######## design 1 ########
### config.mk
export PLATFORM = sky130hd
export DESIGN_NAME = bias_add_sequencer_flat
export DESIGN_NICKNAME = d
export VERILOG_FILES = /design/src/rtl/bias_add_sequencer_if.sv /design/src/rtl/bias_add_sequencer.sv /design/src/flat_wrapper.sv
export SDC_FILE = /design/constraint.sdc
export NUM_CORES = 1
export LEC_CHECK = 0
export CAP_MARGIN = 20
export CORE_AREA = 2 2 338 340
export CTS_CLUSTER_DIAMETER = 100
export DETAILED_ROUTE_END_ITERATION = 12
export DIE_AREA = 0 0 340 342
export PLACE_DENSITY = 0.56
export SETUP_SLACK_MARGIN = 0.15
export SLEW_MARGIN = 20
export SYNTH_ARGS = -nofsm -noshare
export SYNTH_HDL_FRONTEND = slang
export SYNTH_SLANG_ARGS = --single-unit
### constraint.sdc
create_clock -name clk -period 6.6 [get_ports clk]
set_input_delay 1.32 -clock clk [delete_from_list [all_inputs] [get_ports clk]]
set_output_delay 1.32 -clock clk [all_outputs]
set_load 0.03 [all_outputs]
### src/rtl/bias_add_sequencer_if.sv
// rtl/bias_add_sequencer_if.sv - accumulator, bias-bank and result signals of the bias adder
// master: the sequencer; slave: the accumulator/bias-bank/activation side.
interface bias_add_sequencer_if #(
  parameter int N_adder_tree = 16,
  parameter int DATA_W       = 18,
  parameter int GROUP_W      = 6
);
  localparam int W = N_adder_tree * DATA_W;

  logic               acc_valid;
  logic               acc_ready;
  logic [W-1:0]       acc_data;
  logic [GROUP_W-1:0] bias_sel;
  logic [W-1:0]       bias_q;
  logic               out_valid;
  logic               out_ready;
  logic [W-1:0]       out_data;

  modport master (
    input  acc_valid, acc_data, bias_q, out_ready,
    output acc_ready, bias_sel, out_valid, out_data
  );

  modport slave (
    output acc_valid, acc_data, bias_q, out_ready,
    input  acc_ready, bias_sel, out_valid, out_data
  );
endinterface

### src/rtl/bias_add_sequencer.sv
// rtl/bias_add_sequencer.sv - per-group bias sequencing and lane-wise saturating add
// Steps the bias-bank group index, latches each group's bias vector and adds it to accumulator words.
module bias_add_sequencer #(
  parameter int N_adder_tree  = 16,
  parameter int DATA_W        = 18,
  parameter int N_GROUPS      = 40,
  parameter int PIX_PER_GROUP = 196,
  parameter int GROUP_W       = 6,
  parameter int PIX_W         = 8
) (
  input  logic                        clk,
  input  logic                        rst_n,
  input  logic                        start_i,
  bias_add_sequencer_if.master        bus,
  output logic                        busy_o,
  output logic                        layer_done_o
);
  localparam int W = N_adder_tree * DATA_W;
  localparam logic [GROUP_W-1:0] LAST_GROUP = GROUP_W'(N_GROUPS - 1);
  localparam logic [PIX_W-1:0]   LAST_PIX   = PIX_W'(PIX_PER_GROUP - 1);
  localparam logic [DATA_W-1:0]  SAT_MAX    = {1'b0, {(DATA_W-1){1'b1}}};
  localparam logic [DATA_W-1:0]  SAT_MIN    = {1'b1, {(DATA_W-1){1'b0}}};

  typedef enum logic [1:0] {
    S_IDLE,
    S_LOAD,
    S_RUN,
    S_FLUSH
  } state_t;

  state_t             state_q;
  logic [GROUP_W-1:0] group_q;
  logic [PIX_W-1:0]   pix_q;
  logic [W-1:0]       bias_reg_q;
  logic               out_valid_q;
  logic [W-1:0]       out_data_q;
  logic               busy_q;

  logic               acc_hs;
  logic [W-1:0]       sat_sum_d;
  logic [DATA_W:0]    lane_sum;

  always_comb begin
    bus.acc_ready = (state_q == S_RUN) && (!out_valid_q || bus.out_ready);
    acc_hs        = bus.acc_valid && bus.acc_ready;
    layer_done_o  = (state_q == S_FLUSH) && out_valid_q && bus.out_ready;
  end

  // Sign-extend both operands by one bit; the top two sum bits disagree exactly on overflow.
  always_comb begin
    sat_sum_d = '0;
    lane_sum  = '0;
    for (int i = 0; i < N_adder_tree; i++) begin
      lane_sum = {bus.acc_data[DATA_W*i + DATA_W-1], bus.acc_data[DATA_W*i +: DATA_W]}
               + {bias_reg_q[DATA_W*i + DATA_W-1],   bias_reg_q[DATA_W*i +: DATA_W]};
      if (lane_sum[DATA_W] != lane_sum[DATA_W-1]) begin
        sat_sum_d[DATA_W*i +: DATA_W] = lane_sum[DATA_W] ? SAT_MIN : SAT_MAX;
      end else begin
        sat_sum_d[DATA_W*i +: DATA_W] = lane_sum[DATA_W-1:0];
      end
    end
  end

  always_ff @(posedge clk or negedge rst_n) begin
    if (!rst_n) begin
      state_q     <= S_IDLE;
      group_q     <= '0;
      pix_q       <= '0;
      bias_reg_q  <= '0;
      out_valid_q <= 1'b0;
      out_data_q  <= '0;
      busy_q      <= 1'b0;
    end else begin
      // The output register is independent of the FSM so a held result survives a bias reload.
      if (acc_hs) begin
        out_data_q  <= sat_sum_d;
        out_valid_q <= 1'b1;
      end else if (bus.out_ready) begin
        out_valid_q <= 1'b0;
      end

      case (state_q)
        S_IDLE: begin
          if (start_i) begin
            group_q <= '0;
            pix_q   <= '0;
            busy_q  <= 1'b1;
            state_q <= S_LOAD;
          end
        end
        S_LOAD: begin
          bias_reg_q <= bus.bias_q;
          state_q    <= S_RUN;
        end
        S_RUN: begin
          if (acc_hs) begin
            if (pix_q == LAST_PIX) begin
              pix_q <= '0;
              if (group_q == LAST_GROUP) begin
                state_q <= S_FLUSH;
              end else begin
                group_q <= group_q + GROUP_W'(1);
                state_q <= S_LOAD;
              end
            end else begin
              pix_q <= pix_q + PIX_W'(1);
            end
          end
        end
        S_FLUSH: begin
          if (out_valid_q && bus.out_ready) begin
            busy_q  <= 1'b0;
            state_q <= S_IDLE;
          end
        end
        default: state_q <= S_IDLE;
      endcase
    end
  end

  assign bus.bias_sel  = group_q;
  assign bus.out_valid = out_valid_q;
  assign bus.out_data  = out_data_q;
  assign busy_o        = busy_q;

endmodule

### src/flat_wrapper.sv
// flat-port wrapper written by rule: the top's interface ports become plain ports
module bias_add_sequencer_flat 
#(
  parameter int N_adder_tree  = 16,
  parameter int DATA_W        = 18,
  parameter int N_GROUPS      = 40,
  parameter int PIX_PER_GROUP = 196,
  parameter int GROUP_W       = 6,
  parameter int PIX_W         = 8
)
  (clk, rst_n, start_i, busy_o, layer_done_o, bus_acc_valid, bus_acc_data, bus_bias_q, bus_out_ready, bus_acc_ready, bus_bias_sel, bus_out_valid, bus_out_data);
  bias_add_sequencer_if #(.N_adder_tree(N_adder_tree), .DATA_W(DATA_W), .GROUP_W(GROUP_W)) bus_i ();
  input  logic clk;
  input  logic rst_n;
  input  logic start_i;
  output logic busy_o;
  output logic layer_done_o;
  input wire logic [$bits(bus_i.acc_valid)-1:0] bus_acc_valid;
  input wire logic [$bits(bus_i.acc_data)-1:0] bus_acc_data;
  input wire logic [$bits(bus_i.bias_q)-1:0] bus_bias_q;
  input wire logic [$bits(bus_i.out_ready)-1:0] bus_out_ready;
  output wire logic [$bits(bus_i.acc_ready)-1:0] bus_acc_ready;
  output wire logic [$bits(bus_i.bias_sel)-1:0] bus_bias_sel;
  output wire logic [$bits(bus_i.out_valid)-1:0] bus_out_valid;
  output wire logic [$bits(bus_i.out_data)-1:0] bus_out_data;
  assign bus_i.acc_valid = bus_acc_valid;
  assign bus_i.acc_data = bus_acc_data;
  assign bus_i.bias_q = bus_bias_q;
  assign bus_i.out_ready = bus_out_ready;
  assign bus_acc_ready = bus_i.acc_ready;
  assign bus_bias_sel = bus_i.bias_sel;
  assign bus_out_valid = bus_i.out_valid;
  assign bus_out_data = bus_i.out_data;
  bias_add_sequencer #(.N_adder_tree(N_adder_tree), .DATA_W(DATA_W), .N_GROUPS(N_GROUPS), .PIX_PER_GROUP(PIX_PER_GROUP), .GROUP_W(GROUP_W), .PIX_W(PIX_W)) u_core (.clk(clk), .rst_n(rst_n), .start_i(start_i), .bus(bus_i), .busy_o(busy_o), .layer_done_o(layer_done_o));
endmodule
design_1/m1.png
Supply wires on this layer in gray. Cells faint in the background.
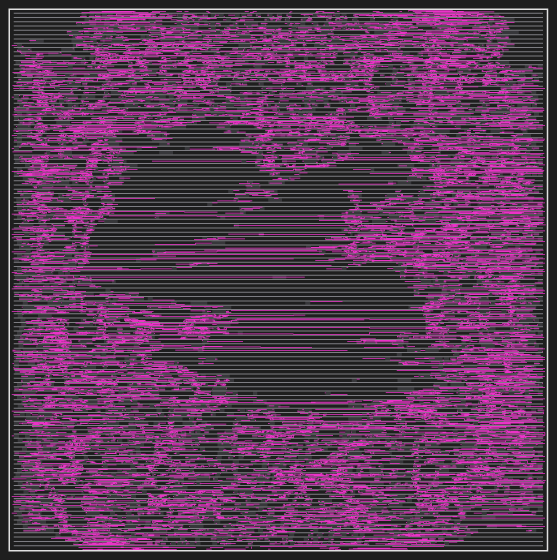
wire length on this layer = 56.0 mm
main direction = horizontal
nets with wire on the layer = 4882

==> impl_metrics.env <==
# yosys + openroad results
export IMPL_num_rows=124
export IMPL_p_sw_uw=12700
export IMPL_combPwrFrac=0.598
export IMPL_path_depth=12
export IMPL_drt_first_pass_iters=5
export IMPL_required_ns=7.07
export IMPL_worstHoldStart="u_core.bus.out_data[31]$_DFFE_PN0P_"
export IMPL_nNonClkBuffers=905
export IMPL_cts_resized=0
export IMPL_p_int_uw=15500
export IMPL_yosys_top_cells_area="dfrtp_1, ha_1, mux2_2"
export IMPL_lay_top_count="clkdlybuf4s50_1"
export IMPL_finalPower_uw=28200
export IMPL_hold_buffers=0
export IMPL_pg_clk_uw=4570
export IMPL_fmax_mhz=223
export IMPL_drt_iter0_drc=1562
export IMPL_die_w_microns=340
export IMPL_arrival_ns=4.95
export IMPL_status="finished clean"
export IMPL_grt_usage=0.222
export IMPL_postCtsSetupBuffers=0
export IMPL_crit_top_cell="a21oi_1"
export IMPL_drt_met1_wl_microns=56000
export IMPL_power_density_nw_per_um2=569
export IMPL_nClkBuffers=108
export IMPL_boundaryPins=879
export IMPL_flops=594
export IMPL_top_usage_layer="met2"
export IMPL_yosys_cells=3591
export IMPL_top_layer="met5"
design_1/ff_map.png
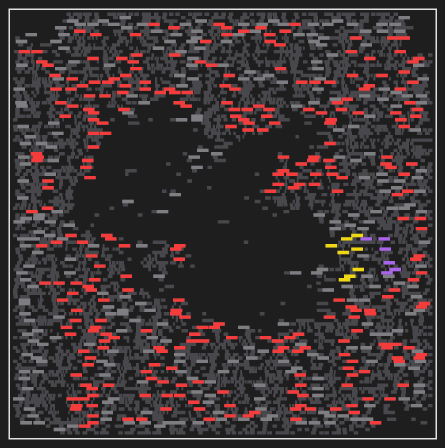
u_core.bus.out_data -> red  # placed flops 288, where spread over the die
u_core.pix_q -> yellow  # placed flops 8, where middle right
u_core.bus.bias_sel -> purple  # placed flops 6, where middle right
not colored = 292


######## design 2 ########
`src/rtl/adc_fe_pkg.sv`:
```
// adc_fe_pkg: shared constants and state types for the ADC front end.
// Overrange counter is built only with ADC_FE_OVR_CNT_EN defined.
package adc_fe_pkg;
  localparam int ADC_W    = 10;
  localparam int AVG_LOG2 = 3;
  localparam int DECIM    = 8192;
  localparam int LLD_INIT = 540;
  localparam int HYST     = 8;
  localparam int STEP_LO  = 4;
  localparam int STEP_HI  = 32;

  typedef enum logic [1:0] {
    IDLE,
    FILL,
    RUN
  } fe_state_t;

  typedef enum logic {
    ARMED,
    FIRED
  } trg_state_t;
endpackage

```
`src/rtl/adc_frontend_boxcar_avg.sv`:
```
// boxcar_avg: 2**L-tap running sum of captured samples.
// Part of adc_frontend (optional ADC_FE_OVR_CNT_EN lives in the top).
module boxcar_avg #(
  parameter int W = adc_fe_pkg::ADC_W,
  parameter int L = adc_fe_pkg::AVG_LOG2
) (
  input  logic           CLK,
  input  logic           RSTN,
  input  logic           flush,
  input  logic           cap_v,
  input  logic [W-1:0]   cap_d,
  output logic [W+L-1:0] sum,
  output logic           sum_v,
  output logic           fill_done
);
  import adc_fe_pkg::*;

  localparam int N = 1 << L;

  logic [N-1:0][W-1:0] taps;
  logic [L:0]          cnt;

  assign fill_done = cap_v && !flush &&
                     (cnt == (L+1)'(N-1));

  // shift taps and update the sum on each capture
  always_ff @(posedge CLK or negedge RSTN) begin
    if (!RSTN) begin
      taps  <= '0;
      sum   <= '0;
      cnt   <= '0;
      sum_v <= 1'b0;
    end else if (flush) begin
      taps  <= '0;
      sum   <= '0;
      cnt   <= '0;
      sum_v <= 1'b0;
    end else begin
      sum_v <= 1'b0;
      if (cap_v) begin
        taps  <= {taps[N-2:0], cap_d};
        sum   <= sum + (W+L)'(cap_d)
                     - (W+L)'(taps[N-1]);
        if (cnt != (L+1)'(N))
          cnt <= cnt + (L+1)'(1);
        sum_v <= (cnt >= (L+1)'(N-1));
      end
    end
  end
endmodule

```
`src/rtl/adc_frontend.sv`:
```
// adc_frontend: ADC clocking, boxcar average, decimation, LLD trigger.
// Define ADC_FE_OVR_CNT_EN to build the saturating overrange counter.
module adc_frontend #(
  parameter int ADC_W    = adc_fe_pkg::ADC_W,
  parameter int AVG_LOG2 = adc_fe_pkg::AVG_LOG2,
  parameter int DECIM    = adc_fe_pkg::DECIM,
  parameter int LLD_INIT = adc_fe_pkg::LLD_INIT,
  parameter int HYST     = adc_fe_pkg::HYST
) (
  input  logic             CLK,
  input  logic             RSTN,
  input  logic [ADC_W-1:0] WAVEX,
  input  logic             OVR,
  input  logic             ENABLE,
  input  logic             THR_UP,
  input  logic             THR_DN,
  input  logic             THR_STEP,
  input  logic             OVR_CLR,
  output logic             ADCLK,
  output logic             PWDN,
  output logic             DFS,
  output logic [ADC_W-1:0] AVG,
  output logic             AVG_VALID,
  output logic             DEC_VALID,
  output logic             TRIG,
  output logic [ADC_W-1:0] LLD,
  output logic [15:0]      OVR_CNT
);
  import adc_fe_pkg::*;

  localparam int SW = ADC_W + AVG_LOG2;
  localparam int DW = (DECIM > 1) ? $clog2(DECIM) : 1;
  localparam logic [ADC_W-1:0] MAXV   = '1;
  localparam logic [ADC_W-1:0] HYST_V = ADC_W'(HYST);
  localparam logic [ADC_W-1:0] INIT_V = ADC_W'(LLD_INIT);
  localparam logic [DW-1:0]    DLAST  = DW'(DECIM - 1);

  logic [1:0]       ph;
  fe_state_t        state_q, state_d;
  logic             flush;
  logic             cap_v;
  logic [ADC_W-1:0] cap_d;
  logic [SW-1:0]    sum;
  logic             sum_v, fill_done;
  logic [DW-1:0]    dcnt;
  trg_state_t       trg_q, trg_d;
  logic             trig_d;
  logic [ADC_W-1:0] step, rearm;
  logic [ADC_W:0]   lld_up;

  assign ADCLK = ph[1];
  assign PWDN  = ~ENABLE;
  assign DFS   = 1'b0;

  // free-running sample phase, ADC clock is its MSB
  always_ff @(posedge CLK or negedge RSTN) begin
    if (!RSTN) ph <= 2'd0;
    else       ph <= ph + 2'd1;
  end

  // acquisition state register
  always_ff @(posedge CLK or negedge RSTN) begin
    if (!RSTN) state_q <= IDLE;
    else       state_q <= state_d;
  end

  // acquisition next state
  always_comb begin
    state_d = state_q;
    unique case (state_q)
      IDLE:    if (ENABLE) state_d = FILL;
      FILL:    if (fill_done) state_d = RUN;
      RUN:     state_d = RUN;
      default: state_d = IDLE;
    endcase
    if (!ENABLE) state_d = IDLE;
  end

  // dropping ENABLE kills in-flight work the same cycle
  always_comb begin
    flush = (state_q == IDLE) || !ENABLE;
  end

  // sample WAVEX on phase 0
  always_ff @(posedge CLK or negedge RSTN) begin
    if (!RSTN) begin
      cap_v <= 1'b0;
      cap_d <= '0;
    end else begin
      cap_v <= (ph == 2'd0) && ENABLE;
      if (ph == 2'd0) cap_d <= WAVEX;
    end
  end

  boxcar_avg #(
    .W (ADC_W),
    .L (AVG_LOG2)
  ) u_avg (
    .CLK       (CLK),
    .RSTN      (RSTN),
    .flush     (flush),
    .cap_v     (cap_v),
    .cap_d     (cap_d),
    .sum       (sum),
    .sum_v     (sum_v),
    .fill_done (fill_done)
  );

  // register average and decimated strobe
  always_ff @(posedge CLK or negedge RSTN) begin
    if (!RSTN) begin
      AVG       <= '0;
      AVG_VALID <= 1'b0;
      DEC_VALID <= 1'b0;
      dcnt      <= '0;
    end else begin
      AVG_VALID <= 1'b0;
      DEC_VALID <= 1'b0;
      if (flush) begin
        dcnt <= '0;
      end else if (sum_v && state_q == RUN) begin
        AVG       <= ADC_W'(sum >> AVG_LOG2);
        AVG_VALID <= 1'b1;
        DEC_VALID <= (dcnt == DLAST);
        dcnt      <= (dcnt == DLAST) ? '0
                                      : dcnt + DW'(1);
      end
    end
  end

  assign step   = THR_STEP ? ADC_W'(STEP_HI)
                           : ADC_W'(STEP_LO);
  assign lld_up = {1'b0, LLD} + {1'b0, step};

  // saturating threshold stepping
  always_ff @(posedge CLK or negedge RSTN) begin
    if (!RSTN) begin
      LLD <= INIT_V;
    end else begin
      unique case (1'b1)
        (THR_UP && !THR_DN):
          LLD <= lld_up[ADC_W] ? MAXV
                               : lld_up[ADC_W-1:0];
        (THR_DN && !THR_UP):
          LLD <= (LLD < step) ? '0 : LLD - step;
        default: LLD <= LLD;
      endcase
    end
  end

  assign rearm = (LLD > HYST_V) ? LLD - HYST_V : '0;

  // trigger state register and registered pulse
  always_ff @(posedge CLK or negedge RSTN) begin
    if (!RSTN) begin
      trg_q <= ARMED;
      TRIG  <= 1'b0;
    end else if (flush) begin
      trg_q <= ARMED;
      TRIG  <= 1'b0;
    end else begin
      trg_q <= trg_d;
      TRIG  <= trig_d;
    end
  end

  // trigger next state on each registered average
  always_comb begin
    trg_d  = trg_q;
    trig_d = 1'b0;
    if (AVG_VALID) begin
      unique case (trg_q)
        ARMED: if (AVG >= LLD) begin
          trg_d  = FIRED;
          trig_d = 1'b1;
        end
        FIRED: if (AVG < rearm) trg_d = ARMED;
      endcase
    end
  end

`ifdef ADC_FE_OVR_CNT_EN
  // saturating overrange count, clear has priority
  always_ff @(posedge CLK or negedge RSTN) begin
    if (!RSTN)
      OVR_CNT <= '0;
    else if (OVR_CLR)
      OVR_CNT <= '0;
    else if (ph == 2'd0 && ENABLE && OVR &&
             OVR_CNT != 16'hFFFF)
      OVR_CNT <= OVR_CNT + 16'd1;
  end
`else
  logic unused_ovr;
  assign unused_ovr = OVR ^ OVR_CLR;
  assign OVR_CNT    = '0;
`endif
endmodule

```
`config.mk`:
```
export PLATFORM = sky130hd
export DESIGN_NAME = adc_frontend
export DESIGN_NICKNAME = d
export VERILOG_FILES = /design/src/rtl/adc_fe_pkg.sv /design/src/rtl/adc_frontend_boxcar_avg.sv /design/src/rtl/adc_frontend.sv
export SDC_FILE = /design/constraint.sdc
export NUM_CORES = 1
export LEC_CHECK = 0
export CAP_MARGIN = 30
export CELL_PAD_IN_SITES_DETAIL_PLACEMENT = 1
export CELL_PAD_IN_SITES_GLOBAL_PLACEMENT = 2
export CORE_AREA = 8 8 116 224
export CTS_BUF_LIST = sky130_fd_sc_hd__clkbuf_4
export DETAILED_ROUTE_END_ITERATION = 7
export DIE_AREA = 0 0 124 232
export PLACE_DENSITY = 0.9
export RECOVER_POWER = 25
export SLEW_MARGIN = 5
export SYNTH_ARGS = -nofsm -noshare
export SYNTH_HDL_FRONTEND = slang
export SYNTH_SLANG_ARGS = --single-unit
```
`constraint.sdc`:
```
create_clock -name CLK -period 2.74 [get_ports CLK]
set_clock_uncertainty 0.15 [all_clocks]
set_input_delay 0.548 -clock CLK [delete_from_list [all_inputs] [get_ports CLK]]
set_output_delay 0.548 -clock CLK [all_outputs]
set_load 0.03 [all_outputs]
```
design_2/ff_map.png
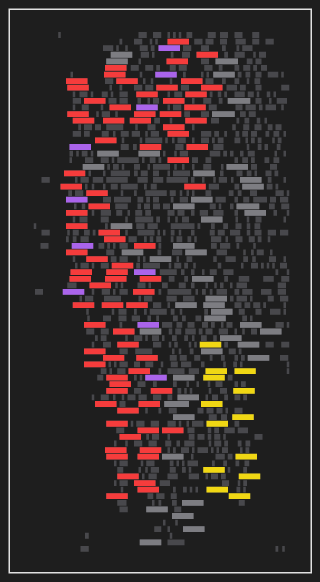
dcnt -> yellow  # placed flops 13
u_avg.taps -> red  # placed flops 80
cap_d -> purple  # placed flops 10
not colored = 46

design_2/congestion_map.png
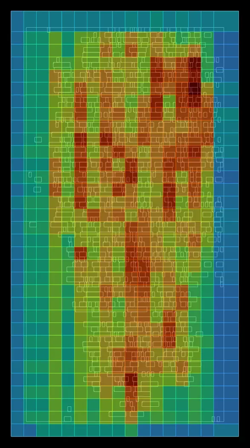
gr busiest metal: met2
met2 Usage GRT: 0.269
final core occ: 0.407
Global Route Usage Sum: 0.141

==> impl_metrics.env <==
# yosys + openroad results
export IMPL_slowest_delay_ns=0.54
export IMPL_timing_final_max_slew_violations=60
export IMPL_regMostFlops="u_avg.taps"
export IMPL_nNonClkBuffers=88
export IMPL_logic_area_sq_um=4020
export IMPL_arrival_ns=3.00
export IMPL_worstHoldStart="ph[0]$_DFF_PN0_"
export IMPL_violations="max-capacitance violations, max-slew violations"
export IMPL_ys_sh_aoi=0.104
export IMPL_yosys_cells=813
export IMPL_power_density_nw_per_um2=611
export IMPL_yosys_warnings=0
export IMPL_r2r_end="u_avg.sum[11]$_DFFE_PN0P_"
export IMPL_synth_distinct_cells=64
export IMPL_top_layer="met4"
export IMPL_cap_violations=1
export IMPL_status="finished with violations"
export IMPL_grt_max_degree=61
export IMPL_syn_avg_cell_area_sq_um=9.98
export IMPL_final_cell_mix="dfrtp_1, nor2_1, mux2i_1, inv_1, nand2_1"
export IMPL_p_int_uw=3510

######## design 3 ########
design_3/m1.png
Supply wires on this layer in gray. Cells faint in the background.
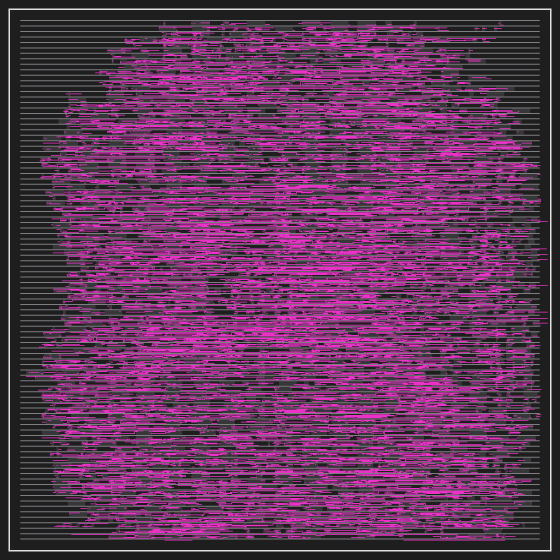
design_3/m2.png
Cells faint in the background.
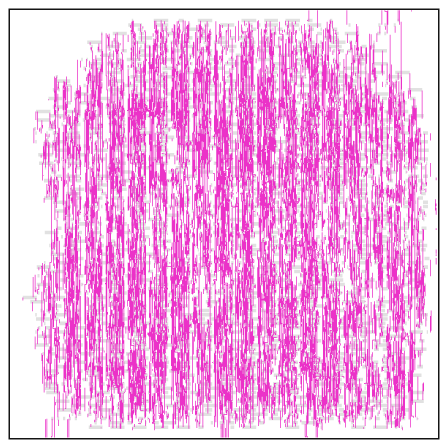
$ cat src/rtl/free_list.sv
// free_list: circular FIFO of free physical register indices with speculative/committed heads and flush recovery
module free_list #(
    parameter int NUM_PREGS           = 64,
    parameter int PHYS_REGS_ADDR_SIZE = 6,
    parameter int ARCH_REGS           = 32,
    parameter int FRONTEND_WIDTH      = 2,
    parameter int COMMIT_WIDTH        = 2
) (
    input  logic                                                clk,
    input  logic                                                reset_n,
    input  logic [FRONTEND_WIDTH-1:0]                           rename_req_i,
    output logic [FRONTEND_WIDTH-1:0][PHYS_REGS_ADDR_SIZE-1:0]  freelist_preg_o,
    output logic                                                freelist_ready_o,
    input  logic [COMMIT_WIDTH-1:0]                             commit_rd_v_i,
    input  logic [COMMIT_WIDTH-1:0]                             commit_free_v_i,
    input  logic [COMMIT_WIDTH-1:0][PHYS_REGS_ADDR_SIZE-1:0]    commit_free_preg_i,
    input  logic                                                flush_i,
    output logic [PHYS_REGS_ADDR_SIZE:0]                        free_count_o,
    output logic                                                overflow_err_o
);
    localparam int AW = PHYS_REGS_ADDR_SIZE;
    localparam int PW = AW + 1;
    logic [AW-1:0] entry [NUM_PREGS];
    logic [PW-1:0] alloc_ptr, commit_ptr, free_ptr;
    logic [PW-1:0] n_alloc, n_commit, n_free, occ, in_flight;
    logic [COMMIT_WIDTH-1:0] wr_en;
    logic [COMMIT_WIDTH-1:0][AW-1:0] wr_idx;
    logic drop, commit_err;
    assign free_count_o     = free_ptr - alloc_ptr;
    assign freelist_ready_o = free_count_o >= PW'(FRONTEND_WIDTH);
    assign occ              = free_ptr - commit_ptr;
    assign in_flight        = alloc_ptr - commit_ptr;
    assign commit_err       = n_commit > in_flight;
    always_comb begin
        n_alloc = '0;
        for (int i = 0; i < FRONTEND_WIDTH; i++) begin
            freelist_preg_o[i] = entry[AW'(alloc_ptr + n_alloc)];
            n_alloc = n_alloc + PW'(rename_req_i[i]);
        end
    end
    always_comb begin
        n_commit = '0;
        for (int j = 0; j < COMMIT_WIDTH; j++)
            n_commit = n_commit + PW'(commit_rd_v_i[j]);
        n_free = '0;
        drop   = 1'b0;
        for (int j = 0; j < COMMIT_WIDTH; j++) begin
            wr_en[j]  = 1'b0;
            wr_idx[j] = AW'(free_ptr + n_free);
            if (commit_free_v_i[j] && commit_free_preg_i[j] != '0) begin
                if (occ + n_free < PW'(NUM_PREGS)) begin
                    wr_en[j] = 1'b1;
                    n_free   = n_free + PW'(1);
                end else begin
                    drop = 1'b1;
                end
            end
        end
    end
    always_ff @(posedge clk or negedge reset_n) begin
        if (!reset_n) begin
            for (int k = 0; k < NUM_PREGS; k++)
                entry[k] <= (k < NUM_PREGS - ARCH_REGS) ? AW'(ARCH_REGS + k) : '0;
            alloc_ptr      <= '0;
            commit_ptr     <= '0;
            free_ptr       <= PW'(NUM_PREGS - ARCH_REGS);
            overflow_err_o <= 1'b0;
        end else begin
            for (int j = 0; j < COMMIT_WIDTH; j++)
                if (wr_en[j]) entry[wr_idx[j]] <= commit_free_preg_i[j];
            alloc_ptr  <= flush_i ? commit_ptr + n_commit
                        : freelist_ready_o ? alloc_ptr + n_alloc : alloc_ptr;
            commit_ptr <= commit_ptr + n_commit;
            free_ptr   <= free_ptr + n_free;
            if (drop || commit_err) overflow_err_o <= 1'b1;
        end
    end
endmodule
$ cat config.mk
export PLATFORM = sky130hd
export DESIGN_NAME = free_list
export DESIGN_NICKNAME = d
export VERILOG_FILES = /design/src/rtl/free_list.sv
export SDC_FILE = /design/constraint.sdc
export NUM_CORES = 1
export LEC_CHECK = 0
export CELL_PAD_IN_SITES_DETAIL_PLACEMENT = 2
export CELL_PAD_IN_SITES_GLOBAL_PLACEMENT = 2
export CORE_MARGIN = 5
export CORE_UTILIZATION = 41
export DETAILED_ROUTE_END_ITERATION = 12
export HOLD_SLACK_MARGIN = 0.15
export PLACE_DENSITY_LB_ADDON = 0.2
export RECOVER_POWER = 25
export REMOVE_ABC_BUFFERS = 1
export SLEW_MARGIN = 20
export SYNTH_ARGS = -nofsm -noshare
export SYNTH_HDL_FRONTEND = slang
export SYNTH_SLANG_ARGS = --single-unit
$ cat constraint.sdc
create_clock -name clk -period 7 [get_ports clk]
set_clock_uncertainty 0.2 [all_clocks]
set_input_delay 2.1 -clock clk [delete_from_list [all_inputs] [get_ports clk]]
set_output_delay 2.1 -clock clk [all_outputs]
set_load 0.01 [all_outputs]
==> impl_metrics.env <==
# yosys + openroad results
export IMPL_worstHoldStart="overflow_err_o$_DFFE_PN0P_"
export IMPL_status="finished with violations"
export IMPL_ys_seq_frac=0.374
export IMPL_root_buffer="clkbuf_16"
export IMPL_ys_flops=406
export IMPL_power_leakage_uw=0.0137
export IMPL_cts_resized=19
export IMPL_ys_flop_type="dfrtp_1"
export IMPL_required_ns=4.70
export IMPL_timing_final_max_slew_violations=196
export IMPL_ys_sh_aoi=0.0466
export IMPL_drc_errors=0
export IMPL_boundaryPins=42
export IMPL_fin_tns_setup_ns=0
export IMPL_top_layer="met4"
export IMPL_ys_area_sq_um=27500
export IMPL_yosys_cells=2305
export IMPL_cap_violations=1
export IMPL_n_tap_cell=873
export IMPL_holdPathEnd="overflow_err_o$_DFFE_PN0P_"
export IMPL_combPwrFrac=0.506
export IMPL_p_int_uw=8010
export IMPL_comb_share=0.526
export IMPL_p_seq_uw=4010
export IMPL_violations="max-capacitance violations, max-slew violations"
Notes on design_3/m1.png above:
share of all routed wire = 41%
wire length on this layer = 50.9 mm
nets with wire on the layer = 2208

Notes on design_3/m2.png above:
longest straight run = 138 microns
share of all routed wire = 45%
nets with wire on the layer = 2175


######## design 4 ########
design_4/congestion_map.png
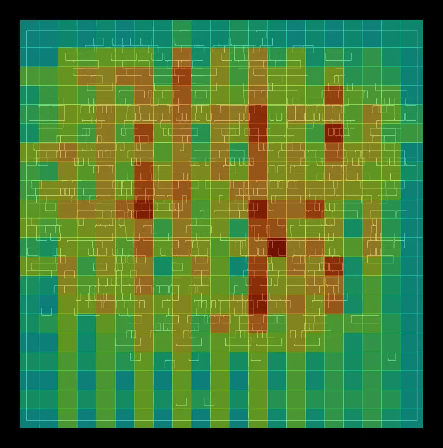
design_4/m2.png
Cells faint in the background.
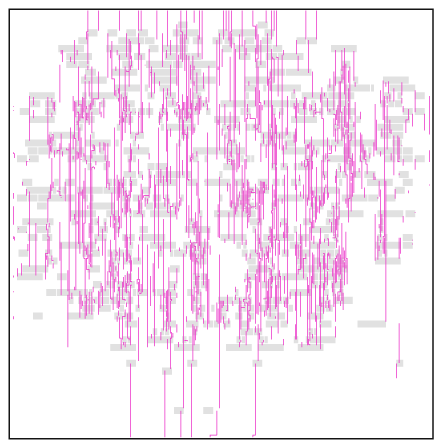
`src/rtl/prod_pkg.sv`:
```
// prod_pkg -- shared definitions for the product accumulator.
// Holds the default accumulator and block-length widths, the product width
// and the controller state encoding used by prod_accum.
package prod_pkg;

  localparam int ACC_W_DEF = 24;
  localparam int LEN_W_DEF = 4;
  localparam int PROD_W    = 16;

  typedef enum logic [1:0] {
    IDLE = 2'd0,
    ACC  = 2'd1,
    DONE = 2'd2
  } state_t;

endpackage

```
`src/rtl/prod_accum_sat16.sv`:
```
// sat16 -- combinational clamp of a signed W-bit value to the signed 16-bit range.
// Ports:
//   acc : input,  W bits, signed value to clamp (W must be at least 17)
//   sat : output, 16 bits, clamped value
//   ovf : output, 1 bit, high when a clamp was applied
module sat16 #(
  parameter int W = 24
) (
  input  logic [W-1:0] acc,
  output logic [15:0]  sat,
  output logic         ovf
);

  localparam logic [W-1:0] MAX_V = W'(32767);
  localparam logic [W-1:0] MIN_V = W'(-32768);

  logic too_big;
  logic too_small;

  assign too_big   = $signed(acc) > $signed(MAX_V);
  assign too_small = $signed(acc) < $signed(MIN_V);

  always_comb begin
    sat = acc[15:0];
    if (too_big) begin
      sat = 16'h7FFF;
    end else if (too_small) begin
      sat = 16'h8000;
    end
  end

  assign ovf = too_big | too_small;

endmodule

```
`src/rtl/prod_accum.sv`:
```
// prod_accum -- accumulates a block of signed 16-bit products and returns the
// block sum plus a 16-bit saturated copy through a valid/ready handshake.
// Ports:
//   clk       : input,  clock, rising edge
//   rst       : input,  asynchronous active-low reset
//   prod      : input,  16 bits, signed product
//   in_valid  : input,  prod valid
//   in_ready  : output, block can accept prod (IDLE/ACC, and out of reset)
//   len       : input,  LEN_W bits, products per block (0 means 2^LEN_W),
//               sampled only on the first accept of a block
//   acc_out   : output, ACC_W bits, signed block sum
//   sat_out   : output, 16 bits, acc_out clamped to the signed 16-bit range
//   ovf       : output, sat_out was clamped
//   out_valid : output, result valid (DONE)
//   out_ready : input,  downstream takes the result
module prod_accum
  import prod_pkg::*;
#(
  parameter int ACC_W = ACC_W_DEF,
  parameter int LEN_W = LEN_W_DEF
) (
  input  logic             clk,
  input  logic             rst,
  input  logic [15:0]      prod,
  input  logic             in_valid,
  output logic             in_ready,
  input  logic [LEN_W-1:0] len,
  output logic [ACC_W-1:0] acc_out,
  output logic [15:0]      sat_out,
  output logic             ovf,
  output logic             out_valid,
  input  logic             out_ready
);

  // One extra bit so a full 2^LEN_W block length is representable.
  localparam int CNT_W = LEN_W + 1;
  localparam logic [CNT_W-1:0] CNT_ONE  = CNT_W'(1);
  localparam logic [CNT_W-1:0] CNT_FULL = CNT_W'(1) << LEN_W;

  state_t           state_q, state_d;
  logic [ACC_W-1:0] acc_q, acc_d;
  logic [CNT_W-1:0] count_q, count_d;
  logic [CNT_W-1:0] len_q, len_d;
  logic [ACC_W-1:0] acc_out_q, acc_out_d;
  logic [15:0]      sat_out_q, sat_out_d;
  logic             ovf_q, ovf_d;
  logic             out_valid_q, out_valid_d;

  logic             accept;
  logic             finish;
  logic [ACC_W-1:0] prod_ext;
  logic [ACC_W-1:0] acc_sum;
  logic [CNT_W-1:0] len_eff;
  logic [15:0]      sat_next;
  logic             ovf_next;

  // in_ready is gated by rst directly so it drops as soon as reset asserts.
  assign in_ready = rst && (state_q != DONE);
  assign accept   = in_valid && in_ready;
  assign prod_ext = {{(ACC_W-16){prod[15]}}, prod};
  assign len_eff  = (len == '0) ? CNT_FULL : {1'b0, len};

  // Candidate accumulator value for an accept this cycle: the first product
  // of a block replaces the old sum instead of adding to it.
  assign acc_sum = (state_q == IDLE) ? prod_ext : (acc_q + prod_ext);

  sat16 #(.W(ACC_W)) u_sat (
    .acc (acc_sum),
    .sat (sat_next),
    .ovf (ovf_next)
  );

  always_comb begin
    state_d     = state_q;
    acc_d       = acc_q;
    count_d     = count_q;
    len_d       = len_q;
    acc_out_d   = acc_out_q;
    sat_out_d   = sat_out_q;
    ovf_d       = ovf_q;
    out_valid_d = out_valid_q;
    finish      = 1'b0;

    case (state_q)
      IDLE: begin
        if (accept) begin
          acc_d   = acc_sum;
          len_d   = len_eff;
          count_d = CNT_ONE;
          if (len_eff == CNT_ONE) begin
            finish = 1'b1;
          end else begin
            state_d = ACC;
          end
        end
      end
      ACC: begin
        if (accept) begin
          acc_d   = acc_sum;
          count_d = count_q + CNT_ONE;
          if ((count_q + CNT_ONE) == len_q) begin
            finish = 1'b1;
          end
        end
      end
      DONE: begin
        if (out_ready) begin
          state_d     = IDLE;
          out_valid_d = 1'b0;
        end
      end
      default: begin
        state_d     = IDLE;
        out_valid_d = 1'b0;
      end
    endcase

    // Result registers load only when a block completes, so they stay put
    // for the whole DONE phase regardless of out_ready.
    if (finish) begin
      state_d     = DONE;
      out_valid_d = 1'b1;
      acc_out_d   = acc_sum;
      sat_out_d   = sat_next;
      ovf_d       = ovf_next;
    end
  end

  always_ff @(posedge clk or negedge rst) begin
    if (!rst) begin
      state_q     <= IDLE;
      acc_q       <= '0;
      count_q     <= '0;
      len_q       <= '0;
      acc_out_q   <= '0;
      sat_out_q   <= '0;
      ovf_q       <= 1'b0;
      out_valid_q <= 1'b0;
    end else begin
      state_q     <= state_d;
      acc_q       <= acc_d;
      count_q     <= count_d;
      len_q       <= len_d;
      acc_out_q   <= acc_out_d;
      sat_out_q   <= sat_out_d;
      ovf_q       <= ovf_d;
      out_valid_q <= out_valid_d;
    end
  end

  assign acc_out   = acc_out_q;
  assign sat_out   = sat_out_q;
  assign ovf       = ovf_q;
  assign out_valid = out_valid_q;

endmodule

```
`config.mk`:
```
export PLATFORM = sky130hd
export DESIGN_NAME = prod_accum
export DESIGN_NICKNAME = d
export VERILOG_FILES = /design/src/rtl/prod_pkg.sv /design/src/rtl/prod_accum_sat16.sv /design/src/rtl/prod_accum.sv
export SDC_FILE = /design/constraint.sdc
export NUM_CORES = 1
export LEC_CHECK = 0
export CORE_AREA = 2 2 144 146
export DETAILED_ROUTE_END_ITERATION = 12
export DIE_AREA = 0 0 146 148
export GPL_ROUTABILITY_DRIVEN = 0
export GPL_TIMING_DRIVEN = 0
export MAX_ROUTING_LAYER = met4
export PLACE_DENSITY = 0.43
export SYNTH_ARGS = -nofsm -noshare
export SYNTH_HDL_FRONTEND = slang
export SYNTH_HIERARCHICAL = 1
export SYNTH_SLANG_ARGS = --single-unit
```
`constraint.sdc`:
```
create_clock -name clk -period 4.4 [get_ports clk]
set_input_delay 0.66 -clock clk [delete_from_list [all_inputs] [get_ports clk]]
set_output_delay 0.66 -clock clk [all_outputs]
set_load 0.02 [all_outputs]
```
==> impl_metrics.env <==
# yosys + openroad results
export IMPL_status="finished clean"
export IMPL_fillCellCount=2145
export IMPL_nets=664
export IMPL_synth_distinct_cells=63
export IMPL_reg2reg_depth=12
export IMPL_final_cell_mix="dfrtp_1, clkdlybuf4s50_1, a21oi_1, nor2_1, nand2_1"
export IMPL_cap_violations=0
export IMPL_crit_slowest_cell="clkdlybuf4s50_1"
export IMPL_worst_setup_path_type="in2reg"
export IMPL_htree_levels=3
export IMPL_n_tap_cell=270
export IMPL_p_sw_uw=2410
export IMPL_pg_clk_uw=785
export IMPL_use_met3=0.0302
export IMPL_tightest_slew_ns=0.704
export IMPL_timing_final_max_slew_violations=0
export IMPL_nNonClkBuffers=103
export IMPL_hold_path_class="in2async"
export IMPL_postSynthNetCount=582
export IMPL_final_min_period_over_clock_period=0.952
export IMPL_grt_max_degree=67
export IMPL_layoutNonFillerInstCount=890
export IMPL_die_h_microns=148
export IMPL_grt_first_pass_wirelength_microns=24200
export IMPL_logic_area_sq_um=2820
export IMPL_synth_most_common_cell="dfrtp_1"
export IMPL_grt_pass1_vias=4332
export IMPL_cts_tree="yes"
export IMPL_lay_top_count="dfrtp_1"
export IMPL_nNonClkInverters=21
export IMPL_placed_area_sq_um=5930
export IMPL_seq_share=0.307
export IMPL_comb_share=0.443
export IMPL_antenna_left=0
export IMPL_ys_area_sq_um=4900
export IMPL_final_util=0.317
export IMPL_syn_avg_cell_area_sq_um=9.20
export IMPL_synth_xor_area_share=0.0393
export IMPL_final_area_sq_um=6350
export IMPL_drive_gt1_frac=0.129
export IMPL_seq_power_share=0.242
export IMPL_timing_hold_ws_ns=0.184
export IMPL_area_dominant_class="multi-input combinational cells"
Notes on design_4/congestion_map.png above:
global-route met1 utilization: 0.188
gr busiest metal: met2
met2 Usage GRT: 0.241
drt wl/cell: 16.7 microns
Global Route Usage Sum: 0.148

Notes on design_4/m2.png above:
longest straight run = 68.0 microns
wire length on this layer = 7090 microns
share of all routed wire = 48%


######## design 5 ########
### src/rtl/gcd_job_sequencer.sv
// gcd_job_sequencer: operand FIFO feeding the iterative GCD core via CORE_RESET/READY.
// Ports: IN_* upstream valid/ready, CORE_* core side, RES_* result valid/ack,
// BUSY, JOBS_DONE. Define JOBSEQ_TIMEOUT_EN to enable the RUN watchdog.
module gcd_job_sequencer #(
  parameter int WIDTH          = 16,
  parameter int DEPTH          = 4,
  parameter int TIMEOUT_CYCLES = 1023
) (
  input  logic             CLK,
  input  logic             RESET_N,
  input  logic             IN_VALID,
  output logic             IN_READY,
  input  logic [WIDTH-1:0] IN_X,
  input  logic [WIDTH-1:0] IN_Y,
  output logic [WIDTH-1:0] CORE_X,
  output logic [WIDTH-1:0] CORE_Y,
  output logic             CORE_RESET,
  input  logic [WIDTH-1:0] CORE_OUT,
  input  logic             CORE_READY,
  output logic             RES_VALID,
  output logic [WIDTH-1:0] RES_DATA,
  input  logic             RES_ACK,
  output logic             RES_TIMEOUT,
  output logic             BUSY,
  output logic [7:0]       JOBS_DONE
);

  localparam int AW = $clog2(DEPTH);
  localparam logic [AW:0]   FULL_CNT = (AW+1)'(DEPTH);
  localparam logic [AW:0]   CNT_ONE  = (AW+1)'(1);
  localparam logic [AW-1:0] PTR_ONE  = AW'(1);

  typedef enum logic [2:0] {
    S_IDLE,
    S_LOAD,
    S_SETTLE,
    S_RUN,
    S_CAPTURE
  } state_e;

  state_e           state_q, state_d;
  logic [WIDTH-1:0] mem_x_q [DEPTH];
  logic [WIDTH-1:0] mem_x_d [DEPTH];
  logic [WIDTH-1:0] mem_y_q [DEPTH];
  logic [WIDTH-1:0] mem_y_d [DEPTH];
  logic [AW-1:0]    wr_ptr_q, wr_ptr_d;
  logic [AW-1:0]    rd_ptr_q, rd_ptr_d;
  logic [AW:0]      cnt_q, cnt_d;
  logic [WIDTH-1:0] core_x_q, core_x_d;
  logic [WIDTH-1:0] core_y_q, core_y_d;
  logic             res_valid_q, res_valid_d;
  logic [WIDTH-1:0] res_data_q, res_data_d;
  logic [7:0]       jobs_q, jobs_d;
  logic             push;
  logic             pop;
  logic             abort;

`ifdef JOBSEQ_TIMEOUT_EN
  localparam int TW = $clog2(TIMEOUT_CYCLES + 1);
  localparam logic [TW-1:0] TMR_LAST = TW'(TIMEOUT_CYCLES - 1);
  localparam logic [TW-1:0] TMR_ONE  = TW'(1);

  logic [TW-1:0] tmr_q, tmr_d;
  logic          abort_q, abort_d;
  logic          res_to_q, res_to_d;

  assign abort       = abort_q;
  assign RES_TIMEOUT = res_to_q;

  always_ff @(posedge CLK or negedge RESET_N) begin
    if (!RESET_N) begin
      tmr_q    <= '0;
      abort_q  <= 1'b0;
      res_to_q <= 1'b0;
    end else begin
      tmr_q    <= tmr_d;
      abort_q  <= abort_d;
      res_to_q <= res_to_d;
    end
  end
`else
  logic unused_timeout;

  assign unused_timeout = (TIMEOUT_CYCLES == 0);
  assign abort          = 1'b0;
  assign RES_TIMEOUT    = 1'b0;
`endif

  // Ready is forced low while reset is held.
  assign IN_READY   = RESET_N && (cnt_q != FULL_CNT);
  assign push       = IN_VALID && IN_READY;
  assign pop        = (state_q == S_IDLE) && (cnt_q != '0);
  assign CORE_RESET = (state_q == S_IDLE) || (state_q == S_LOAD);
  assign CORE_X     = core_x_q;
  assign CORE_Y     = core_y_q;
  assign RES_VALID  = res_valid_q;
  assign RES_DATA   = res_data_q;
  assign JOBS_DONE  = jobs_q;
  assign BUSY       = (state_q != S_IDLE) || (cnt_q != '0);

  always_comb begin
    state_d     = state_q;
    mem_x_d     = mem_x_q;
    mem_y_d     = mem_y_q;
    wr_ptr_d    = wr_ptr_q;
    rd_ptr_d    = rd_ptr_q;
    cnt_d       = cnt_q;
    core_x_d    = core_x_q;
    core_y_d    = core_y_q;
    res_valid_d = res_valid_q;
    res_data_d  = res_data_q;
    jobs_d      = jobs_q;
`ifdef JOBSEQ_TIMEOUT_EN
    tmr_d       = tmr_q;
    abort_d     = abort_q;
    res_to_d    = res_to_q;
`endif

    if (push) begin
      mem_x_d[wr_ptr_q] = IN_X;
      mem_y_d[wr_ptr_q] = IN_Y;
      wr_ptr_d          = wr_ptr_q + PTR_ONE;
    end

    unique case ({push, pop})
      2'b10:   cnt_d = cnt_q + CNT_ONE;
      2'b01:   cnt_d = cnt_q - CNT_ONE;
      default: cnt_d = cnt_q;
    endcase

    // Ack drops the held result; a capture below may refill it.
    if (RES_ACK) begin
      res_valid_d = 1'b0;
    end

    unique case (state_q)
      S_IDLE: begin
        if (pop) begin
          core_x_d = mem_x_q[rd_ptr_q];
          core_y_d = mem_y_q[rd_ptr_q];
          rd_ptr_d = rd_ptr_q + PTR_ONE;
          state_d  = S_LOAD;
        end
      end
      S_LOAD: begin
        state_d = S_SETTLE;
      end
      S_SETTLE: begin
        state_d = S_RUN;
`ifdef JOBSEQ_TIMEOUT_EN
        tmr_d   = '0;
        abort_d = 1'b0;
`endif
      end
      S_RUN: begin
        if (CORE_READY) begin
          state_d = S_CAPTURE;
        end
`ifdef JOBSEQ_TIMEOUT_EN
        else if (tmr_q == TMR_LAST) begin
          state_d = S_CAPTURE;
          abort_d = 1'b1;
        end else begin
          tmr_d = tmr_q + TMR_ONE;
        end
`endif
      end
      S_CAPTURE: begin
        // Core is not cleared here, so OUT stays valid while stalled.
        if (!res_valid_q || RES_ACK) begin
          res_valid_d = 1'b1;
          res_data_d  = abort ? '0 : CORE_OUT;
          jobs_d      = jobs_q + 8'd1;
          state_d     = S_IDLE;
`ifdef JOBSEQ_TIMEOUT_EN
          res_to_d    = abort_q;
`endif
        end
      end
      default: begin
        state_d = S_IDLE;
      end
    endcase
  end

  always_ff @(posedge CLK or negedge RESET_N) begin
    if (!RESET_N) begin
      state_q     <= S_IDLE;
      for (int i = 0; i < DEPTH; i++) begin
        mem_x_q[i] <= '0;
        mem_y_q[i] <= '0;
      end
      wr_ptr_q    <= '0;
      rd_ptr_q    <= '0;
      cnt_q       <= '0;
      core_x_q    <= '0;
      core_y_q    <= '0;
      res_valid_q <= 1'b0;
      res_data_q  <= '0;
      jobs_q      <= '0;
    end else begin
      state_q     <= state_d;
      mem_x_q     <= mem_x_d;
      mem_y_q     <= mem_y_d;
      wr_ptr_q    <= wr_ptr_d;
      rd_ptr_q    <= rd_ptr_d;
      cnt_q       <= cnt_d;
      core_x_q    <= core_x_d;
      core_y_q    <= core_y_d;
      res_valid_q <= res_valid_d;
      res_data_q  <= res_data_d;
      jobs_q      <= jobs_d;
    end
  end

endmodule

### config.mk
export PLATFORM = sky130hd
export DESIGN_NAME = gcd_job_sequencer
export DESIGN_NICKNAME = d
export VERILOG_FILES = /design/src/rtl/gcd_job_sequencer.sv
export SDC_FILE = /design/constraint.sdc
export NUM_CORES = 1
export LEC_CHECK = 0
export CORE_MARGIN = 1
export CORE_UTILIZATION = 40
export CTS_BUF_LIST = sky130_fd_sc_hd__clkbuf_16
export DETAILED_ROUTE_END_ITERATION = 8
export PLACE_DENSITY = 0.71
export SYNTH_ARGS = -nofsm -noshare
export SYNTH_HDL_FRONTEND = slang
export SYNTH_SLANG_ARGS = --single-unit
### constraint.sdc
create_clock -name CLK -period 3.55 [get_ports CLK]
set_clock_uncertainty 0.2 [all_clocks]
set_input_delay 0.71 -clock CLK [delete_from_list [all_inputs] [get_ports CLK]]
set_output_delay 0.71 -clock CLK [all_outputs]
set_load 0.01 [all_outputs]
==> impl_metrics.env <==
# yosys + openroad results
export IMPL_boundaryPins=114
export IMPL_num_multi_input_gates=304
export IMPL_place_gp_congestion=0.746
export IMPL_comb_share=0.341
export IMPL_p_seq_uw=4140
export IMPL_timing_hold_ws_ns=0.272
export IMPL_grt_first_pass_wirelength_microns=28700
export IMPL_combPwrFrac=0.381
export IMPL_timing_critical_path_from="cnt_q[0]$_DFFE_PN0P_"
export IMPL_io_buffers=112
export IMPL_p_sw_uw=2860
export IMPL_antenna_cells=0
export IMPL_postCtsSetupBuffers=0
export IMPL_fmax_mhz=368
export IMPL_nClkBuffers=17
export IMPL_cts_sinks=195
export IMPL_async_reset_ff_frac=1.00
export IMPL_wire_per_inst_microns=19.0
export IMPL_wl_met3_microns=757
export IMPL_dr_wl_met2_microns=8790
export IMPL_required_ns=2.64
export IMPL_use_met3=0.0388
export IMPL_grt_usage=0.169
export IMPL_antenna_found_initial=0
export IMPL_top_area_frac=0.555
export IMPL_cts_tree="yes"
export IMPL_area_dominant_class="flip-flops and latches"
export IMPL_maxPowerGroup="sequential cells"
export IMPL_r2r_start="cnt_q[0]$_DFFE_PN0P_"
export IMPL_status="finished clean"
export IMPL_r2r_end="cnt_q[2]$_DFFE_PN0P_"
export IMPL_arrival_ns=1.81
export IMPL_chip_area_sq_um=22600
export IMPL_top_layer="met4"
design_5/m1.png
Supply wires on this layer in gray. Cells faint in the background.
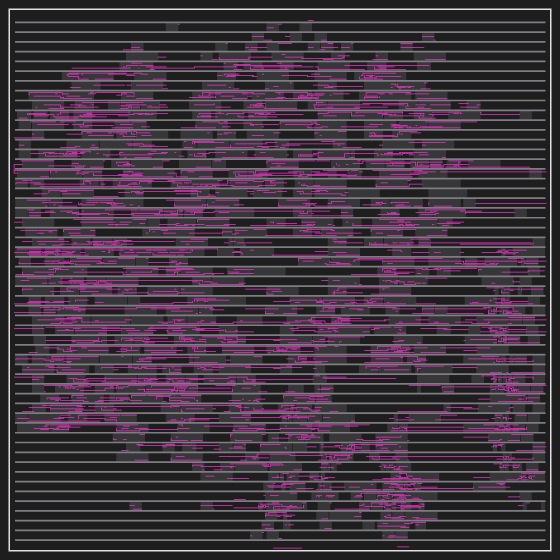
wire length on this layer = 7940 microns
longest straight run = 71.3 microns
share of all routed wire = 45%

design_5/ff_map.png
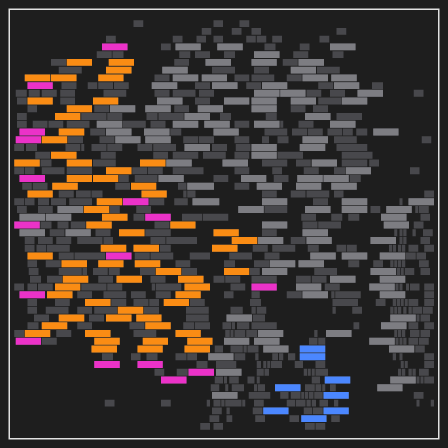
mem_x_q -> orange  # placed flops 64
CORE_X -> magenta  # placed flops 16
JOBS_DONE -> blue  # placed flops 8


######## design 6 ########
design_6/ff_map.png
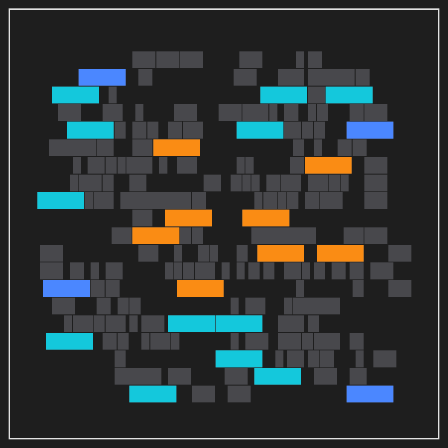
design_6/m1.png
Supply wires on this layer in gray. Cells faint in the background.
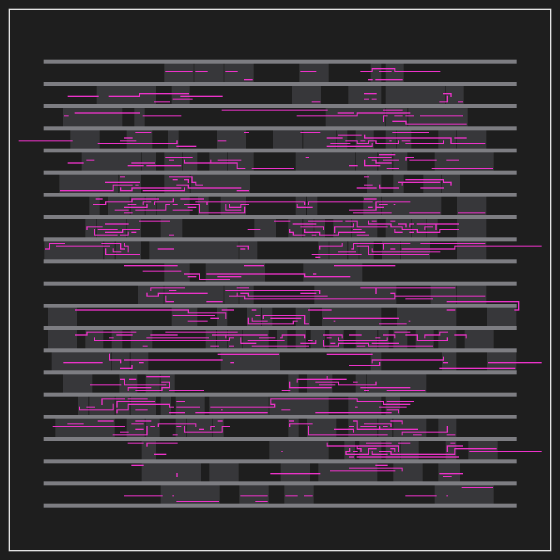
[config.mk]
export PLATFORM = sky130hd
export DESIGN_NAME = int_sync_gateway
export DESIGN_NICKNAME = d
export VERILOG_FILES = /design/src/rtl/int_sync_gateway.sv
export SDC_FILE = /design/constraint.sdc
export NUM_CORES = 1
export LEC_CHECK = 0
export CELL_PAD_IN_SITES_DETAIL_PLACEMENT = 0
export CELL_PAD_IN_SITES_GLOBAL_PLACEMENT = 1
export CORE_MARGIN = 4
export CORE_UTILIZATION = 40
export CTS_CLUSTER_SIZE = 14
export DETAILED_ROUTE_END_ITERATION = 8
export PLACE_DENSITY_LB_ADDON = 0.15
export SETUP_SLACK_MARGIN = 0.15
export SLEW_MARGIN = 10
export SYNTH_ARGS = -nofsm -noshare
export SYNTH_HDL_FRONTEND = slang
export SYNTH_SLANG_ARGS = --single-unit
[constraint.sdc]
create_clock -name clock -period 4.6 [get_ports clock]
set_input_delay 0.92 -clock clock [delete_from_list [all_inputs] [get_ports clock]]
set_output_delay 0.92 -clock clock [all_outputs]
set_load 0.005 [all_outputs]
[src/rtl/int_sync_gateway.sv]
// Interrupt gateway: per-source IDLE/PENDING/INFLIGHT tracking with level or counted-edge capture,
// fixed lowest-index arbitration onto a single claim/complete handshake to the interrupt controller.
module int_sync_gateway #(
  parameter int NUM_SRC    = 4,
  parameter int ID_W       = 2,
  parameter int EDGE_CNT_W = 3
) (
  input  logic               clock,
  input  logic               reset,
  input  logic [NUM_SRC-1:0] src_in,
  input  logic [NUM_SRC-1:0] src_edge_mode,
  input  logic [NUM_SRC-1:0] src_enable,
  output logic               claim_valid,
  output logic [ID_W-1:0]    claim_id,
  input  logic               claim_ready,
  input  logic               complete_valid,
  input  logic [ID_W-1:0]    complete_id,
  output logic [NUM_SRC-1:0] pending
);

  typedef enum logic [1:0] {
    S_IDLE     = 2'd0,
    S_PENDING  = 2'd1,
    S_INFLIGHT = 2'd2
  } state_e;

  localparam logic [EDGE_CNT_W-1:0] CNT_MAX = '1;

  state_e                state_q [NUM_SRC];
  state_e                state_d [NUM_SRC];
  logic [EDGE_CNT_W-1:0] cnt_q   [NUM_SRC];
  logic [EDGE_CNT_W-1:0] cnt_d   [NUM_SRC];
  logic [NUM_SRC-1:0]    prev_q;

  logic [NUM_SRC-1:0] rise;
  logic [NUM_SRC-1:0] claim_hs;
  logic [NUM_SRC-1:0] done_hit;

  // prev_q resets low, so a line already high at reset release counts as one edge
  assign rise = src_edge_mode & src_in & ~prev_q;

  always_comb begin
    pending = '0;
    for (int i = 0; i < NUM_SRC; i++) begin
      pending[i] = (state_q[i] == S_PENDING);
    end
  end

  always_comb begin
    claim_valid = 1'b0;
    claim_id    = '0;
    for (int i = NUM_SRC - 1; i >= 0; i--) begin
      if (pending[i] && src_enable[i]) begin
        claim_valid = 1'b1;
        claim_id    = ID_W'(i);
      end
    end
  end

  always_comb begin
    claim_hs = '0;
    done_hit = '0;
    for (int i = 0; i < NUM_SRC; i++) begin
      claim_hs[i] = claim_valid && claim_ready && (claim_id == ID_W'(i));
      done_hit[i] = complete_valid && (complete_id == ID_W'(i));
    end
  end

  always_comb begin
    for (int i = 0; i < NUM_SRC; i++) begin
      cnt_d[i]   = cnt_q[i];
      state_d[i] = state_q[i];

      // a rise coinciding with a claim leaves the count unchanged, even when saturated
      if (rise[i] && !claim_hs[i] && (cnt_q[i] != CNT_MAX)) begin
        cnt_d[i] = cnt_q[i] + 1'b1;
      end else if (!rise[i] && claim_hs[i] && src_edge_mode[i] && (cnt_q[i] != '0)) begin
        cnt_d[i] = cnt_q[i] - 1'b1;
      end

      case (state_q[i])
        S_IDLE: begin
          if (src_edge_mode[i] ? ((cnt_q[i] != '0) || rise[i]) : src_in[i]) begin
            state_d[i] = S_PENDING;
          end
        end
        S_PENDING: begin
          if (claim_hs[i]) begin
            state_d[i] = S_INFLIGHT;
          end
        end
        S_INFLIGHT: begin
          if (done_hit[i]) begin
            state_d[i] = S_IDLE;
          end
        end
        default: state_d[i] = S_IDLE;
      endcase
    end
  end

  always_ff @(posedge clock) begin
    if (reset) begin
      for (int i = 0; i < NUM_SRC; i++) begin
        state_q[i] <= S_IDLE;
        cnt_q[i]   <= '0;
      end
      prev_q <= '0;
    end else begin
      for (int i = 0; i < NUM_SRC; i++) begin
        state_q[i] <= state_d[i];
        cnt_q[i]   <= cnt_d[i];
      end
      prev_q <= src_in;
    end
  end

endmodule

==> impl_metrics.env <==
# yosys + openroad results
export IMPL_chip_area_sq_um=4380
export IMPL_yosys_top_cells_area="dfxtp_1, nor2b_1, fa_1"
export IMPL_grt_ovfl_total=0
export IMPL_root_buffer="clkbuf_4"
export IMPL_r2r_end="cnt_q[2][2]$_SDFFE_PP0P_"
export IMPL_seq_share=0.289
export IMPL_pg_clk_uw=158
export IMPL_totalWireLength_microns=2750
export IMPL_htree_levels=1
export IMPL_ctsLongestPathBuffers=2
export IMPL_cts_made_buffers=3
export IMPL_crit_end="claim_id[0]"
export IMPL_met2_usage=0.218
export IMPL_status="finished clean"
export IMPL_drive_gt1_frac=0.0506
export IMPL_final_cell_mix="dfxtp_1, clkdlybuf4s50_1, nor2_1, nor2b_1, nand2_1"
export IMPL_antenna_found_initial=0
export IMPL_reg2reg_slack_ns=2.22
export IMPL_preCtsSetupSlack_ns=1.13
export IMPL_power_density_nw_per_um2=307
export IMPL_final_min_period_over_clock_period=0.736
export IMPL_grt_max_degree=28
export IMPL_synth_most_common_cell="dfxtp_1"
export IMPL_yosys_cells=154
export IMPL_end_kind="output pin"
## Picture notes: design_6/ff_map.png
state_q -> orange  # placed flops 8, where center
cnt_q -> cyan  # placed flops 12
prev_q -> blue  # placed flops 4, where spread over the die

## Picture notes: design_6/m1.png
longest straight run = 18.4 microns
wire length on this layer = 1330 microns
main direction = horizontal


######## design 7 ########
design_7/m2.png
Cells faint in the background.
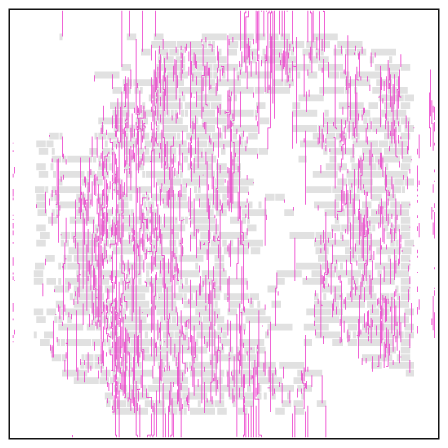
design_7/m1.png
Supply wires on this layer in gray. Cells faint in the background.
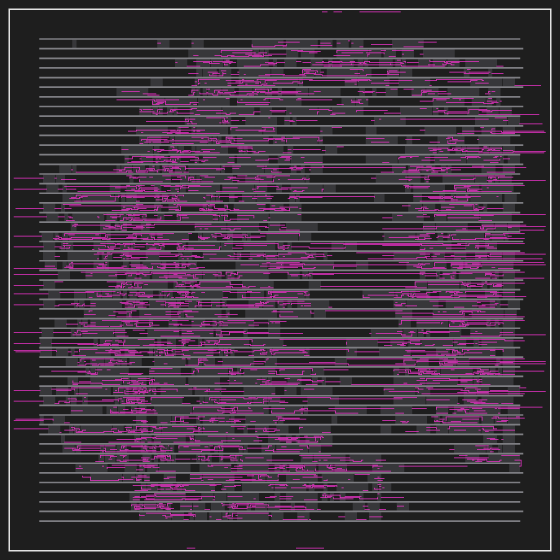
$ cat src/rtl/fetch_pkg.sv
// Shared types and constants for the instruction fetch stage.
// The fetch unit and its skid FIFO both exchange fetch_entry_t.
package fetch_pkg;

  localparam int XLEN        = 32;
  localparam int INSTR_WIDTH = 32;

  localparam logic [INSTR_WIDTH-1:0] INSTR_NOP = 32'h0000_0013;

  typedef struct packed {
    logic [XLEN-1:0]        pc;
    logic [INSTR_WIDTH-1:0] instr;
  } fetch_entry_t;

endpackage

$ cat src/rtl/fetch_skid_fifo.sv
// Two-entry FIFO of fetch entries; the head is held in a register so the
// downstream outputs never see a combinational path from the memory.
module fetch_skid_fifo
  import fetch_pkg::*;
(
  input  logic         clk,
  input  logic         rst,
  input  logic         push,
  input  logic         pop,
  input  logic         flush,
  input  fetch_entry_t din,
  output fetch_entry_t head,
  output logic [1:0]   count
);

  fetch_entry_t tail_q;

  always_ff @(posedge clk or posedge rst) begin
    if (rst) begin
      count  <= 2'd0;
      head   <= '0;
      tail_q <= '0;
    end else if (flush) begin
      count <= 2'd0;
    end else begin
      case (count)
        2'd0: begin
          if (push) begin
            head  <= din;
            count <= 2'd1;
          end
        end
        2'd1: begin
          if (push && pop) begin
            head <= din;
          end else if (push) begin
            tail_q <= din;
            count  <= 2'd2;
          end else if (pop) begin
            count <= 2'd0;
          end
        end
        default: begin
          // Full: the issue credit rule never pushes here without a pop.
          if (pop) begin
            head <= tail_q;
            if (push) begin
              tail_q <= din;
            end else begin
              count <= 2'd1;
            end
          end
        end
      endcase
    end
  end

endmodule

$ cat src/rtl/fetch_unit.sv
// Instruction fetch stage: PC generation, issue credit control and capture
// of the 1-cycle registered instruction memory read into a skid FIFO.
module fetch_unit
  import fetch_pkg::*;
#(
  parameter int              IMEM_DEPTH_WORDS = 1024,
  parameter logic [XLEN-1:0] RESET_PC         = 32'h0000_0000,
  localparam int             ADDR_WIDTH       = $clog2(IMEM_DEPTH_WORDS)
) (
  input  logic                   clk,
  input  logic                   rst,
  input  logic                   en,
  output logic [ADDR_WIDTH-1:0]  imem_addr,
  input  logic [INSTR_WIDTH-1:0] imem_instr,
  input  logic                   redirect_valid,
  input  logic [XLEN-1:0]        redirect_pc,
  output logic                   out_valid,
  input  logic                   out_ready,
  output logic [XLEN-1:0]        out_pc,
  output logic [INSTR_WIDTH-1:0] out_instr
);

  logic [XLEN-1:0] pc_q;
  logic [XLEN-1:0] infl_pc_q;
  logic            infl_q;
  logic [1:0]      fifo_count;
  logic [2:0]      occupancy;
  logic            pop;
  logic            push;
  logic            issue;
  logic            unused_redirect_lsb;
  fetch_entry_t    push_entry;
  fetch_entry_t    head;

  // PC is sliced, not truncated: addresses past the memory alias.
  assign imem_addr = pc_q[ADDR_WIDTH+1:2];

  assign out_valid = (fifo_count != 2'd0);
  assign pop       = out_valid & out_ready;
  assign push      = infl_q & ~redirect_valid;

  // At most two entries may be held or in flight once this cycle's pop retires.
  assign occupancy = {1'b0, fifo_count} + {2'b00, infl_q};
  assign issue     = en & ~redirect_valid & (occupancy <= ({2'b00, pop} + 3'd1));

  assign push_entry = '{pc: infl_pc_q, instr: imem_instr};

  assign unused_redirect_lsb = ^redirect_pc[1:0];

  always_ff @(posedge clk or posedge rst) begin
    if (rst) begin
      pc_q      <= RESET_PC;
      infl_q    <= 1'b0;
      infl_pc_q <= '0;
    end else if (redirect_valid) begin
      pc_q   <= {redirect_pc[XLEN-1:2], 2'b00};
      infl_q <= 1'b0;
    end else if (issue) begin
      infl_q    <= 1'b1;
      infl_pc_q <= pc_q;
      pc_q      <= pc_q + 32'd4;
    end else begin
      infl_q <= 1'b0;
    end
  end

  fetch_skid_fifo u_fifo (
    .clk   (clk),
    .rst   (rst),
    .push  (push),
    .pop   (pop),
    .flush (redirect_valid),
    .din   (push_entry),
    .head  (head),
    .count (fifo_count)
  );

  assign out_pc    = head.pc;
  assign out_instr = head.instr;

endmodule
$ cat config.mk
export PLATFORM = sky130hd
export DESIGN_NAME = fetch_unit
export DESIGN_NICKNAME = d
export VERILOG_FILES = /design/src/rtl/fetch_pkg.sv /design/src/rtl/fetch_skid_fifo.sv /design/src/rtl/fetch_unit.sv
export SDC_FILE = /design/constraint.sdc
export NUM_CORES = 1
export LEC_CHECK = 0
export CAP_MARGIN = 20
export CORE_MARGIN = 8
export CORE_UTILIZATION = 45
export DETAILED_ROUTE_END_ITERATION = 8
export HOLD_SLACK_MARGIN = 0.05
export PLACE_DENSITY = 0.8
export SLEW_MARGIN = 20
export SYNTH_ARGS = -nofsm -noshare
export SYNTH_HDL_FRONTEND = slang
export SYNTH_SLANG_ARGS = --single-unit
$ cat constraint.sdc
create_clock -name clk -period 9.82 [get_ports clk]
set_clock_uncertainty 0.15 [all_clocks]
set_input_delay 1.473 -clock clk [delete_from_list [all_inputs] [get_ports clk]]
set_output_delay 1.473 -clock clk [all_outputs]
set_load 0.01 [all_outputs]
==> impl_metrics.env <==
# yosys + openroad results
export IMPL_maxPowerGroup="sequential cells"
export IMPL_power_density_nw_per_um2=196
export IMPL_p_sw_uw=551
export IMPL_status="finished clean"
export IMPL_seq_power_share=0.491
export IMPL_layout_nonclk_buf_frac=0.140
export IMPL_path_depth=10
export IMPL_drt_iter0_drc=261
export IMPL_placed_area_sq_um=9850
export IMPL_comb_share=0.325
export IMPL_fmax_mhz=210
export IMPL_topCombFamilyByArea="multiplexers"
export IMPL_hold_buffers=0
export IMPL_rsz0062_at_grt="no"
export IMPL_layoutNonFillerInstCount=1129
export IMPL_nClkBuffers=20
export IMPL_fin_tns_setup_ns=0
export IMPL_wl_met3_microns=808
export IMPL_syn_avg_cell_area_sq_um=10.8
export IMPL_hpwlAfterDp_microns=12400
export IMPL_grt_use_met1=0.224
export IMPL_cap_violations=0
export IMPL_grt_pass1_vias=6028
About design_7/m2.png:
wire length on this layer = 8070 microns
main direction = vertical
share of all routed wire = 44%
nets with wire on the layer = 769

About design_7/m1.png:
main direction = horizontal
wire length on this layer = 9060 microns
nets with wire on the layer = 878
share of all routed wire = 50%


######## design 8 ########
design_8/ff_map.png
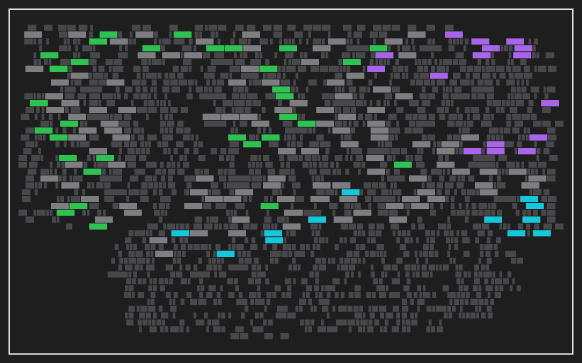
design_8/port_trees.png
Bar = 50 microns.
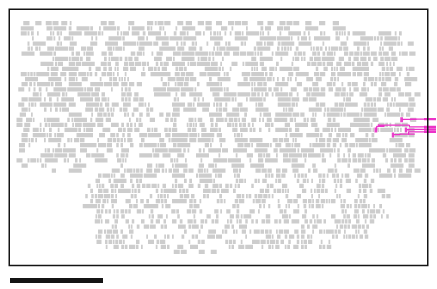
## config.mk

```make
export PLATFORM = sky130hd
export DESIGN_NAME = dds_symbol_mod
export DESIGN_NICKNAME = d
export VERILOG_FILES = /design/src/rtl/dds_symbol_mod.sv
export SDC_FILE = /design/constraint.sdc
export NUM_CORES = 1
export LEC_CHECK = 0
export CAP_MARGIN = 10
export CELL_PAD_IN_SITES_DETAIL_PLACEMENT = 0
export CELL_PAD_IN_SITES_GLOBAL_PLACEMENT = 1
export CORE_ASPECT_RATIO = 0.6
export CORE_MARGIN = 3
export CORE_UTILIZATION = 44
export DETAILED_ROUTE_END_ITERATION = 10
export PLACE_DENSITY = 0.84
export SYNTH_ARGS = -nofsm -noshare
export SYNTH_HDL_FRONTEND = slang
export SYNTH_SLANG_ARGS = --single-unit
```

## constraint.sdc

```tcl
create_clock -name clk -period 5.5 [get_ports clk]
set_clock_uncertainty 0.15 [all_clocks]
set_input_delay 1.375 -clock clk [delete_from_list [all_inputs] [get_ports clk]]
set_output_delay 1.375 -clock clk [all_outputs]
set_load 0.05 [all_outputs]
```

## src/rtl/dds_symbol_mod.sv

```systemverilog
// Symbol-timed DDS modulator: phase accumulator, per-symbol latched controls,
// sine LUT and a two-stage output pipeline gated by en.
module dds_symbol_mod #(
  parameter int unsigned PHASE_W = 32,
  parameter int unsigned OUT_W   = 12,
  parameter int unsigned LUT_AW  = 8
) (
  input  logic                      clk,
  input  logic                      rst,
  input  logic                      en,
  input  logic [3:0]                mode,
  input  logic [1:0]                data,
  input  logic [PHASE_W-1:0]        phase_inc,
  input  logic [PHASE_W-1:0]        fsk_phase_inc,
  input  logic [15:0]               sym_len,
  output logic signed [OUT_W-1:0]   wave,
  output logic                      valid,
  output logic                      sym_strobe
);

  typedef enum logic [3:0] {
    ModeSine   = 4'd0,
    ModeCos    = 4'd1,
    ModeSaw    = 4'd2,
    ModeSquare = 4'd3,
    ModeAsk    = 4'd8,
    ModeFsk    = 4'd9,
    ModeBpsk   = 4'd10,
    ModeRaw    = 4'd11,
    ModeQpsk   = 4'd12
  } mode_e;

  localparam real Pi = 3.14159265358979323846;
  localparam logic signed [OUT_W-1:0] MaxPos = {1'b0, {(OUT_W-1){1'b1}}};
  localparam logic signed [OUT_W-1:0] MaxNeg = -MaxPos;

  // Elaboration-time sine via Taylor series on [-pi, pi], rounded to nearest.
  function automatic int lut_entry(int unsigned k);
    real x, term, s, r;
    x = 2.0 * Pi * real'(k) / real'(2 ** LUT_AW);
    if (x > Pi) x = x - 2.0 * Pi;
    term = x;
    s    = x;
    for (int i = 1; i < 14; i++) begin
      term = -term * x * x / real'((2 * i) * (2 * i + 1));
      s    = s + term;
    end
    r = s * real'((2 ** (OUT_W - 1)) - 1);
    return (r >= 0.0) ? $rtoi(r + 0.5) : -$rtoi(0.5 - r);
  endfunction

  logic signed [OUT_W-1:0] lut [2**LUT_AW];
  for (genvar k = 0; k < 2**LUT_AW; k++) begin : g_lut
    assign lut[k] = OUT_W'(lut_entry(k));
  end

  // Latched symbol controls and accumulator
  logic [PHASE_W-1:0] acc_q, acc_d, inc_q, fsk_q, inc_sel, offset, phase;
  logic [15:0]        cnt_q, cnt_d, len_q, len_eff;
  mode_e              mode_q;
  logic [1:0]         data_q;
  logic               latch;

  // Pipeline stage 1 and output stage
  logic [LUT_AW-1:0]       addr_q;
  logic [OUT_W-1:0]        top_q;
  mode_e                   s1_mode_q;
  logic                    s1_bit_q;
  logic signed [OUT_W-1:0] wave_q, wave_d, lut_val;
  logic                    fill_q, valid_q, strobe_q;

  always_comb begin
    latch   = (cnt_q == '0);
    inc_sel = (mode_q == ModeFsk) ? fsk_q : inc_q;
    len_eff = latch ? sym_len : len_q;
    cnt_d   = ((len_eff == '0) || (cnt_q == len_eff - 16'd1)) ? '0 : cnt_q + 16'd1;
    acc_d   = acc_q + inc_sel;
    case (mode_q)
      ModeCos:  offset = PHASE_W'(1) << (PHASE_W - 2);
      ModeBpsk: offset = PHASE_W'(data_q[0]) << (PHASE_W - 1);
      ModeQpsk: offset = (PHASE_W'(data_q) << (PHASE_W - 2)) | (PHASE_W'(1) << (PHASE_W - 3));
      default:  offset = '0;
    endcase
    phase = acc_q + offset;
  end

  always_comb begin
    lut_val = lut[addr_q];
    case (s1_mode_q)
      ModeSine, ModeCos, ModeFsk, ModeBpsk, ModeQpsk: wave_d = lut_val;
      ModeAsk:    wave_d = s1_bit_q ? lut_val : '0;
      ModeSaw:    wave_d = {~top_q[OUT_W-1], top_q[OUT_W-2:0]};
      ModeSquare: wave_d = top_q[OUT_W-1] ? MaxNeg : MaxPos;
      ModeRaw:    wave_d = s1_bit_q ? MaxPos : MaxNeg;
      default:    wave_d = '0;
    endcase
  end

  always_ff @(posedge clk) begin
    if (rst) begin
      acc_q     <= '0;
      cnt_q     <= '0;
      mode_q    <= ModeSine;
      data_q    <= '0;
      inc_q     <= '0;
      fsk_q     <= '0;
      len_q     <= '0;
      addr_q    <= '0;
      top_q     <= '0;
      s1_mode_q <= ModeSine;
      s1_bit_q  <= 1'b0;
      wave_q    <= '0;
      fill_q    <= 1'b0;
      valid_q   <= 1'b0;
      strobe_q  <= 1'b0;
    end else begin
      strobe_q <= 1'b0;
      if (en) begin
        // Stage 1 snapshots the pre-update accumulator and symbol controls
        addr_q    <= phase[PHASE_W-1 -: LUT_AW];
        top_q     <= acc_q[PHASE_W-1 -: OUT_W];
        s1_mode_q <= mode_q;
        s1_bit_q  <= data_q[0];
        wave_q    <= wave_d;
        fill_q    <= 1'b1;
        valid_q   <= fill_q;
        strobe_q  <= latch;
        acc_q     <= acc_d;
        cnt_q     <= cnt_d;
        if (latch) begin
          mode_q <= mode_e'(mode);
          data_q <= data;
          inc_q  <= phase_inc;
          fsk_q  <= fsk_phase_inc;
          len_q  <= sym_len;
        end
      end
    end
  end

  assign wave       = wave_q;
  assign valid      = valid_q;
  assign sym_strobe = strobe_q;

endmodule

```

==> impl_metrics.env <==
# yosys + openroad results
export IMPL_wl_met3_microns=5120
export IMPL_drt_first_pass_iters=6
export IMPL_htree_levels=4
export IMPL_end_kind="flop"
export IMPL_finalPower_uw=3450
export IMPL_logic_area_sq_um=8410
export IMPL_viasPerCell=6.15
export IMPL_power_density_nw_per_um2=243
export IMPL_dp_cells=2057
export IMPL_critPathBufInv=2
export IMPL_worst_setup_path_type="reg2reg"
export IMPL_fin_tns_setup_ns=0
export IMPL_yosys_top_cells_area="dfxtp_1, nand2_1, a21oi_1"
export IMPL_status="finished clean"
export IMPL_critical_path_cell_chain="nand2b_1, nor3b_2, buf_4, buf_4, mux2_2, ha_1, o21ai_0, a211oi_1, nand3_1, o21ai_0, a22oi_1, o221ai_1, o21ai_0, or4_1, nand3_1"
export IMPL_hold_path_class="reg2reg"
export IMPL_antenna_cells=0
export IMPL_fmax_mhz=210
Notes on design_8/ff_map.png above:
len_q -> purple  # placed flops 16, where upper right
inc_q -> green  # placed flops 32
wave -> cyan  # placed flops 12
not colored = 109

Notes on design_8/port_trees.png above:
mode -> magenta  # bits 4, direction input, end cells 4, buffers 4, wire 86.6 microns


######## design 9 ########
design_9/ff_map.png
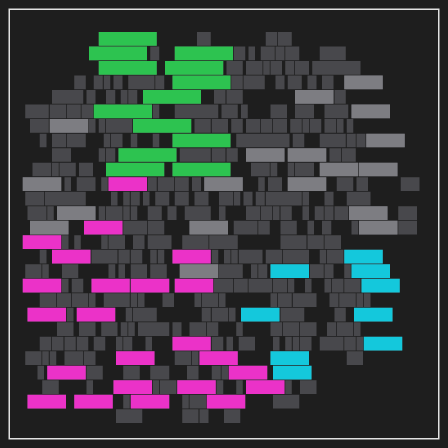
`src/rtl/drive_cmd_uart_tx.sv`:
```
// rtl/drive_cmd_uart_tx.sv - Drive command to Drive Direct (opcode 145) packet over 8N1 UART
module drive_cmd_uart_tx #(
    parameter int CLK_HZ     = 50_000_000,
    parameter int BAUD       = 115_200,
    parameter int SLOW_MMS   = 100,
    parameter int MED_MMS    = 200,
    parameter int FAST_MMS   = 300,
    parameter int TURN_MMS   = 100,
    parameter int REFRESH_MS = 100
) (
    input  logic       clk_50,
    input  logic       reset_n,
    input  logic [2:0] drive_state,
    input  logic       state_change,
    output logic       tx,
    output logic       busy,
    output logic       pkt_sent
);

    localparam int BAUD_DIV       = CLK_HZ / BAUD;
    localparam int REFRESH_CYCLES = CLK_HZ / 1000 * REFRESH_MS;
    localparam int BW             = (BAUD_DIV > 1) ? $clog2(BAUD_DIV) : 1;
    localparam int RW             = (REFRESH_CYCLES > 1) ? $clog2(REFRESH_CYCLES) : 1;
    localparam logic [BW-1:0] BAUD_LAST    = BW'(BAUD_DIV - 1);
    localparam logic [RW-1:0] REFRESH_LAST = RW'(REFRESH_CYCLES - 1);
    localparam logic [7:0]    OPCODE       = 8'h91;

    typedef enum logic [1:0] {IDLE, START, DATA, STOP} tx_state_t;

    tx_state_t     state, state_n;
    logic [BW-1:0] baud_cnt, baud_n;
    logic [2:0]    bit_cnt, bit_n, bit_next;
    logic [2:0]    byte_idx, byte_n;
    logic [RW-1:0] refresh_cnt, refresh_n;
    logic [2:0]    last_sent, last_n;
    logic          pending_force, force_n;
    logic          tx_r, tx_n, busy_r, busy_n, sent_r, sent_n;
    logic          load, trigger, baud_done;
    logic [7:0]    pkt_buf [5];
    logic [7:0]    cur_byte;
    logic [31:0]   vel;

    // Returns {right, left} wheel velocity, signed 16-bit each.
    function automatic logic [31:0] wheel_vel(input logic [2:0] cmd);
        logic [15:0] turn, r, l;
        turn = 16'(TURN_MMS);
        case (cmd)
            3'b001:  begin r = turn;            l = -turn;           end
            3'b010:  begin r = -turn;           l = turn;            end
            3'b011:  begin r = 16'(SLOW_MMS);   l = 16'(SLOW_MMS);   end
            3'b100:  begin r = 16'(MED_MMS);    l = 16'(MED_MMS);    end
            3'b101:  begin r = 16'(FAST_MMS);   l = 16'(FAST_MMS);   end
            default: begin r = 16'd0;           l = 16'd0;           end
        endcase
        return {r, l};
    endfunction

    assign vel       = wheel_vel(drive_state);
    assign cur_byte  = pkt_buf[byte_idx];
    assign baud_done = (baud_cnt == BAUD_LAST);
    assign bit_next  = bit_cnt + 3'd1;
    assign trigger   = (drive_state != last_sent) || pending_force || (refresh_cnt == REFRESH_LAST);

    always_comb begin
        state_n   = state;
        baud_n    = baud_cnt;
        bit_n     = bit_cnt;
        byte_n    = byte_idx;
        refresh_n = refresh_cnt;
        last_n    = last_sent;
        force_n   = pending_force | state_change;
        tx_n      = tx_r;
        busy_n    = busy_r;
        sent_n    = 1'b0;
        load      = 1'b0;
        case (state)
            IDLE: begin
                tx_n   = 1'b1;
                busy_n = 1'b0;
                if (trigger) begin
                    // A coincident state_change is absorbed by this launch.
                    load      = 1'b1;
                    last_n    = drive_state;
                    force_n   = 1'b0;
                    refresh_n = '0;
                    baud_n    = '0;
                    byte_n    = 3'd0;
                    tx_n      = 1'b0;
                    busy_n    = 1'b1;
                    state_n   = START;
                end else begin
                    refresh_n = refresh_cnt + 1'b1;
                end
            end
            START: begin
                if (baud_done) begin
                    baud_n  = '0;
                    bit_n   = 3'd0;
                    tx_n    = cur_byte[0];
                    state_n = DATA;
                end else begin
                    baud_n = baud_cnt + 1'b1;
                end
            end
            DATA: begin
                if (baud_done) begin
                    baud_n = '0;
                    if (bit_cnt == 3'd7) begin
                        tx_n    = 1'b1;
                        state_n = STOP;
                    end else begin
                        bit_n = bit_next;
                        tx_n  = cur_byte[bit_next];
                    end
                end else begin
                    baud_n = baud_cnt + 1'b1;
                end
            end
            STOP: begin
                if (baud_done) begin
                    baud_n = '0;
                    if (byte_idx < 3'd4) begin
                        byte_n  = byte_idx + 3'd1;
                        tx_n    = 1'b0;
                        state_n = START;
                    end else begin
                        tx_n    = 1'b1;
                        busy_n  = 1'b0;
                        sent_n  = 1'b1;
                        state_n = IDLE;
                    end
                end else begin
                    baud_n = baud_cnt + 1'b1;
                end
            end
            default: state_n = IDLE;
        endcase
    end

    always_ff @(posedge clk_50) begin
        if (!reset_n) begin
            state         <= IDLE;
            baud_cnt      <= '0;
            bit_cnt       <= 3'd0;
            byte_idx      <= 3'd0;
            refresh_cnt   <= '0;
            last_sent     <= 3'b111;
            pending_force <= 1'b0;
            tx_r          <= 1'b1;
            busy_r        <= 1'b0;
            sent_r        <= 1'b0;
        end else begin
            state         <= state_n;
            baud_cnt      <= baud_n;
            bit_cnt       <= bit_n;
            byte_idx      <= byte_n;
            refresh_cnt   <= refresh_n;
            last_sent     <= last_n;
            pending_force <= force_n;
            tx_r          <= tx_n;
            busy_r        <= busy_n;
            sent_r        <= sent_n;
        end
    end

    // Bytes are frozen at launch so mid-packet command changes cannot corrupt them.
    always_ff @(posedge clk_50) begin
        if (load) begin
            pkt_buf[0] <= OPCODE;
            pkt_buf[1] <= vel[31:24];
            pkt_buf[2] <= vel[23:16];
            pkt_buf[3] <= vel[15:8];
            pkt_buf[4] <= vel[7:0];
        end
    end

    assign tx       = tx_r;
    assign busy     = busy_r;
    assign pkt_sent = sent_r;

endmodule

```
`config.mk`:
```
export PLATFORM = sky130hd
export DESIGN_NAME = drive_cmd_uart_tx
export DESIGN_NICKNAME = d
export VERILOG_FILES = /design/src/rtl/drive_cmd_uart_tx.sv
export SDC_FILE = /design/constraint.sdc
export NUM_CORES = 1
export LEC_CHECK = 0
export CAP_MARGIN = 20
export CORE_MARGIN = 2
export CORE_UTILIZATION = 54
export CTS_CLUSTER_SIZE = 12
export DETAILED_ROUTE_END_ITERATION = 8
export PLACE_DENSITY = 0.78
export SLEW_MARGIN = 10
export SYNTH_ARGS = -nofsm -noshare
export SYNTH_HDL_FRONTEND = slang
export SYNTH_SLANG_ARGS = --single-unit
```
`constraint.sdc`:
```
create_clock -name clk_50 -period 2.08 [get_ports clk_50]
set_input_delay 0.624 -clock clk_50 [delete_from_list [all_inputs] [get_ports clk_50]]
set_output_delay 0.624 -clock clk_50 [all_outputs]
set_load 0.01 [all_outputs]
```
==> impl_metrics.env <==
# yosys + openroad results
export IMPL_async_reset_ff_frac=0
export IMPL_die_w_microns=80.2
export IMPL_p_seq_uw=1620
export IMPL_power_leakage_uw=0.00136
export IMPL_timing_hold_ws_ns=0.483
export IMPL_slew_headroom=0.728
export IMPL_status="finished clean"
export IMPL_clock_skew_final_ns=0.00454
export IMPL_fmax_mhz=505
export IMPL_grt_use_met1=0.265
export IMPL_top_area_frac=0.319
export IMPL_grt_pass1_vias=2202
export IMPL_grt_max_degree=24
export IMPL_regMostFlops="refresh_cnt"
export IMPL_antenna_found_initial=0
export IMPL_layoutNonFillerInstCount=424
export IMPL_warnings=31
export IMPL_period_needed_ns=1.98
export IMPL_drt_met1_wl_microns=2800
export IMPL_clkCellAreaFrac=0.0499
export IMPL_r2r_end="tx$_SDFFE_PN1P_"
export IMPL_postSynthNetCount=345
export IMPL_r2r_start="bit_cnt[0]$_SDFFE_PN0P_"
export IMPL_fa_ha_area_frac=0.0439
export IMPL_final_area_sq_um=3540
export IMPL_timing_critical_path_from="bit_cnt[0]$_SDFFE_PN0P_"
export IMPL_totalWireLength_microns=5550
export IMPL_grt_first_pass_wirelength_microns=9640
export IMPL_critPathTopFamily="AND-OR/OR-AND gates"
export IMPL_cap_violations=0
export IMPL_holdPathEnd="busy$_SDFFE_PN0P_"
export IMPL_fillCellCount=470
export IMPL_root_buffer="clkbuf_8"
export IMPL_seq_power_share=0.468
export IMPL_end_kind="flop"
export IMPL_cts_made_buffers=9
export IMPL_largest_area_cell="dfxtp_1"
export IMPL_lay_top_count="nor2_1"
export IMPL_n_tap_cell=72
## Picture notes: design_9/ff_map.png
pkt_buf -> green  # placed flops 13
baud_cnt -> cyan  # placed flops 9
refresh_cnt -> magenta  # placed flops 23
not colored = 18


######## design 10 ########
design_10/m2.png
Cells faint in the background.
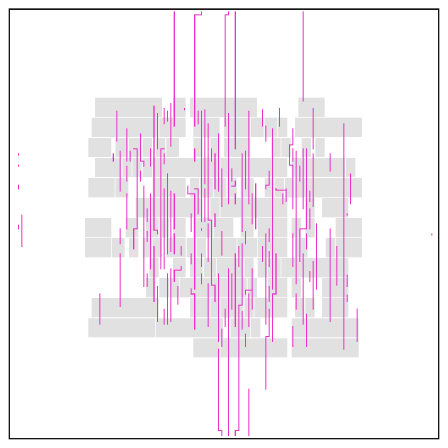
design_10/ff_map.png
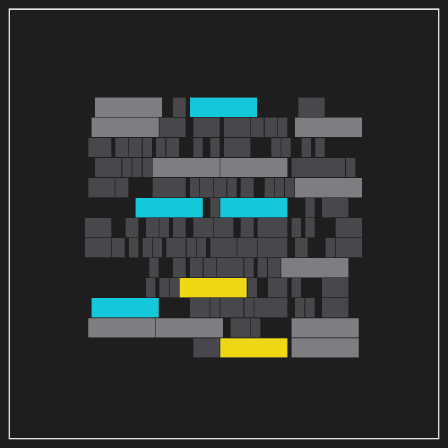
--- src/rtl/serial_ripple_subtractor_pkg.sv ---
// Shared definitions for the bit-serial subtractor.
package serial_ripple_subtractor_pkg;

  // Control states of the serial subtractor
  typedef enum logic [1:0] {
    IDLE = 2'd0,
    RUN  = 2'd1,
    DONE = 2'd2
  } sub_state_t;

  // Bit-counter width: max(1, ceil(log2(width)))
  function automatic int unsigned cnt_width(input int unsigned width);
    return (width <= 1) ? 1 : $clog2(width);
  endfunction

endpackage

--- src/rtl/full_subtractor.sv ---
// Single-bit full subtractor: d = a - b - bi, bo set on borrow.
module full_subtractor (
  input  logic a,
  input  logic b,
  input  logic bi,
  output logic d,
  output logic bo
);

  assign d  = a ^ b ^ bi;
  assign bo = (~a & b) | (~(a ^ b) & bi);

endmodule

--- src/rtl/serial_ripple_subtractor.sv ---
// Bit-serial subtractor: iterates one full-subtractor cell LSB first,
// with valid/ready handshakes on operand and result sides.
module serial_ripple_subtractor
  import serial_ripple_subtractor_pkg::*;
#(
  parameter int unsigned DATA_WIDTH = 4
) (
  input  logic                  clk,
  input  logic                  rst_n,
  input  logic                  in_vld,
  output logic                  in_rd,
  input  logic [DATA_WIDTH-1:0] a,
  input  logic [DATA_WIDTH-1:0] b,
  input  logic                  bi,
  output logic                  out_vld,
  input  logic                  out_rd,
  output logic [DATA_WIDTH-1:0] d,
  output logic                  bo
);

  localparam int unsigned     CNT_W    = cnt_width(DATA_WIDTH);
  localparam logic [CNT_W-1:0] CNT_LAST = CNT_W'(DATA_WIDTH - 1);

  sub_state_t            state;
  sub_state_t            state_nxt;
  logic [DATA_WIDTH-1:0] a_sh;
  logic [DATA_WIDTH-1:0] b_sh;
  logic [DATA_WIDTH-1:0] res;
  logic [DATA_WIDTH-1:0] res_shift;
  logic [CNT_W-1:0]      cnt;
  logic                  br;
  logic                  diff;
  logic                  br_nxt;
  logic                  accept;
  logic                  last_bit;

  // The only arithmetic: one cell on the current LSBs and borrow
  full_subtractor u_fs (
    .a  (a_sh[0]),
    .b  (b_sh[0]),
    .bi (br),
    .d  (diff),
    .bo (br_nxt)
  );

  assign in_rd    = (state == IDLE);
  assign out_vld  = (state == DONE);
  assign accept   = in_vld & in_rd;
  assign last_bit = (cnt == CNT_LAST);
  assign d        = res;
  assign bo       = br;

  // New difference bit enters at the MSB of the result register
  if (DATA_WIDTH == 1) begin : g_res_one
    assign res_shift = diff;
  end else begin : g_res_many
    assign res_shift = {diff, res[DATA_WIDTH-1:1]};
  end

  // State register
  always_ff @(posedge clk or negedge rst_n) begin
    if (!rst_n) state <= IDLE;
    else        state <= state_nxt;
  end

  // Next-state decode
  always_comb begin
    state_nxt = state;
    case (state)
      IDLE:    if (accept)   state_nxt = RUN;
      RUN:     if (last_bit) state_nxt = DONE;
      DONE:    if (out_rd)   state_nxt = IDLE;
      default:               state_nxt = IDLE;
    endcase
  end

  // Operand capture and one-bit-per-edge datapath
  always_ff @(posedge clk or negedge rst_n) begin
    if (!rst_n) begin
      a_sh <= '0;
      b_sh <= '0;
      res  <= '0;
      br   <= 1'b0;
      cnt  <= '0;
    end else if (accept) begin
      a_sh <= a;
      b_sh <= b;
      br   <= bi;
      cnt  <= '0;
    end else if (state == RUN) begin
      a_sh <= a_sh >> 1;
      b_sh <= b_sh >> 1;
      res  <= res_shift;
      br   <= br_nxt;
      cnt  <= cnt + CNT_W'(1);
    end
  end

endmodule
--- config.mk ---
export PLATFORM = sky130hd
export DESIGN_NAME = serial_ripple_subtractor
export DESIGN_NICKNAME = d
export VERILOG_FILES = /design/src/rtl/serial_ripple_subtractor_pkg.sv /design/src/rtl/full_subtractor.sv /design/src/rtl/serial_ripple_subtractor.sv
export SDC_FILE = /design/constraint.sdc
export NUM_CORES = 1
export LEC_CHECK = 0
export ABC_AREA = 1
export CORE_MARGIN = 10
export CORE_UTILIZATION = 53
export CTS_BUF_LIST = sky130_fd_sc_hd__clkbuf_4 sky130_fd_sc_hd__clkbuf_8
export DETAILED_ROUTE_END_ITERATION = 10
export GPL_TIMING_DRIVEN = 0
export PLACE_DENSITY = 0.89
export SYNTH_ARGS = -nofsm -noshare
export SYNTH_HDL_FRONTEND = slang
export SYNTH_SLANG_ARGS = --single-unit
--- constraint.sdc ---
create_clock -name clk -period 1.9 [get_ports clk]
set_input_delay 0.285 -clock clk [delete_from_list [all_inputs] [get_ports clk]]
set_output_delay 0.285 -clock clk [all_outputs]
set_load 0.03 [all_outputs]
==> impl_metrics.env <==
# yosys + openroad results
export IMPL_critPathTopFamily="buffers and inverters"
export IMPL_hpwlAfterDp_microns=1280
export IMPL_antenna_cells=0
export IMPL_largest_area_cell="dfrtp_1"
export IMPL_layout_nonclk_buf_frac=0.219
export IMPL_preCtsSetupSlack_ns=0.168
export IMPL_vias=633
export IMPL_num_rows=13
export IMPL_max_vdd_ir_drop_mv=0.883
export IMPL_htree_levels=1
export IMPL_status="finished clean"
export IMPL_p_sw_uw=710
export IMPL_drt_iter0_drc=16
export IMPL_layoutNonFillerInstCount=125
export IMPL_boundaryPins=20
export IMPL_drt_first_pass_iters=4
export IMPL_period_needed_ns=1.77
export IMPL_hold_path_class="in2async"
export IMPL_hold_buffers=0
export IMPL_place_gp_congestion=0.725
export IMPL_placed_area_sq_um=978
export IMPL_root_buffer="clkbuf_4"
export IMPL_synth_edff_count=0
export IMPL_wire_per_inst_microns=13.5
export IMPL_p_seq_uw=624
About design_10/m2.png:
nets with wire on the layer = 99
longest straight run = 30.6 microns
main direction = vertical

About design_10/ff_map.png:
b_sh -> cyan  # placed flops 4, where center
state -> yellow  # placed flops 2


######## design 11 ########
`src/rtl/sum_unmask_decoder.sv`:
```
// Two-stage pipelined decoder: unmasks (in1 + in2) XOR key, subtracts the known addend
// in1 to recover in2, flags impossible sums, and keeps delivery statistics.
module sum_unmask_decoder #(
    parameter int CNT_W = 16
) (
    input  logic             clock,
    input  logic             reset,
    input  logic             io_in_valid,
    output logic             io_in_ready,
    input  logic [32:0]      io_in_masked,
    input  logic [32:0]      io_in_key,
    input  logic [31:0]      io_in_known,
    output logic             io_out_valid,
    input  logic             io_out_ready,
    output logic [31:0]      io_out_recovered,
    output logic             io_out_err,
    output logic [CNT_W-1:0] io_good_count,
    output logic             io_err_sticky
);

    // Returns {err, recovered}; bit 33 of the difference is the borrow (sum < known),
    // bit 32 means the difference does not fit in 32 bits.
    function automatic logic [32:0] decode_word(input logic [32:0] sum, input logic [31:0] known);
        logic [33:0] diff;
        diff = {1'b0, sum} - {2'b00, known};
        return {diff[33] | diff[32], diff[31:0]};
    endfunction

    logic             s1_valid_r;
    logic [32:0]      s1_sum_r;
    logic [31:0]      s1_known_r;
    logic             s2_valid_r;
    logic [31:0]      s2_recovered_r;
    logic             s2_err_r;
    logic [CNT_W-1:0] good_count_r;
    logic             err_sticky_r;

    logic             out_fire_s;
    logic             s2_load_s;
    logic             s1_adv_s;
    logic             in_fire_s;
    logic [32:0]      decoded_s;

    // Handshake and advance conditions for both pipeline stages.
    always_comb begin
        out_fire_s = 1'b0;
        s2_load_s  = 1'b0;
        s1_adv_s   = 1'b0;
        in_fire_s  = 1'b0;
        decoded_s  = decode_word(s1_sum_r, s1_known_r);
        if (s2_valid_r) begin
            out_fire_s = io_out_ready;
        end else begin
            out_fire_s = 1'b0;
        end
        s2_load_s = ~s2_valid_r | out_fire_s;
        s1_adv_s  = ~s1_valid_r | s2_load_s;
        in_fire_s = io_in_valid & s1_adv_s;
    end

    // Pipeline valid bits; a reset drops every in-flight word.
    always_ff @(posedge clock) begin
        if (reset) begin
            s1_valid_r <= 1'b0;
            s2_valid_r <= 1'b0;
        end else begin
            if (s1_adv_s) begin
                s1_valid_r <= io_in_valid;
            end
            if (s2_load_s) begin
                s2_valid_r <= s1_valid_r;
            end
        end
    end

    // Pipeline data registers; contents are don't-care while the matching valid is low.
    always_ff @(posedge clock) begin
        if (in_fire_s) begin
            s1_sum_r   <= io_in_masked ^ io_in_key;
            s1_known_r <= io_in_known;
        end
        if (s2_load_s) begin
            s2_err_r       <= decoded_s[32];
            s2_recovered_r <= decoded_s[31:0];
        end
    end

    // Delivery statistics, updated only on output transfers.
    always_ff @(posedge clock) begin
        if (reset) begin
            good_count_r <= {CNT_W{1'b0}};
            err_sticky_r <= 1'b0;
        end else if (out_fire_s) begin
            if (s2_err_r) begin
                err_sticky_r <= 1'b1;
            end else if (good_count_r != {CNT_W{1'b1}}) begin
                good_count_r <= good_count_r + CNT_W'(1);
            end
        end
    end

    assign io_in_ready      = s1_adv_s;
    assign io_out_valid     = s2_valid_r;
    assign io_out_recovered = s2_recovered_r;
    assign io_out_err       = s2_err_r;
    assign io_good_count    = good_count_r;
    assign io_err_sticky    = err_sticky_r;

endmodule

```
`config.mk`:
```
export PLATFORM = sky130hd
export DESIGN_NAME = sum_unmask_decoder
export DESIGN_NICKNAME = d
export VERILOG_FILES = /design/src/rtl/sum_unmask_decoder.sv
export SDC_FILE = /design/constraint.sdc
export NUM_CORES = 1
export LEC_CHECK = 0
export ABC_AREA = 0
export CAP_MARGIN = 0
export CORE_ASPECT_RATIO = 1.4
export CORE_MARGIN = 3
export CORE_UTILIZATION = 40
export CTS_CLUSTER_DIAMETER = 60
export DETAILED_ROUTE_END_ITERATION = 8
export HOLD_SLACK_MARGIN = 0.03
export PLACE_DENSITY = 0.67
export SETUP_SLACK_MARGIN = 0.02
export SLEW_MARGIN = 5
export SYNTH_ARGS = -nofsm -noshare
export SYNTH_HDL_FRONTEND = slang
export SYNTH_SLANG_ARGS = --single-unit
```
`constraint.sdc`:
```
create_clock -name clock -period 4.65 [get_ports clock]
set_input_delay 1.1625 -clock clock [delete_from_list [all_inputs] [get_ports clock]]
set_output_delay 1.1625 -clock clock [all_outputs]
set_load 0.05 [all_outputs]
```
design_11/ff_map.png
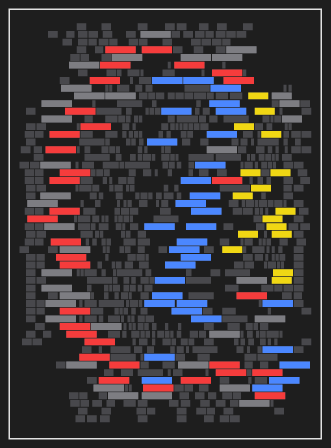
io_out_recovered -> blue  # placed flops 32
io_good_count -> yellow  # placed flops 16, where middle right
s1_sum_r -> red  # placed flops 33

design_11/congestion_map.png
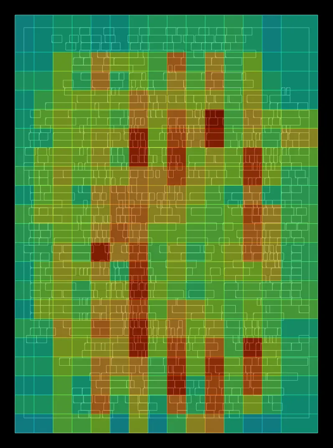
final core occ: 0.574
drt wl/cell: 14.9 microns
gr busiest metal: met2
met2 Usage GRT: 0.289
global-route met1 utilization: 0.190

==> impl_metrics.env <==
# yosys + openroad results
export IMPL_timing_critical_path_from="io_out_ready"
export IMPL_clock_skew_final_ns=0.0120
export IMPL_grt_usage=0.165
export IMPL_die_w_microns=110
export IMPL_arrival_ns=2.73
export IMPL_grt_pass1_vias=4532
export IMPL_nNonClkInverters=43
export IMPL_die_h_microns=151
export IMPL_drc_errors=0
export IMPL_status="finished clean"
export IMPL_syn_avg_cell_area_sq_um=11.4
export IMPL_p_seq_uw=1340
export IMPL_cts_clk_slew_worst_paths_ns=0.06
export IMPL_ys_seq_frac=0.550
export IMPL_cts_made_buffers=17
export IMPL_root_buffer="clkbuf_16"

######## design 12 ########
design_12/m1.png
Supply wires on this layer in gray. Cells faint in the background.
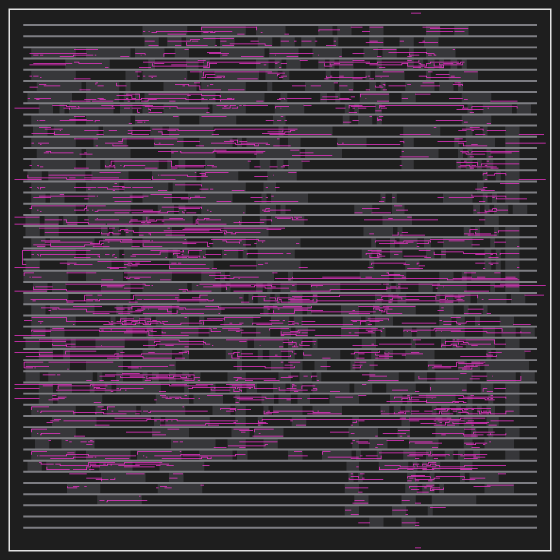
design_12/m2.png
Cells faint in the background.
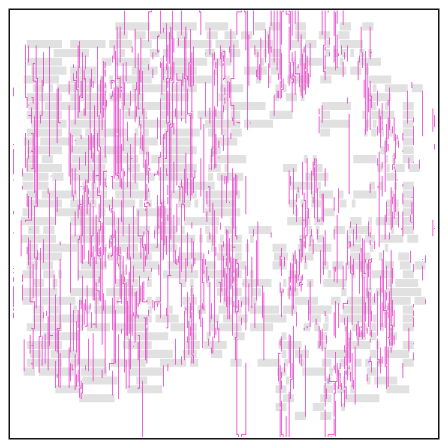
===== config.mk =====
export PLATFORM = sky130hd
export DESIGN_NAME = calc_sequencer_flat
export DESIGN_NICKNAME = d
export VERILOG_FILES = /design/src/rtl/calc_sequencer_if.sv /design/src/rtl/calc_sequencer.sv /design/src/flat_wrapper.sv
export SDC_FILE = /design/constraint.sdc
export NUM_CORES = 1
export LEC_CHECK = 0
export CAP_MARGIN = 20
export CELL_PAD_IN_SITES_DETAIL_PLACEMENT = 1
export CELL_PAD_IN_SITES_GLOBAL_PLACEMENT = 2
export CORE_MARGIN = 3
export CORE_UTILIZATION = 36
export CTS_CLUSTER_DIAMETER = 200
export DETAILED_ROUTE_END_ITERATION = 10
export GPL_TIMING_DRIVEN = 0
export PLACE_DENSITY = 0.88
export SLEW_MARGIN = 20
export SYNTH_ARGS = -nofsm -noshare
export SYNTH_HDL_FRONTEND = slang
export SYNTH_SLANG_ARGS = --single-unit

===== constraint.sdc =====
create_clock -name clk -period 2.8 [get_ports clk]
set_clock_uncertainty 0.2 [all_clocks]
set_input_delay 0.56 -clock clk [delete_from_list [all_inputs] [get_ports clk]]
set_output_delay 0.56 -clock clk [all_outputs]
set_load 0.01 [all_outputs]

===== src/rtl/calc_sequencer_if.sv =====
// Bus between the calculator command sequencer (master) and its environment:
// command stream in, datapath controls out, accumulator sample in, results out.
interface calc_sequencer_if;
    logic        cmd_valid;
    logic        cmd_ready;
    logic        cmd_clr;
    logic [2:0]  cmd_op;
    logic [15:0] cmd_operand;
    logic [2:0]  alu_op;
    logic [15:0] alu_operand;
    logic        acc_en;
    logic        acc_clr;
    logic [15:0] acc_value;
    logic        res_valid;
    logic        res_ready;
    logic [15:0] res_data;
    logic [15:0] ops_done;

    modport master (
        input  cmd_valid, cmd_clr, cmd_op, cmd_operand, acc_value, res_ready,
        output cmd_ready, alu_op, alu_operand, acc_en, acc_clr,
               res_valid, res_data, ops_done
    );

    modport slave (
        output cmd_valid, cmd_clr, cmd_op, cmd_operand, acc_value, res_ready,
        input  cmd_ready, alu_op, alu_operand, acc_en, acc_clr,
               res_valid, res_data, ops_done
    );
endinterface


===== src/rtl/calc_sequencer.sv =====
// Command sequencer for the calculator accumulator datapath: buffers commands,
// issues them one at a time and returns each post-operation accumulator value.
module calc_sequencer #(
    parameter int FIFO_DEPTH    = 4,
    parameter int SETTLE_CYCLES = 1
) (
    input  logic             clk,
    input  logic             rst_n,
    calc_sequencer_if.master bus
);
    localparam int AW = $clog2(FIFO_DEPTH);
    localparam int EW = 20;
    localparam int CW = 4;

    typedef enum logic [1:0] {
        S_IDLE  = 2'd0,
        S_ISSUE = 2'd1,
        S_WAIT  = 2'd2,
        S_RESP  = 2'd3
    } state_t;

    state_t          state_reg, state_next;
    logic [AW:0]     wr_ptr_reg, rd_ptr_reg;
    logic [EW-1:0]   entry_q [FIFO_DEPTH];
    logic [EW-1:0]   head;
    logic            fifo_empty, fifo_full, push, pop;
    logic            clr_reg;
    logic [2:0]      alu_op_reg;
    logic [15:0]     alu_operand_reg;
    logic [CW-1:0]   settle_cnt_reg;
    logic [15:0]     res_data_reg;
    logic [15:0]     ops_done_reg;
    logic            last_wait;

    // Pointers carry one extra wrap bit so full and empty are distinguishable.
    assign fifo_empty = (wr_ptr_reg == rd_ptr_reg);
    assign fifo_full  = (wr_ptr_reg[AW] != rd_ptr_reg[AW]) &&
                        (wr_ptr_reg[AW-1:0] == rd_ptr_reg[AW-1:0]);
    assign push       = bus.cmd_valid && !fifo_full;
    assign pop        = (state_reg == S_IDLE) && !fifo_empty;
    assign head       = entry_q[rd_ptr_reg[AW-1:0]];
    assign last_wait  = (state_reg == S_WAIT) && (settle_cnt_reg == CW'(1));

    generate
        for (genvar gi = 0; gi < FIFO_DEPTH; gi++) begin : g_entry
            logic [EW-1:0] data_reg;

            always_ff @(posedge clk) begin
                if (push && (wr_ptr_reg[AW-1:0] == AW'(gi))) begin
                    data_reg <= {bus.cmd_clr, bus.cmd_op, bus.cmd_operand};
                end
            end

            assign entry_q[gi] = data_reg;
        end
    endgenerate

    always_ff @(posedge clk) begin
        if (!rst_n) begin
            wr_ptr_reg <= '0;
            rd_ptr_reg <= '0;
        end else begin
            if (push) begin
                wr_ptr_reg <= wr_ptr_reg + 1'b1;
            end
            if (pop) begin
                rd_ptr_reg <= rd_ptr_reg + 1'b1;
            end
        end
    end

    always_ff @(posedge clk) begin
        if (!rst_n) begin
            state_reg <= S_IDLE;
        end else begin
            state_reg <= state_next;
        end
    end

    always_comb begin
        state_next = state_reg;
        case (state_reg)
            S_IDLE:  if (!fifo_empty) state_next = S_ISSUE;
            S_ISSUE: state_next = S_WAIT;
            S_WAIT:  if (last_wait) state_next = S_RESP;
            S_RESP:  if (bus.res_ready) state_next = S_IDLE;
            default: state_next = S_IDLE;
        endcase
    end

    // Clear commands leave alu_op/alu_operand at their last issued values.
    always_ff @(posedge clk) begin
        if (!rst_n) begin
            clr_reg         <= 1'b0;
            alu_op_reg      <= 3'd0;
            alu_operand_reg <= 16'd0;
            settle_cnt_reg  <= '0;
            res_data_reg    <= 16'd0;
            ops_done_reg    <= 16'd0;
        end else begin
            if (pop) begin
                clr_reg <= head[19];
                if (!head[19]) begin
                    alu_op_reg      <= head[18:16];
                    alu_operand_reg <= head[15:0];
                end
            end
            if (state_reg == S_ISSUE) begin
                settle_cnt_reg <= CW'(SETTLE_CYCLES);
            end else if (state_reg == S_WAIT) begin
                settle_cnt_reg <= settle_cnt_reg - 1'b1;
            end
            if (last_wait) begin
                res_data_reg <= bus.acc_value;
            end
            if ((state_reg == S_RESP) && bus.res_ready) begin
                ops_done_reg <= ops_done_reg + 16'd1;
            end
        end
    end

    always_comb begin
        bus.acc_en    = 1'b0;
        bus.acc_clr   = 1'b0;
        bus.res_valid = 1'b0;
        case (state_reg)
            S_ISSUE: begin
                bus.acc_en  = !clr_reg;
                bus.acc_clr = clr_reg;
            end
            S_RESP:  bus.res_valid = 1'b1;
            default: ;
        endcase
    end

    assign bus.cmd_ready   = !fifo_full;
    assign bus.alu_op      = alu_op_reg;
    assign bus.alu_operand = alu_operand_reg;
    assign bus.res_data    = res_data_reg;
    assign bus.ops_done    = ops_done_reg;
endmodule

===== src/flat_wrapper.sv =====
// flat-port wrapper written by rule: the top's interface ports become plain ports
module calc_sequencer_flat 
#(
    parameter int FIFO_DEPTH    = 4,
    parameter int SETTLE_CYCLES = 1
)
  (clk, rst_n, bus_cmd_valid, bus_cmd_clr, bus_cmd_op, bus_cmd_operand, bus_acc_value, bus_res_ready, bus_cmd_ready, bus_alu_op, bus_alu_operand, bus_acc_en, bus_acc_clr, bus_res_valid, bus_res_data, bus_ops_done);
  calc_sequencer_if bus_i ();
  input  logic clk;
  input  logic rst_n;
  input wire logic [$bits(bus_i.cmd_valid)-1:0] bus_cmd_valid;
  input wire logic [$bits(bus_i.cmd_clr)-1:0] bus_cmd_clr;
  input wire logic [$bits(bus_i.cmd_op)-1:0] bus_cmd_op;
  input wire logic [$bits(bus_i.cmd_operand)-1:0] bus_cmd_operand;
  input wire logic [$bits(bus_i.acc_value)-1:0] bus_acc_value;
  input wire logic [$bits(bus_i.res_ready)-1:0] bus_res_ready;
  output wire logic [$bits(bus_i.cmd_ready)-1:0] bus_cmd_ready;
  output wire logic [$bits(bus_i.alu_op)-1:0] bus_alu_op;
  output wire logic [$bits(bus_i.alu_operand)-1:0] bus_alu_operand;
  output wire logic [$bits(bus_i.acc_en)-1:0] bus_acc_en;
  output wire logic [$bits(bus_i.acc_clr)-1:0] bus_acc_clr;
  output wire logic [$bits(bus_i.res_valid)-1:0] bus_res_valid;
  output wire logic [$bits(bus_i.res_data)-1:0] bus_res_data;
  output wire logic [$bits(bus_i.ops_done)-1:0] bus_ops_done;
  assign bus_i.cmd_valid = bus_cmd_valid;
  assign bus_i.cmd_clr = bus_cmd_clr;
  assign bus_i.cmd_op = bus_cmd_op;
  assign bus_i.cmd_operand = bus_cmd_operand;
  assign bus_i.acc_value = bus_acc_value;
  assign bus_i.res_ready = bus_res_ready;
  assign bus_cmd_ready = bus_i.cmd_ready;
  assign bus_alu_op = bus_i.alu_op;
  assign bus_alu_operand = bus_i.alu_operand;
  assign bus_acc_en = bus_i.acc_en;
  assign bus_acc_clr = bus_i.acc_clr;
  assign bus_res_valid = bus_i.res_valid;
  assign bus_res_data = bus_i.res_data;
  assign bus_ops_done = bus_i.ops_done;
  calc_sequencer #(.FIFO_DEPTH(FIFO_DEPTH), .SETTLE_CYCLES(SETTLE_CYCLES)) u_core (.clk(clk), .rst_n(rst_n), .bus(bus_i));
endmodule

==> impl_metrics.env <==
# yosys + openroad results
export IMPL_final_area_sq_um=7470
export IMPL_cts_sinks=144
export IMPL_root_buffer="clkbuf_16"
export IMPL_seq_area_sq_um=3680
export IMPL_final_cell_mix="clkdlybuf4s50_1, edfxtp_1, nand2_1, dfxtp_1, nand3_1"
export IMPL_nNonClkBuffers=115
export IMPL_period_needed_ns=2.61
export IMPL_cts_made_buffers=17
export IMPL_synth_most_common_cell="edfxtp_1"
export IMPL_dp_cells=736
export IMPL_ctsLongestPathBuffers=2
export IMPL_area_growth_pct=31.8
export IMPL_common_cells="edfxtp_1, dfxtp_1, nand2_1"
export IMPL_timing_hold_ws_ns=0.252
export IMPL_clockPowerShare=0.371
export IMPL_comb_share=0.246
export IMPL_seq_share=0.493
export IMPL_use_met3=0.0540
export IMPL_combPwrFrac=0.211
export IMPL_ys_sh_mux=0.0900
export IMPL_fa_ha_area_frac=0.0287
export IMPL_worst_setup_path_type="reg2out"
export IMPL_chip_area_sq_um=17300
export IMPL_crit_path_start_kind="flop"
export IMPL_drc_errors=0
export IMPL_hpwlAfterDp_microns=9110
export IMPL_htree_levels=4
export IMPL_top_usage_layer="met2"
export IMPL_postCtsSetupBuffers=0
export IMPL_status="finished clean"
export IMPL_grt_pass1_vias=4163
export IMPL_antenna_cells=0
export IMPL_place_gp_congestion=0.718
export IMPL_io_buffers=94
export IMPL_critical_path_cell_chain="clkbuf_1, xnor2_1, nand3_1, clkdlybuf4s50_1"
export IMPL_hold_buffers=0
export IMPL_critPathTopFamily="buffers and inverters"
export IMPL_tightest_slew_ns=0.679
Notes on design_12/m1.png above:
nets with wire on the layer = 538
share of all routed wire = 42%
wire length on this layer = 5750 microns

Notes on design_12/m2.png above:
share of all routed wire = 51%
nets with wire on the layer = 537


######## design 13 ########
design_13/m2.png
Cells faint in the background.
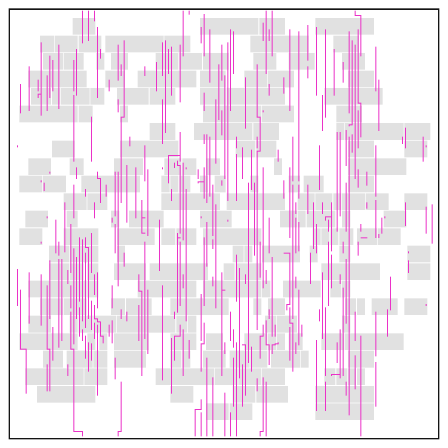
design_13/port_trees.png
Bar = 20 microns.
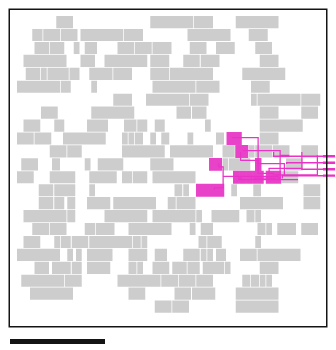
--- config.mk ---
export PLATFORM = sky130hd
export DESIGN_NAME = nr_div_result_fixup
export DESIGN_NICKNAME = d
export VERILOG_FILES = /design/src/rtl/nr_div_pkg.sv /design/src/rtl/nr_div_fifo2.sv /design/src/rtl/nr_div_result_fixup.sv
export SDC_FILE = /design/constraint.sdc
export NUM_CORES = 1
export LEC_CHECK = 0
export CAP_MARGIN = 5
export CELL_PAD_IN_SITES_DETAIL_PLACEMENT = 0
export CELL_PAD_IN_SITES_GLOBAL_PLACEMENT = 1
export CORE_UTILIZATION = 41
export DETAILED_ROUTE_END_ITERATION = 12
export HOLD_SLACK_MARGIN = 0.03
export PLACE_DENSITY_LB_ADDON = 0.08
export SLEW_MARGIN = 20
export SYNTH_ARGS = -nofsm -noshare
export SYNTH_HDL_FRONTEND = slang
export SYNTH_SLANG_ARGS = --single-unit
--- constraint.sdc ---
create_clock -name clk -period 3 [get_ports clk]
set_clock_uncertainty 0.1 [all_clocks]
set_input_delay 0.3 -clock clk [delete_from_list [all_inputs] [get_ports clk]]
set_output_delay 0.3 -clock clk [all_outputs]
set_load 0.02 [all_outputs]
--- src/rtl/nr_div_pkg.sv ---
// Shared definitions for the non-restoring divider result path.
// Width-agnostic so every divider width can import the same package.
package nr_div_pkg;

    localparam int unsigned DIV_N_DEFAULT = 4;
    localparam int unsigned CNT_W_DEFAULT = 8;

    // Result-flag vector layout.
    localparam int unsigned FLAG_OVF = 0;
    localparam int unsigned FLAG_DZ  = 1;
    localparam int unsigned FLAG_W   = 2;

    // Saturated quotient is {1'b0, ones}; users slice the low N-1 bits.
    localparam int unsigned    SAT_MAX_W    = 64;
    localparam logic [SAT_MAX_W-1:0] QUO_SAT_ONES = '1;

endpackage

--- src/rtl/nr_div_fifo2.sv ---
// Generic two-entry register FIFO with valid/ready on both sides.
// Head entry is read straight from storage, so pop data is glitch-free.
module nr_div_fifo2 #(
    parameter int unsigned W = 8
) (
    input  logic         clk,
    input  logic         rst,
    input  logic         push_valid,
    output logic         push_ready,
    input  logic [W-1:0] push_data,
    output logic         pop_valid,
    input  logic         pop_ready,
    output logic [W-1:0] pop_data
);

    logic [W-1:0] mem [2];
    logic         wr_ptr;
    logic         rd_ptr;
    logic [1:0]   count;
    logic         push;
    logic         pop;

    // Ready depends only on the stored count, never on pop_ready.
    assign push_ready = (count != 2'd2);
    assign pop_valid  = (count != 2'd0);
    assign push       = push_valid && push_ready;
    assign pop        = pop_valid && pop_ready;
    assign pop_data   = mem[rd_ptr];

    always_ff @(posedge clk or posedge rst) begin
        if (rst) begin
            mem[0] <= '0;
            mem[1] <= '0;
            wr_ptr <= 1'b0;
            rd_ptr <= 1'b0;
            count  <= 2'd0;
        end else begin
            if (push) begin
                mem[wr_ptr] <= push_data;
                wr_ptr      <= ~wr_ptr;
            end
            if (pop) begin
                rd_ptr <= ~rd_ptr;
            end
            case ({push, pop})
                2'b10:   count <= count + 2'd1;
                2'b01:   count <= count - 2'd1;
                default: count <= count;
            endcase
        end
    end

endmodule

--- src/rtl/nr_div_result_fixup.sv ---
// Divider output stage: sign/zero fixup of core magnitudes, overflow saturation,
// divide-by-zero flagging, error counting and a 2-entry output FIFO.
module nr_div_result_fixup
    import nr_div_pkg::*;
#(
    parameter int unsigned N     = DIV_N_DEFAULT,
    parameter int unsigned CNT_W = CNT_W_DEFAULT
) (
    input  logic             clk,
    input  logic             rst,
    input  logic             in_valid,
    output logic             in_ready,
    input  logic [N-1:0]     in_quo,
    input  logic [N-1:0]     in_rem,
    input  logic [N-1:0]     in_dd,
    input  logic             in_dd_neg,
    input  logic             in_dr_neg,
    input  logic             in_dr_zero,
    output logic             out_valid,
    input  logic             out_ready,
    output logic [N-1:0]     out_quo,
    output logic [N-1:0]     out_rem,
    output logic             out_dz,
    output logic             out_ovf,
    output logic [CNT_W-1:0] err_cnt
);

    typedef struct packed {
        logic [N-1:0]      quo;
        logic [N-1:0]      rem;
        logic [FLAG_W-1:0] flags;
    } div_result_t;

    localparam int unsigned RES_W = $bits(div_result_t);
    localparam logic [N-1:0] QUO_SAT = {1'b0, QUO_SAT_ONES[N-2:0]};

    div_result_t fix;
    div_result_t head;
    logic        neg;
    logic        accept;
    logic        err_hit;

    assign neg = in_dd_neg ^ in_dr_neg;

    // Divide-by-zero outranks overflow; overflow is only -2^(N-1) / -1,
    // the one case where a positive result has the quotient MSB set.
    always_comb begin
        fix = '0;
        if (in_dr_zero) begin
            fix.quo            = '1;
            fix.rem            = in_dd;
            fix.flags[FLAG_DZ] = 1'b1;
        end else if (!neg && in_quo[N-1]) begin
            fix.quo             = QUO_SAT;
            fix.rem             = '0;
            fix.flags[FLAG_OVF] = 1'b1;
        end else begin
            fix.quo = neg       ? -in_quo : in_quo;
            fix.rem = in_dd_neg ? -in_rem : in_rem;
        end
    end

    nr_div_fifo2 #(
        .W (RES_W)
    ) u_fifo (
        .clk        (clk),
        .rst        (rst),
        .push_valid (in_valid),
        .push_ready (in_ready),
        .push_data  (fix),
        .pop_valid  (out_valid),
        .pop_ready  (out_ready),
        .pop_data   (head)
    );

    assign out_quo = head.quo;
    assign out_rem = head.rem;
    assign out_dz  = head.flags[FLAG_DZ];
    assign out_ovf = head.flags[FLAG_OVF];

    assign accept  = in_valid && in_ready;
    assign err_hit = fix.flags[FLAG_DZ] || fix.flags[FLAG_OVF];

    always_ff @(posedge clk or posedge rst) begin
        if (rst) begin
            err_cnt <= '0;
        end else if (accept && err_hit && (err_cnt != '1)) begin
            err_cnt <= err_cnt + 1'b1;
        end
    end

endmodule

==> impl_metrics.env <==
# yosys + openroad results
export IMPL_htree_levels=2
export IMPL_ys_sh_aoi=0.0881
export IMPL_async_reset_ff_frac=1.00
export IMPL_clockPowerShare=0.158
export IMPL_chip_area_sq_um=4420
export IMPL_largest_reg_flops=20
export IMPL_crit_slowest_cell="dfrtp_1"
export IMPL_drive_gt1_frac=0.194
export IMPL_cts_made_buffers=5
export IMPL_final_cell_mix="clkdlybuf4s50_1, dfrtp_1, mux2_2, nand2_1, o21ai_0"
export IMPL_drt_met1_wl_microns=1700
export IMPL_boundaryPins=39
export IMPL_antenna_found_initial=0
export IMPL_p_int_uw=1360
export IMPL_tightest_slew_ns=0.542
export IMPL_layout_nonclk_buf_frac=0.175
export IMPL_synth_xor_area_share=0.0661
export IMPL_worst_slack_ns=0.689
export IMPL_hold_path_class="in2async"
export IMPL_fp_util=0.426
export IMPL_met2_usage=0.313
export IMPL_critical_path_cell_chain="mux2_2, clkdlybuf4s50_1"
export IMPL_largest_area_cell="dfrtp_1"
export IMPL_nets=218
export IMPL_finalPower_uw=2150
export IMPL_p_seq_uw=786
export IMPL_warnings=26
export IMPL_n_tap_cell=50
export IMPL_drt_iter0_drc=29
export IMPL_final_util=0.555
export IMPL_viasPerCell=5.26
export IMPL_comb_power_uw=1020
export IMPL_slowest_delay_ns=0.68
export IMPL_status="finished clean"
export IMPL_timing_critical_path_from="u_fifo.rd_ptr$_DFFE_PP0P_"
export IMPL_top_regs="u_fifo.mem: 20 flops, err_cnt: 8 flops, u_fifo.count: 2 flops"
export IMPL_hold_buffers=0
export IMPL_totalWireLength_microns=3830
export IMPL_combPwrFrac=0.477
export IMPL_top_area_frac=0.470
export IMPL_clkCellAreaFrac=0.0406
export IMPL_synth_most_common_cell="dfrtp_1"
About design_13/m2.png:
nets with wire on the layer = 192
wire length on this layer = 1900 microns

About design_13/port_trees.png:
in_quo -> magenta  # bits 4, direction input, end cells 10, buffers 4, wire 142 microns



==> screenshots <==
Sequential cells grouped by signal name.
picture 1
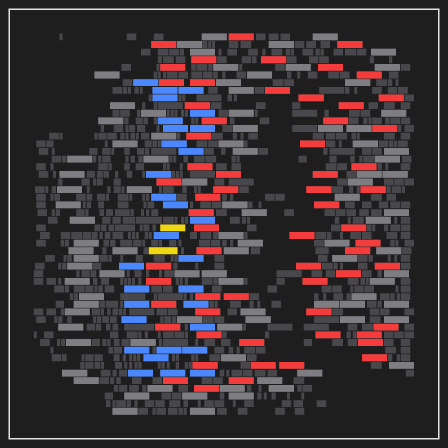
picture 2
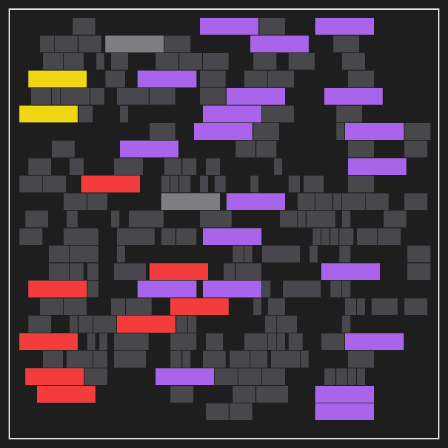
picture 3
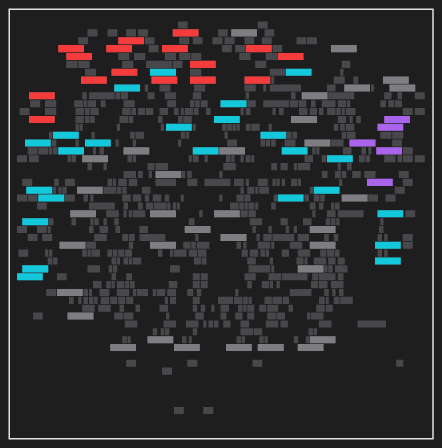
picture 4
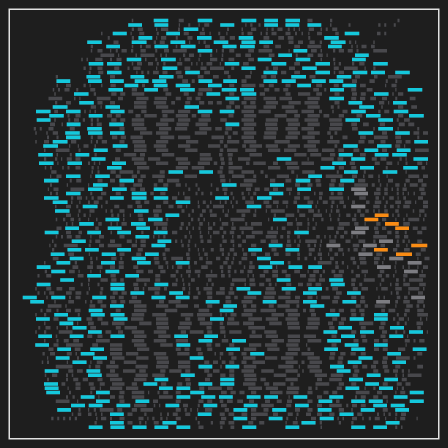
picture 5
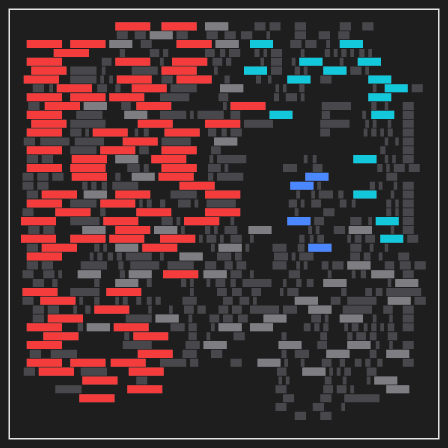
- most cells: picture 4
- fewest sequential cells: picture 2
- picture 1 = design 7
- picture 3 = design 4
- picture 5 = design 12
- picture 4 = design 3
- picture 2 = design 13


==> notes/layouts.md <==
Pictures saved along the way, in no particular order.

I/O nets highlighted.
Plate I
Bar = 20 microns.
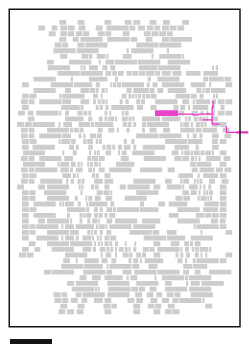
Plate II
Bar = 50 microns.
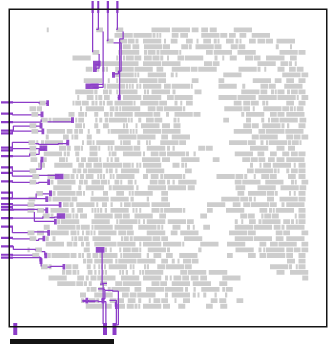
Plate III
Bar = 50 microns.
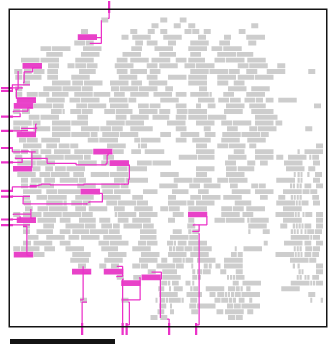
Plate IV
Bar = 20 microns.
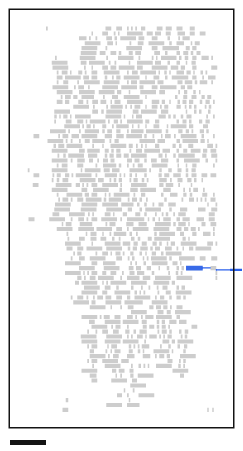
Plate V
Bar = 20 microns.
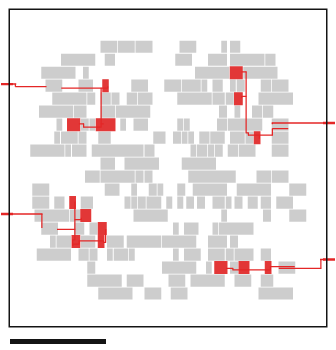
Plate VI
Bar = 20 microns.
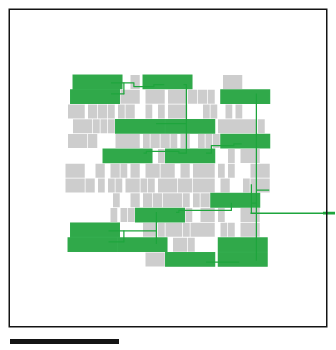
Of these, smallest die: Plate VI
Of these, largest die: Plate IV
design 11 -> Plate I
design 10 -> Plate VI
design 6 -> Plate V
design 7 -> Plate II
design 5 -> Plate III
design 2 -> Plate IV

Key to Plate IV:
DEC_VALID -> blue  # bits 1, direction output, end cells 1, buffers 1, wire 14.1 microns

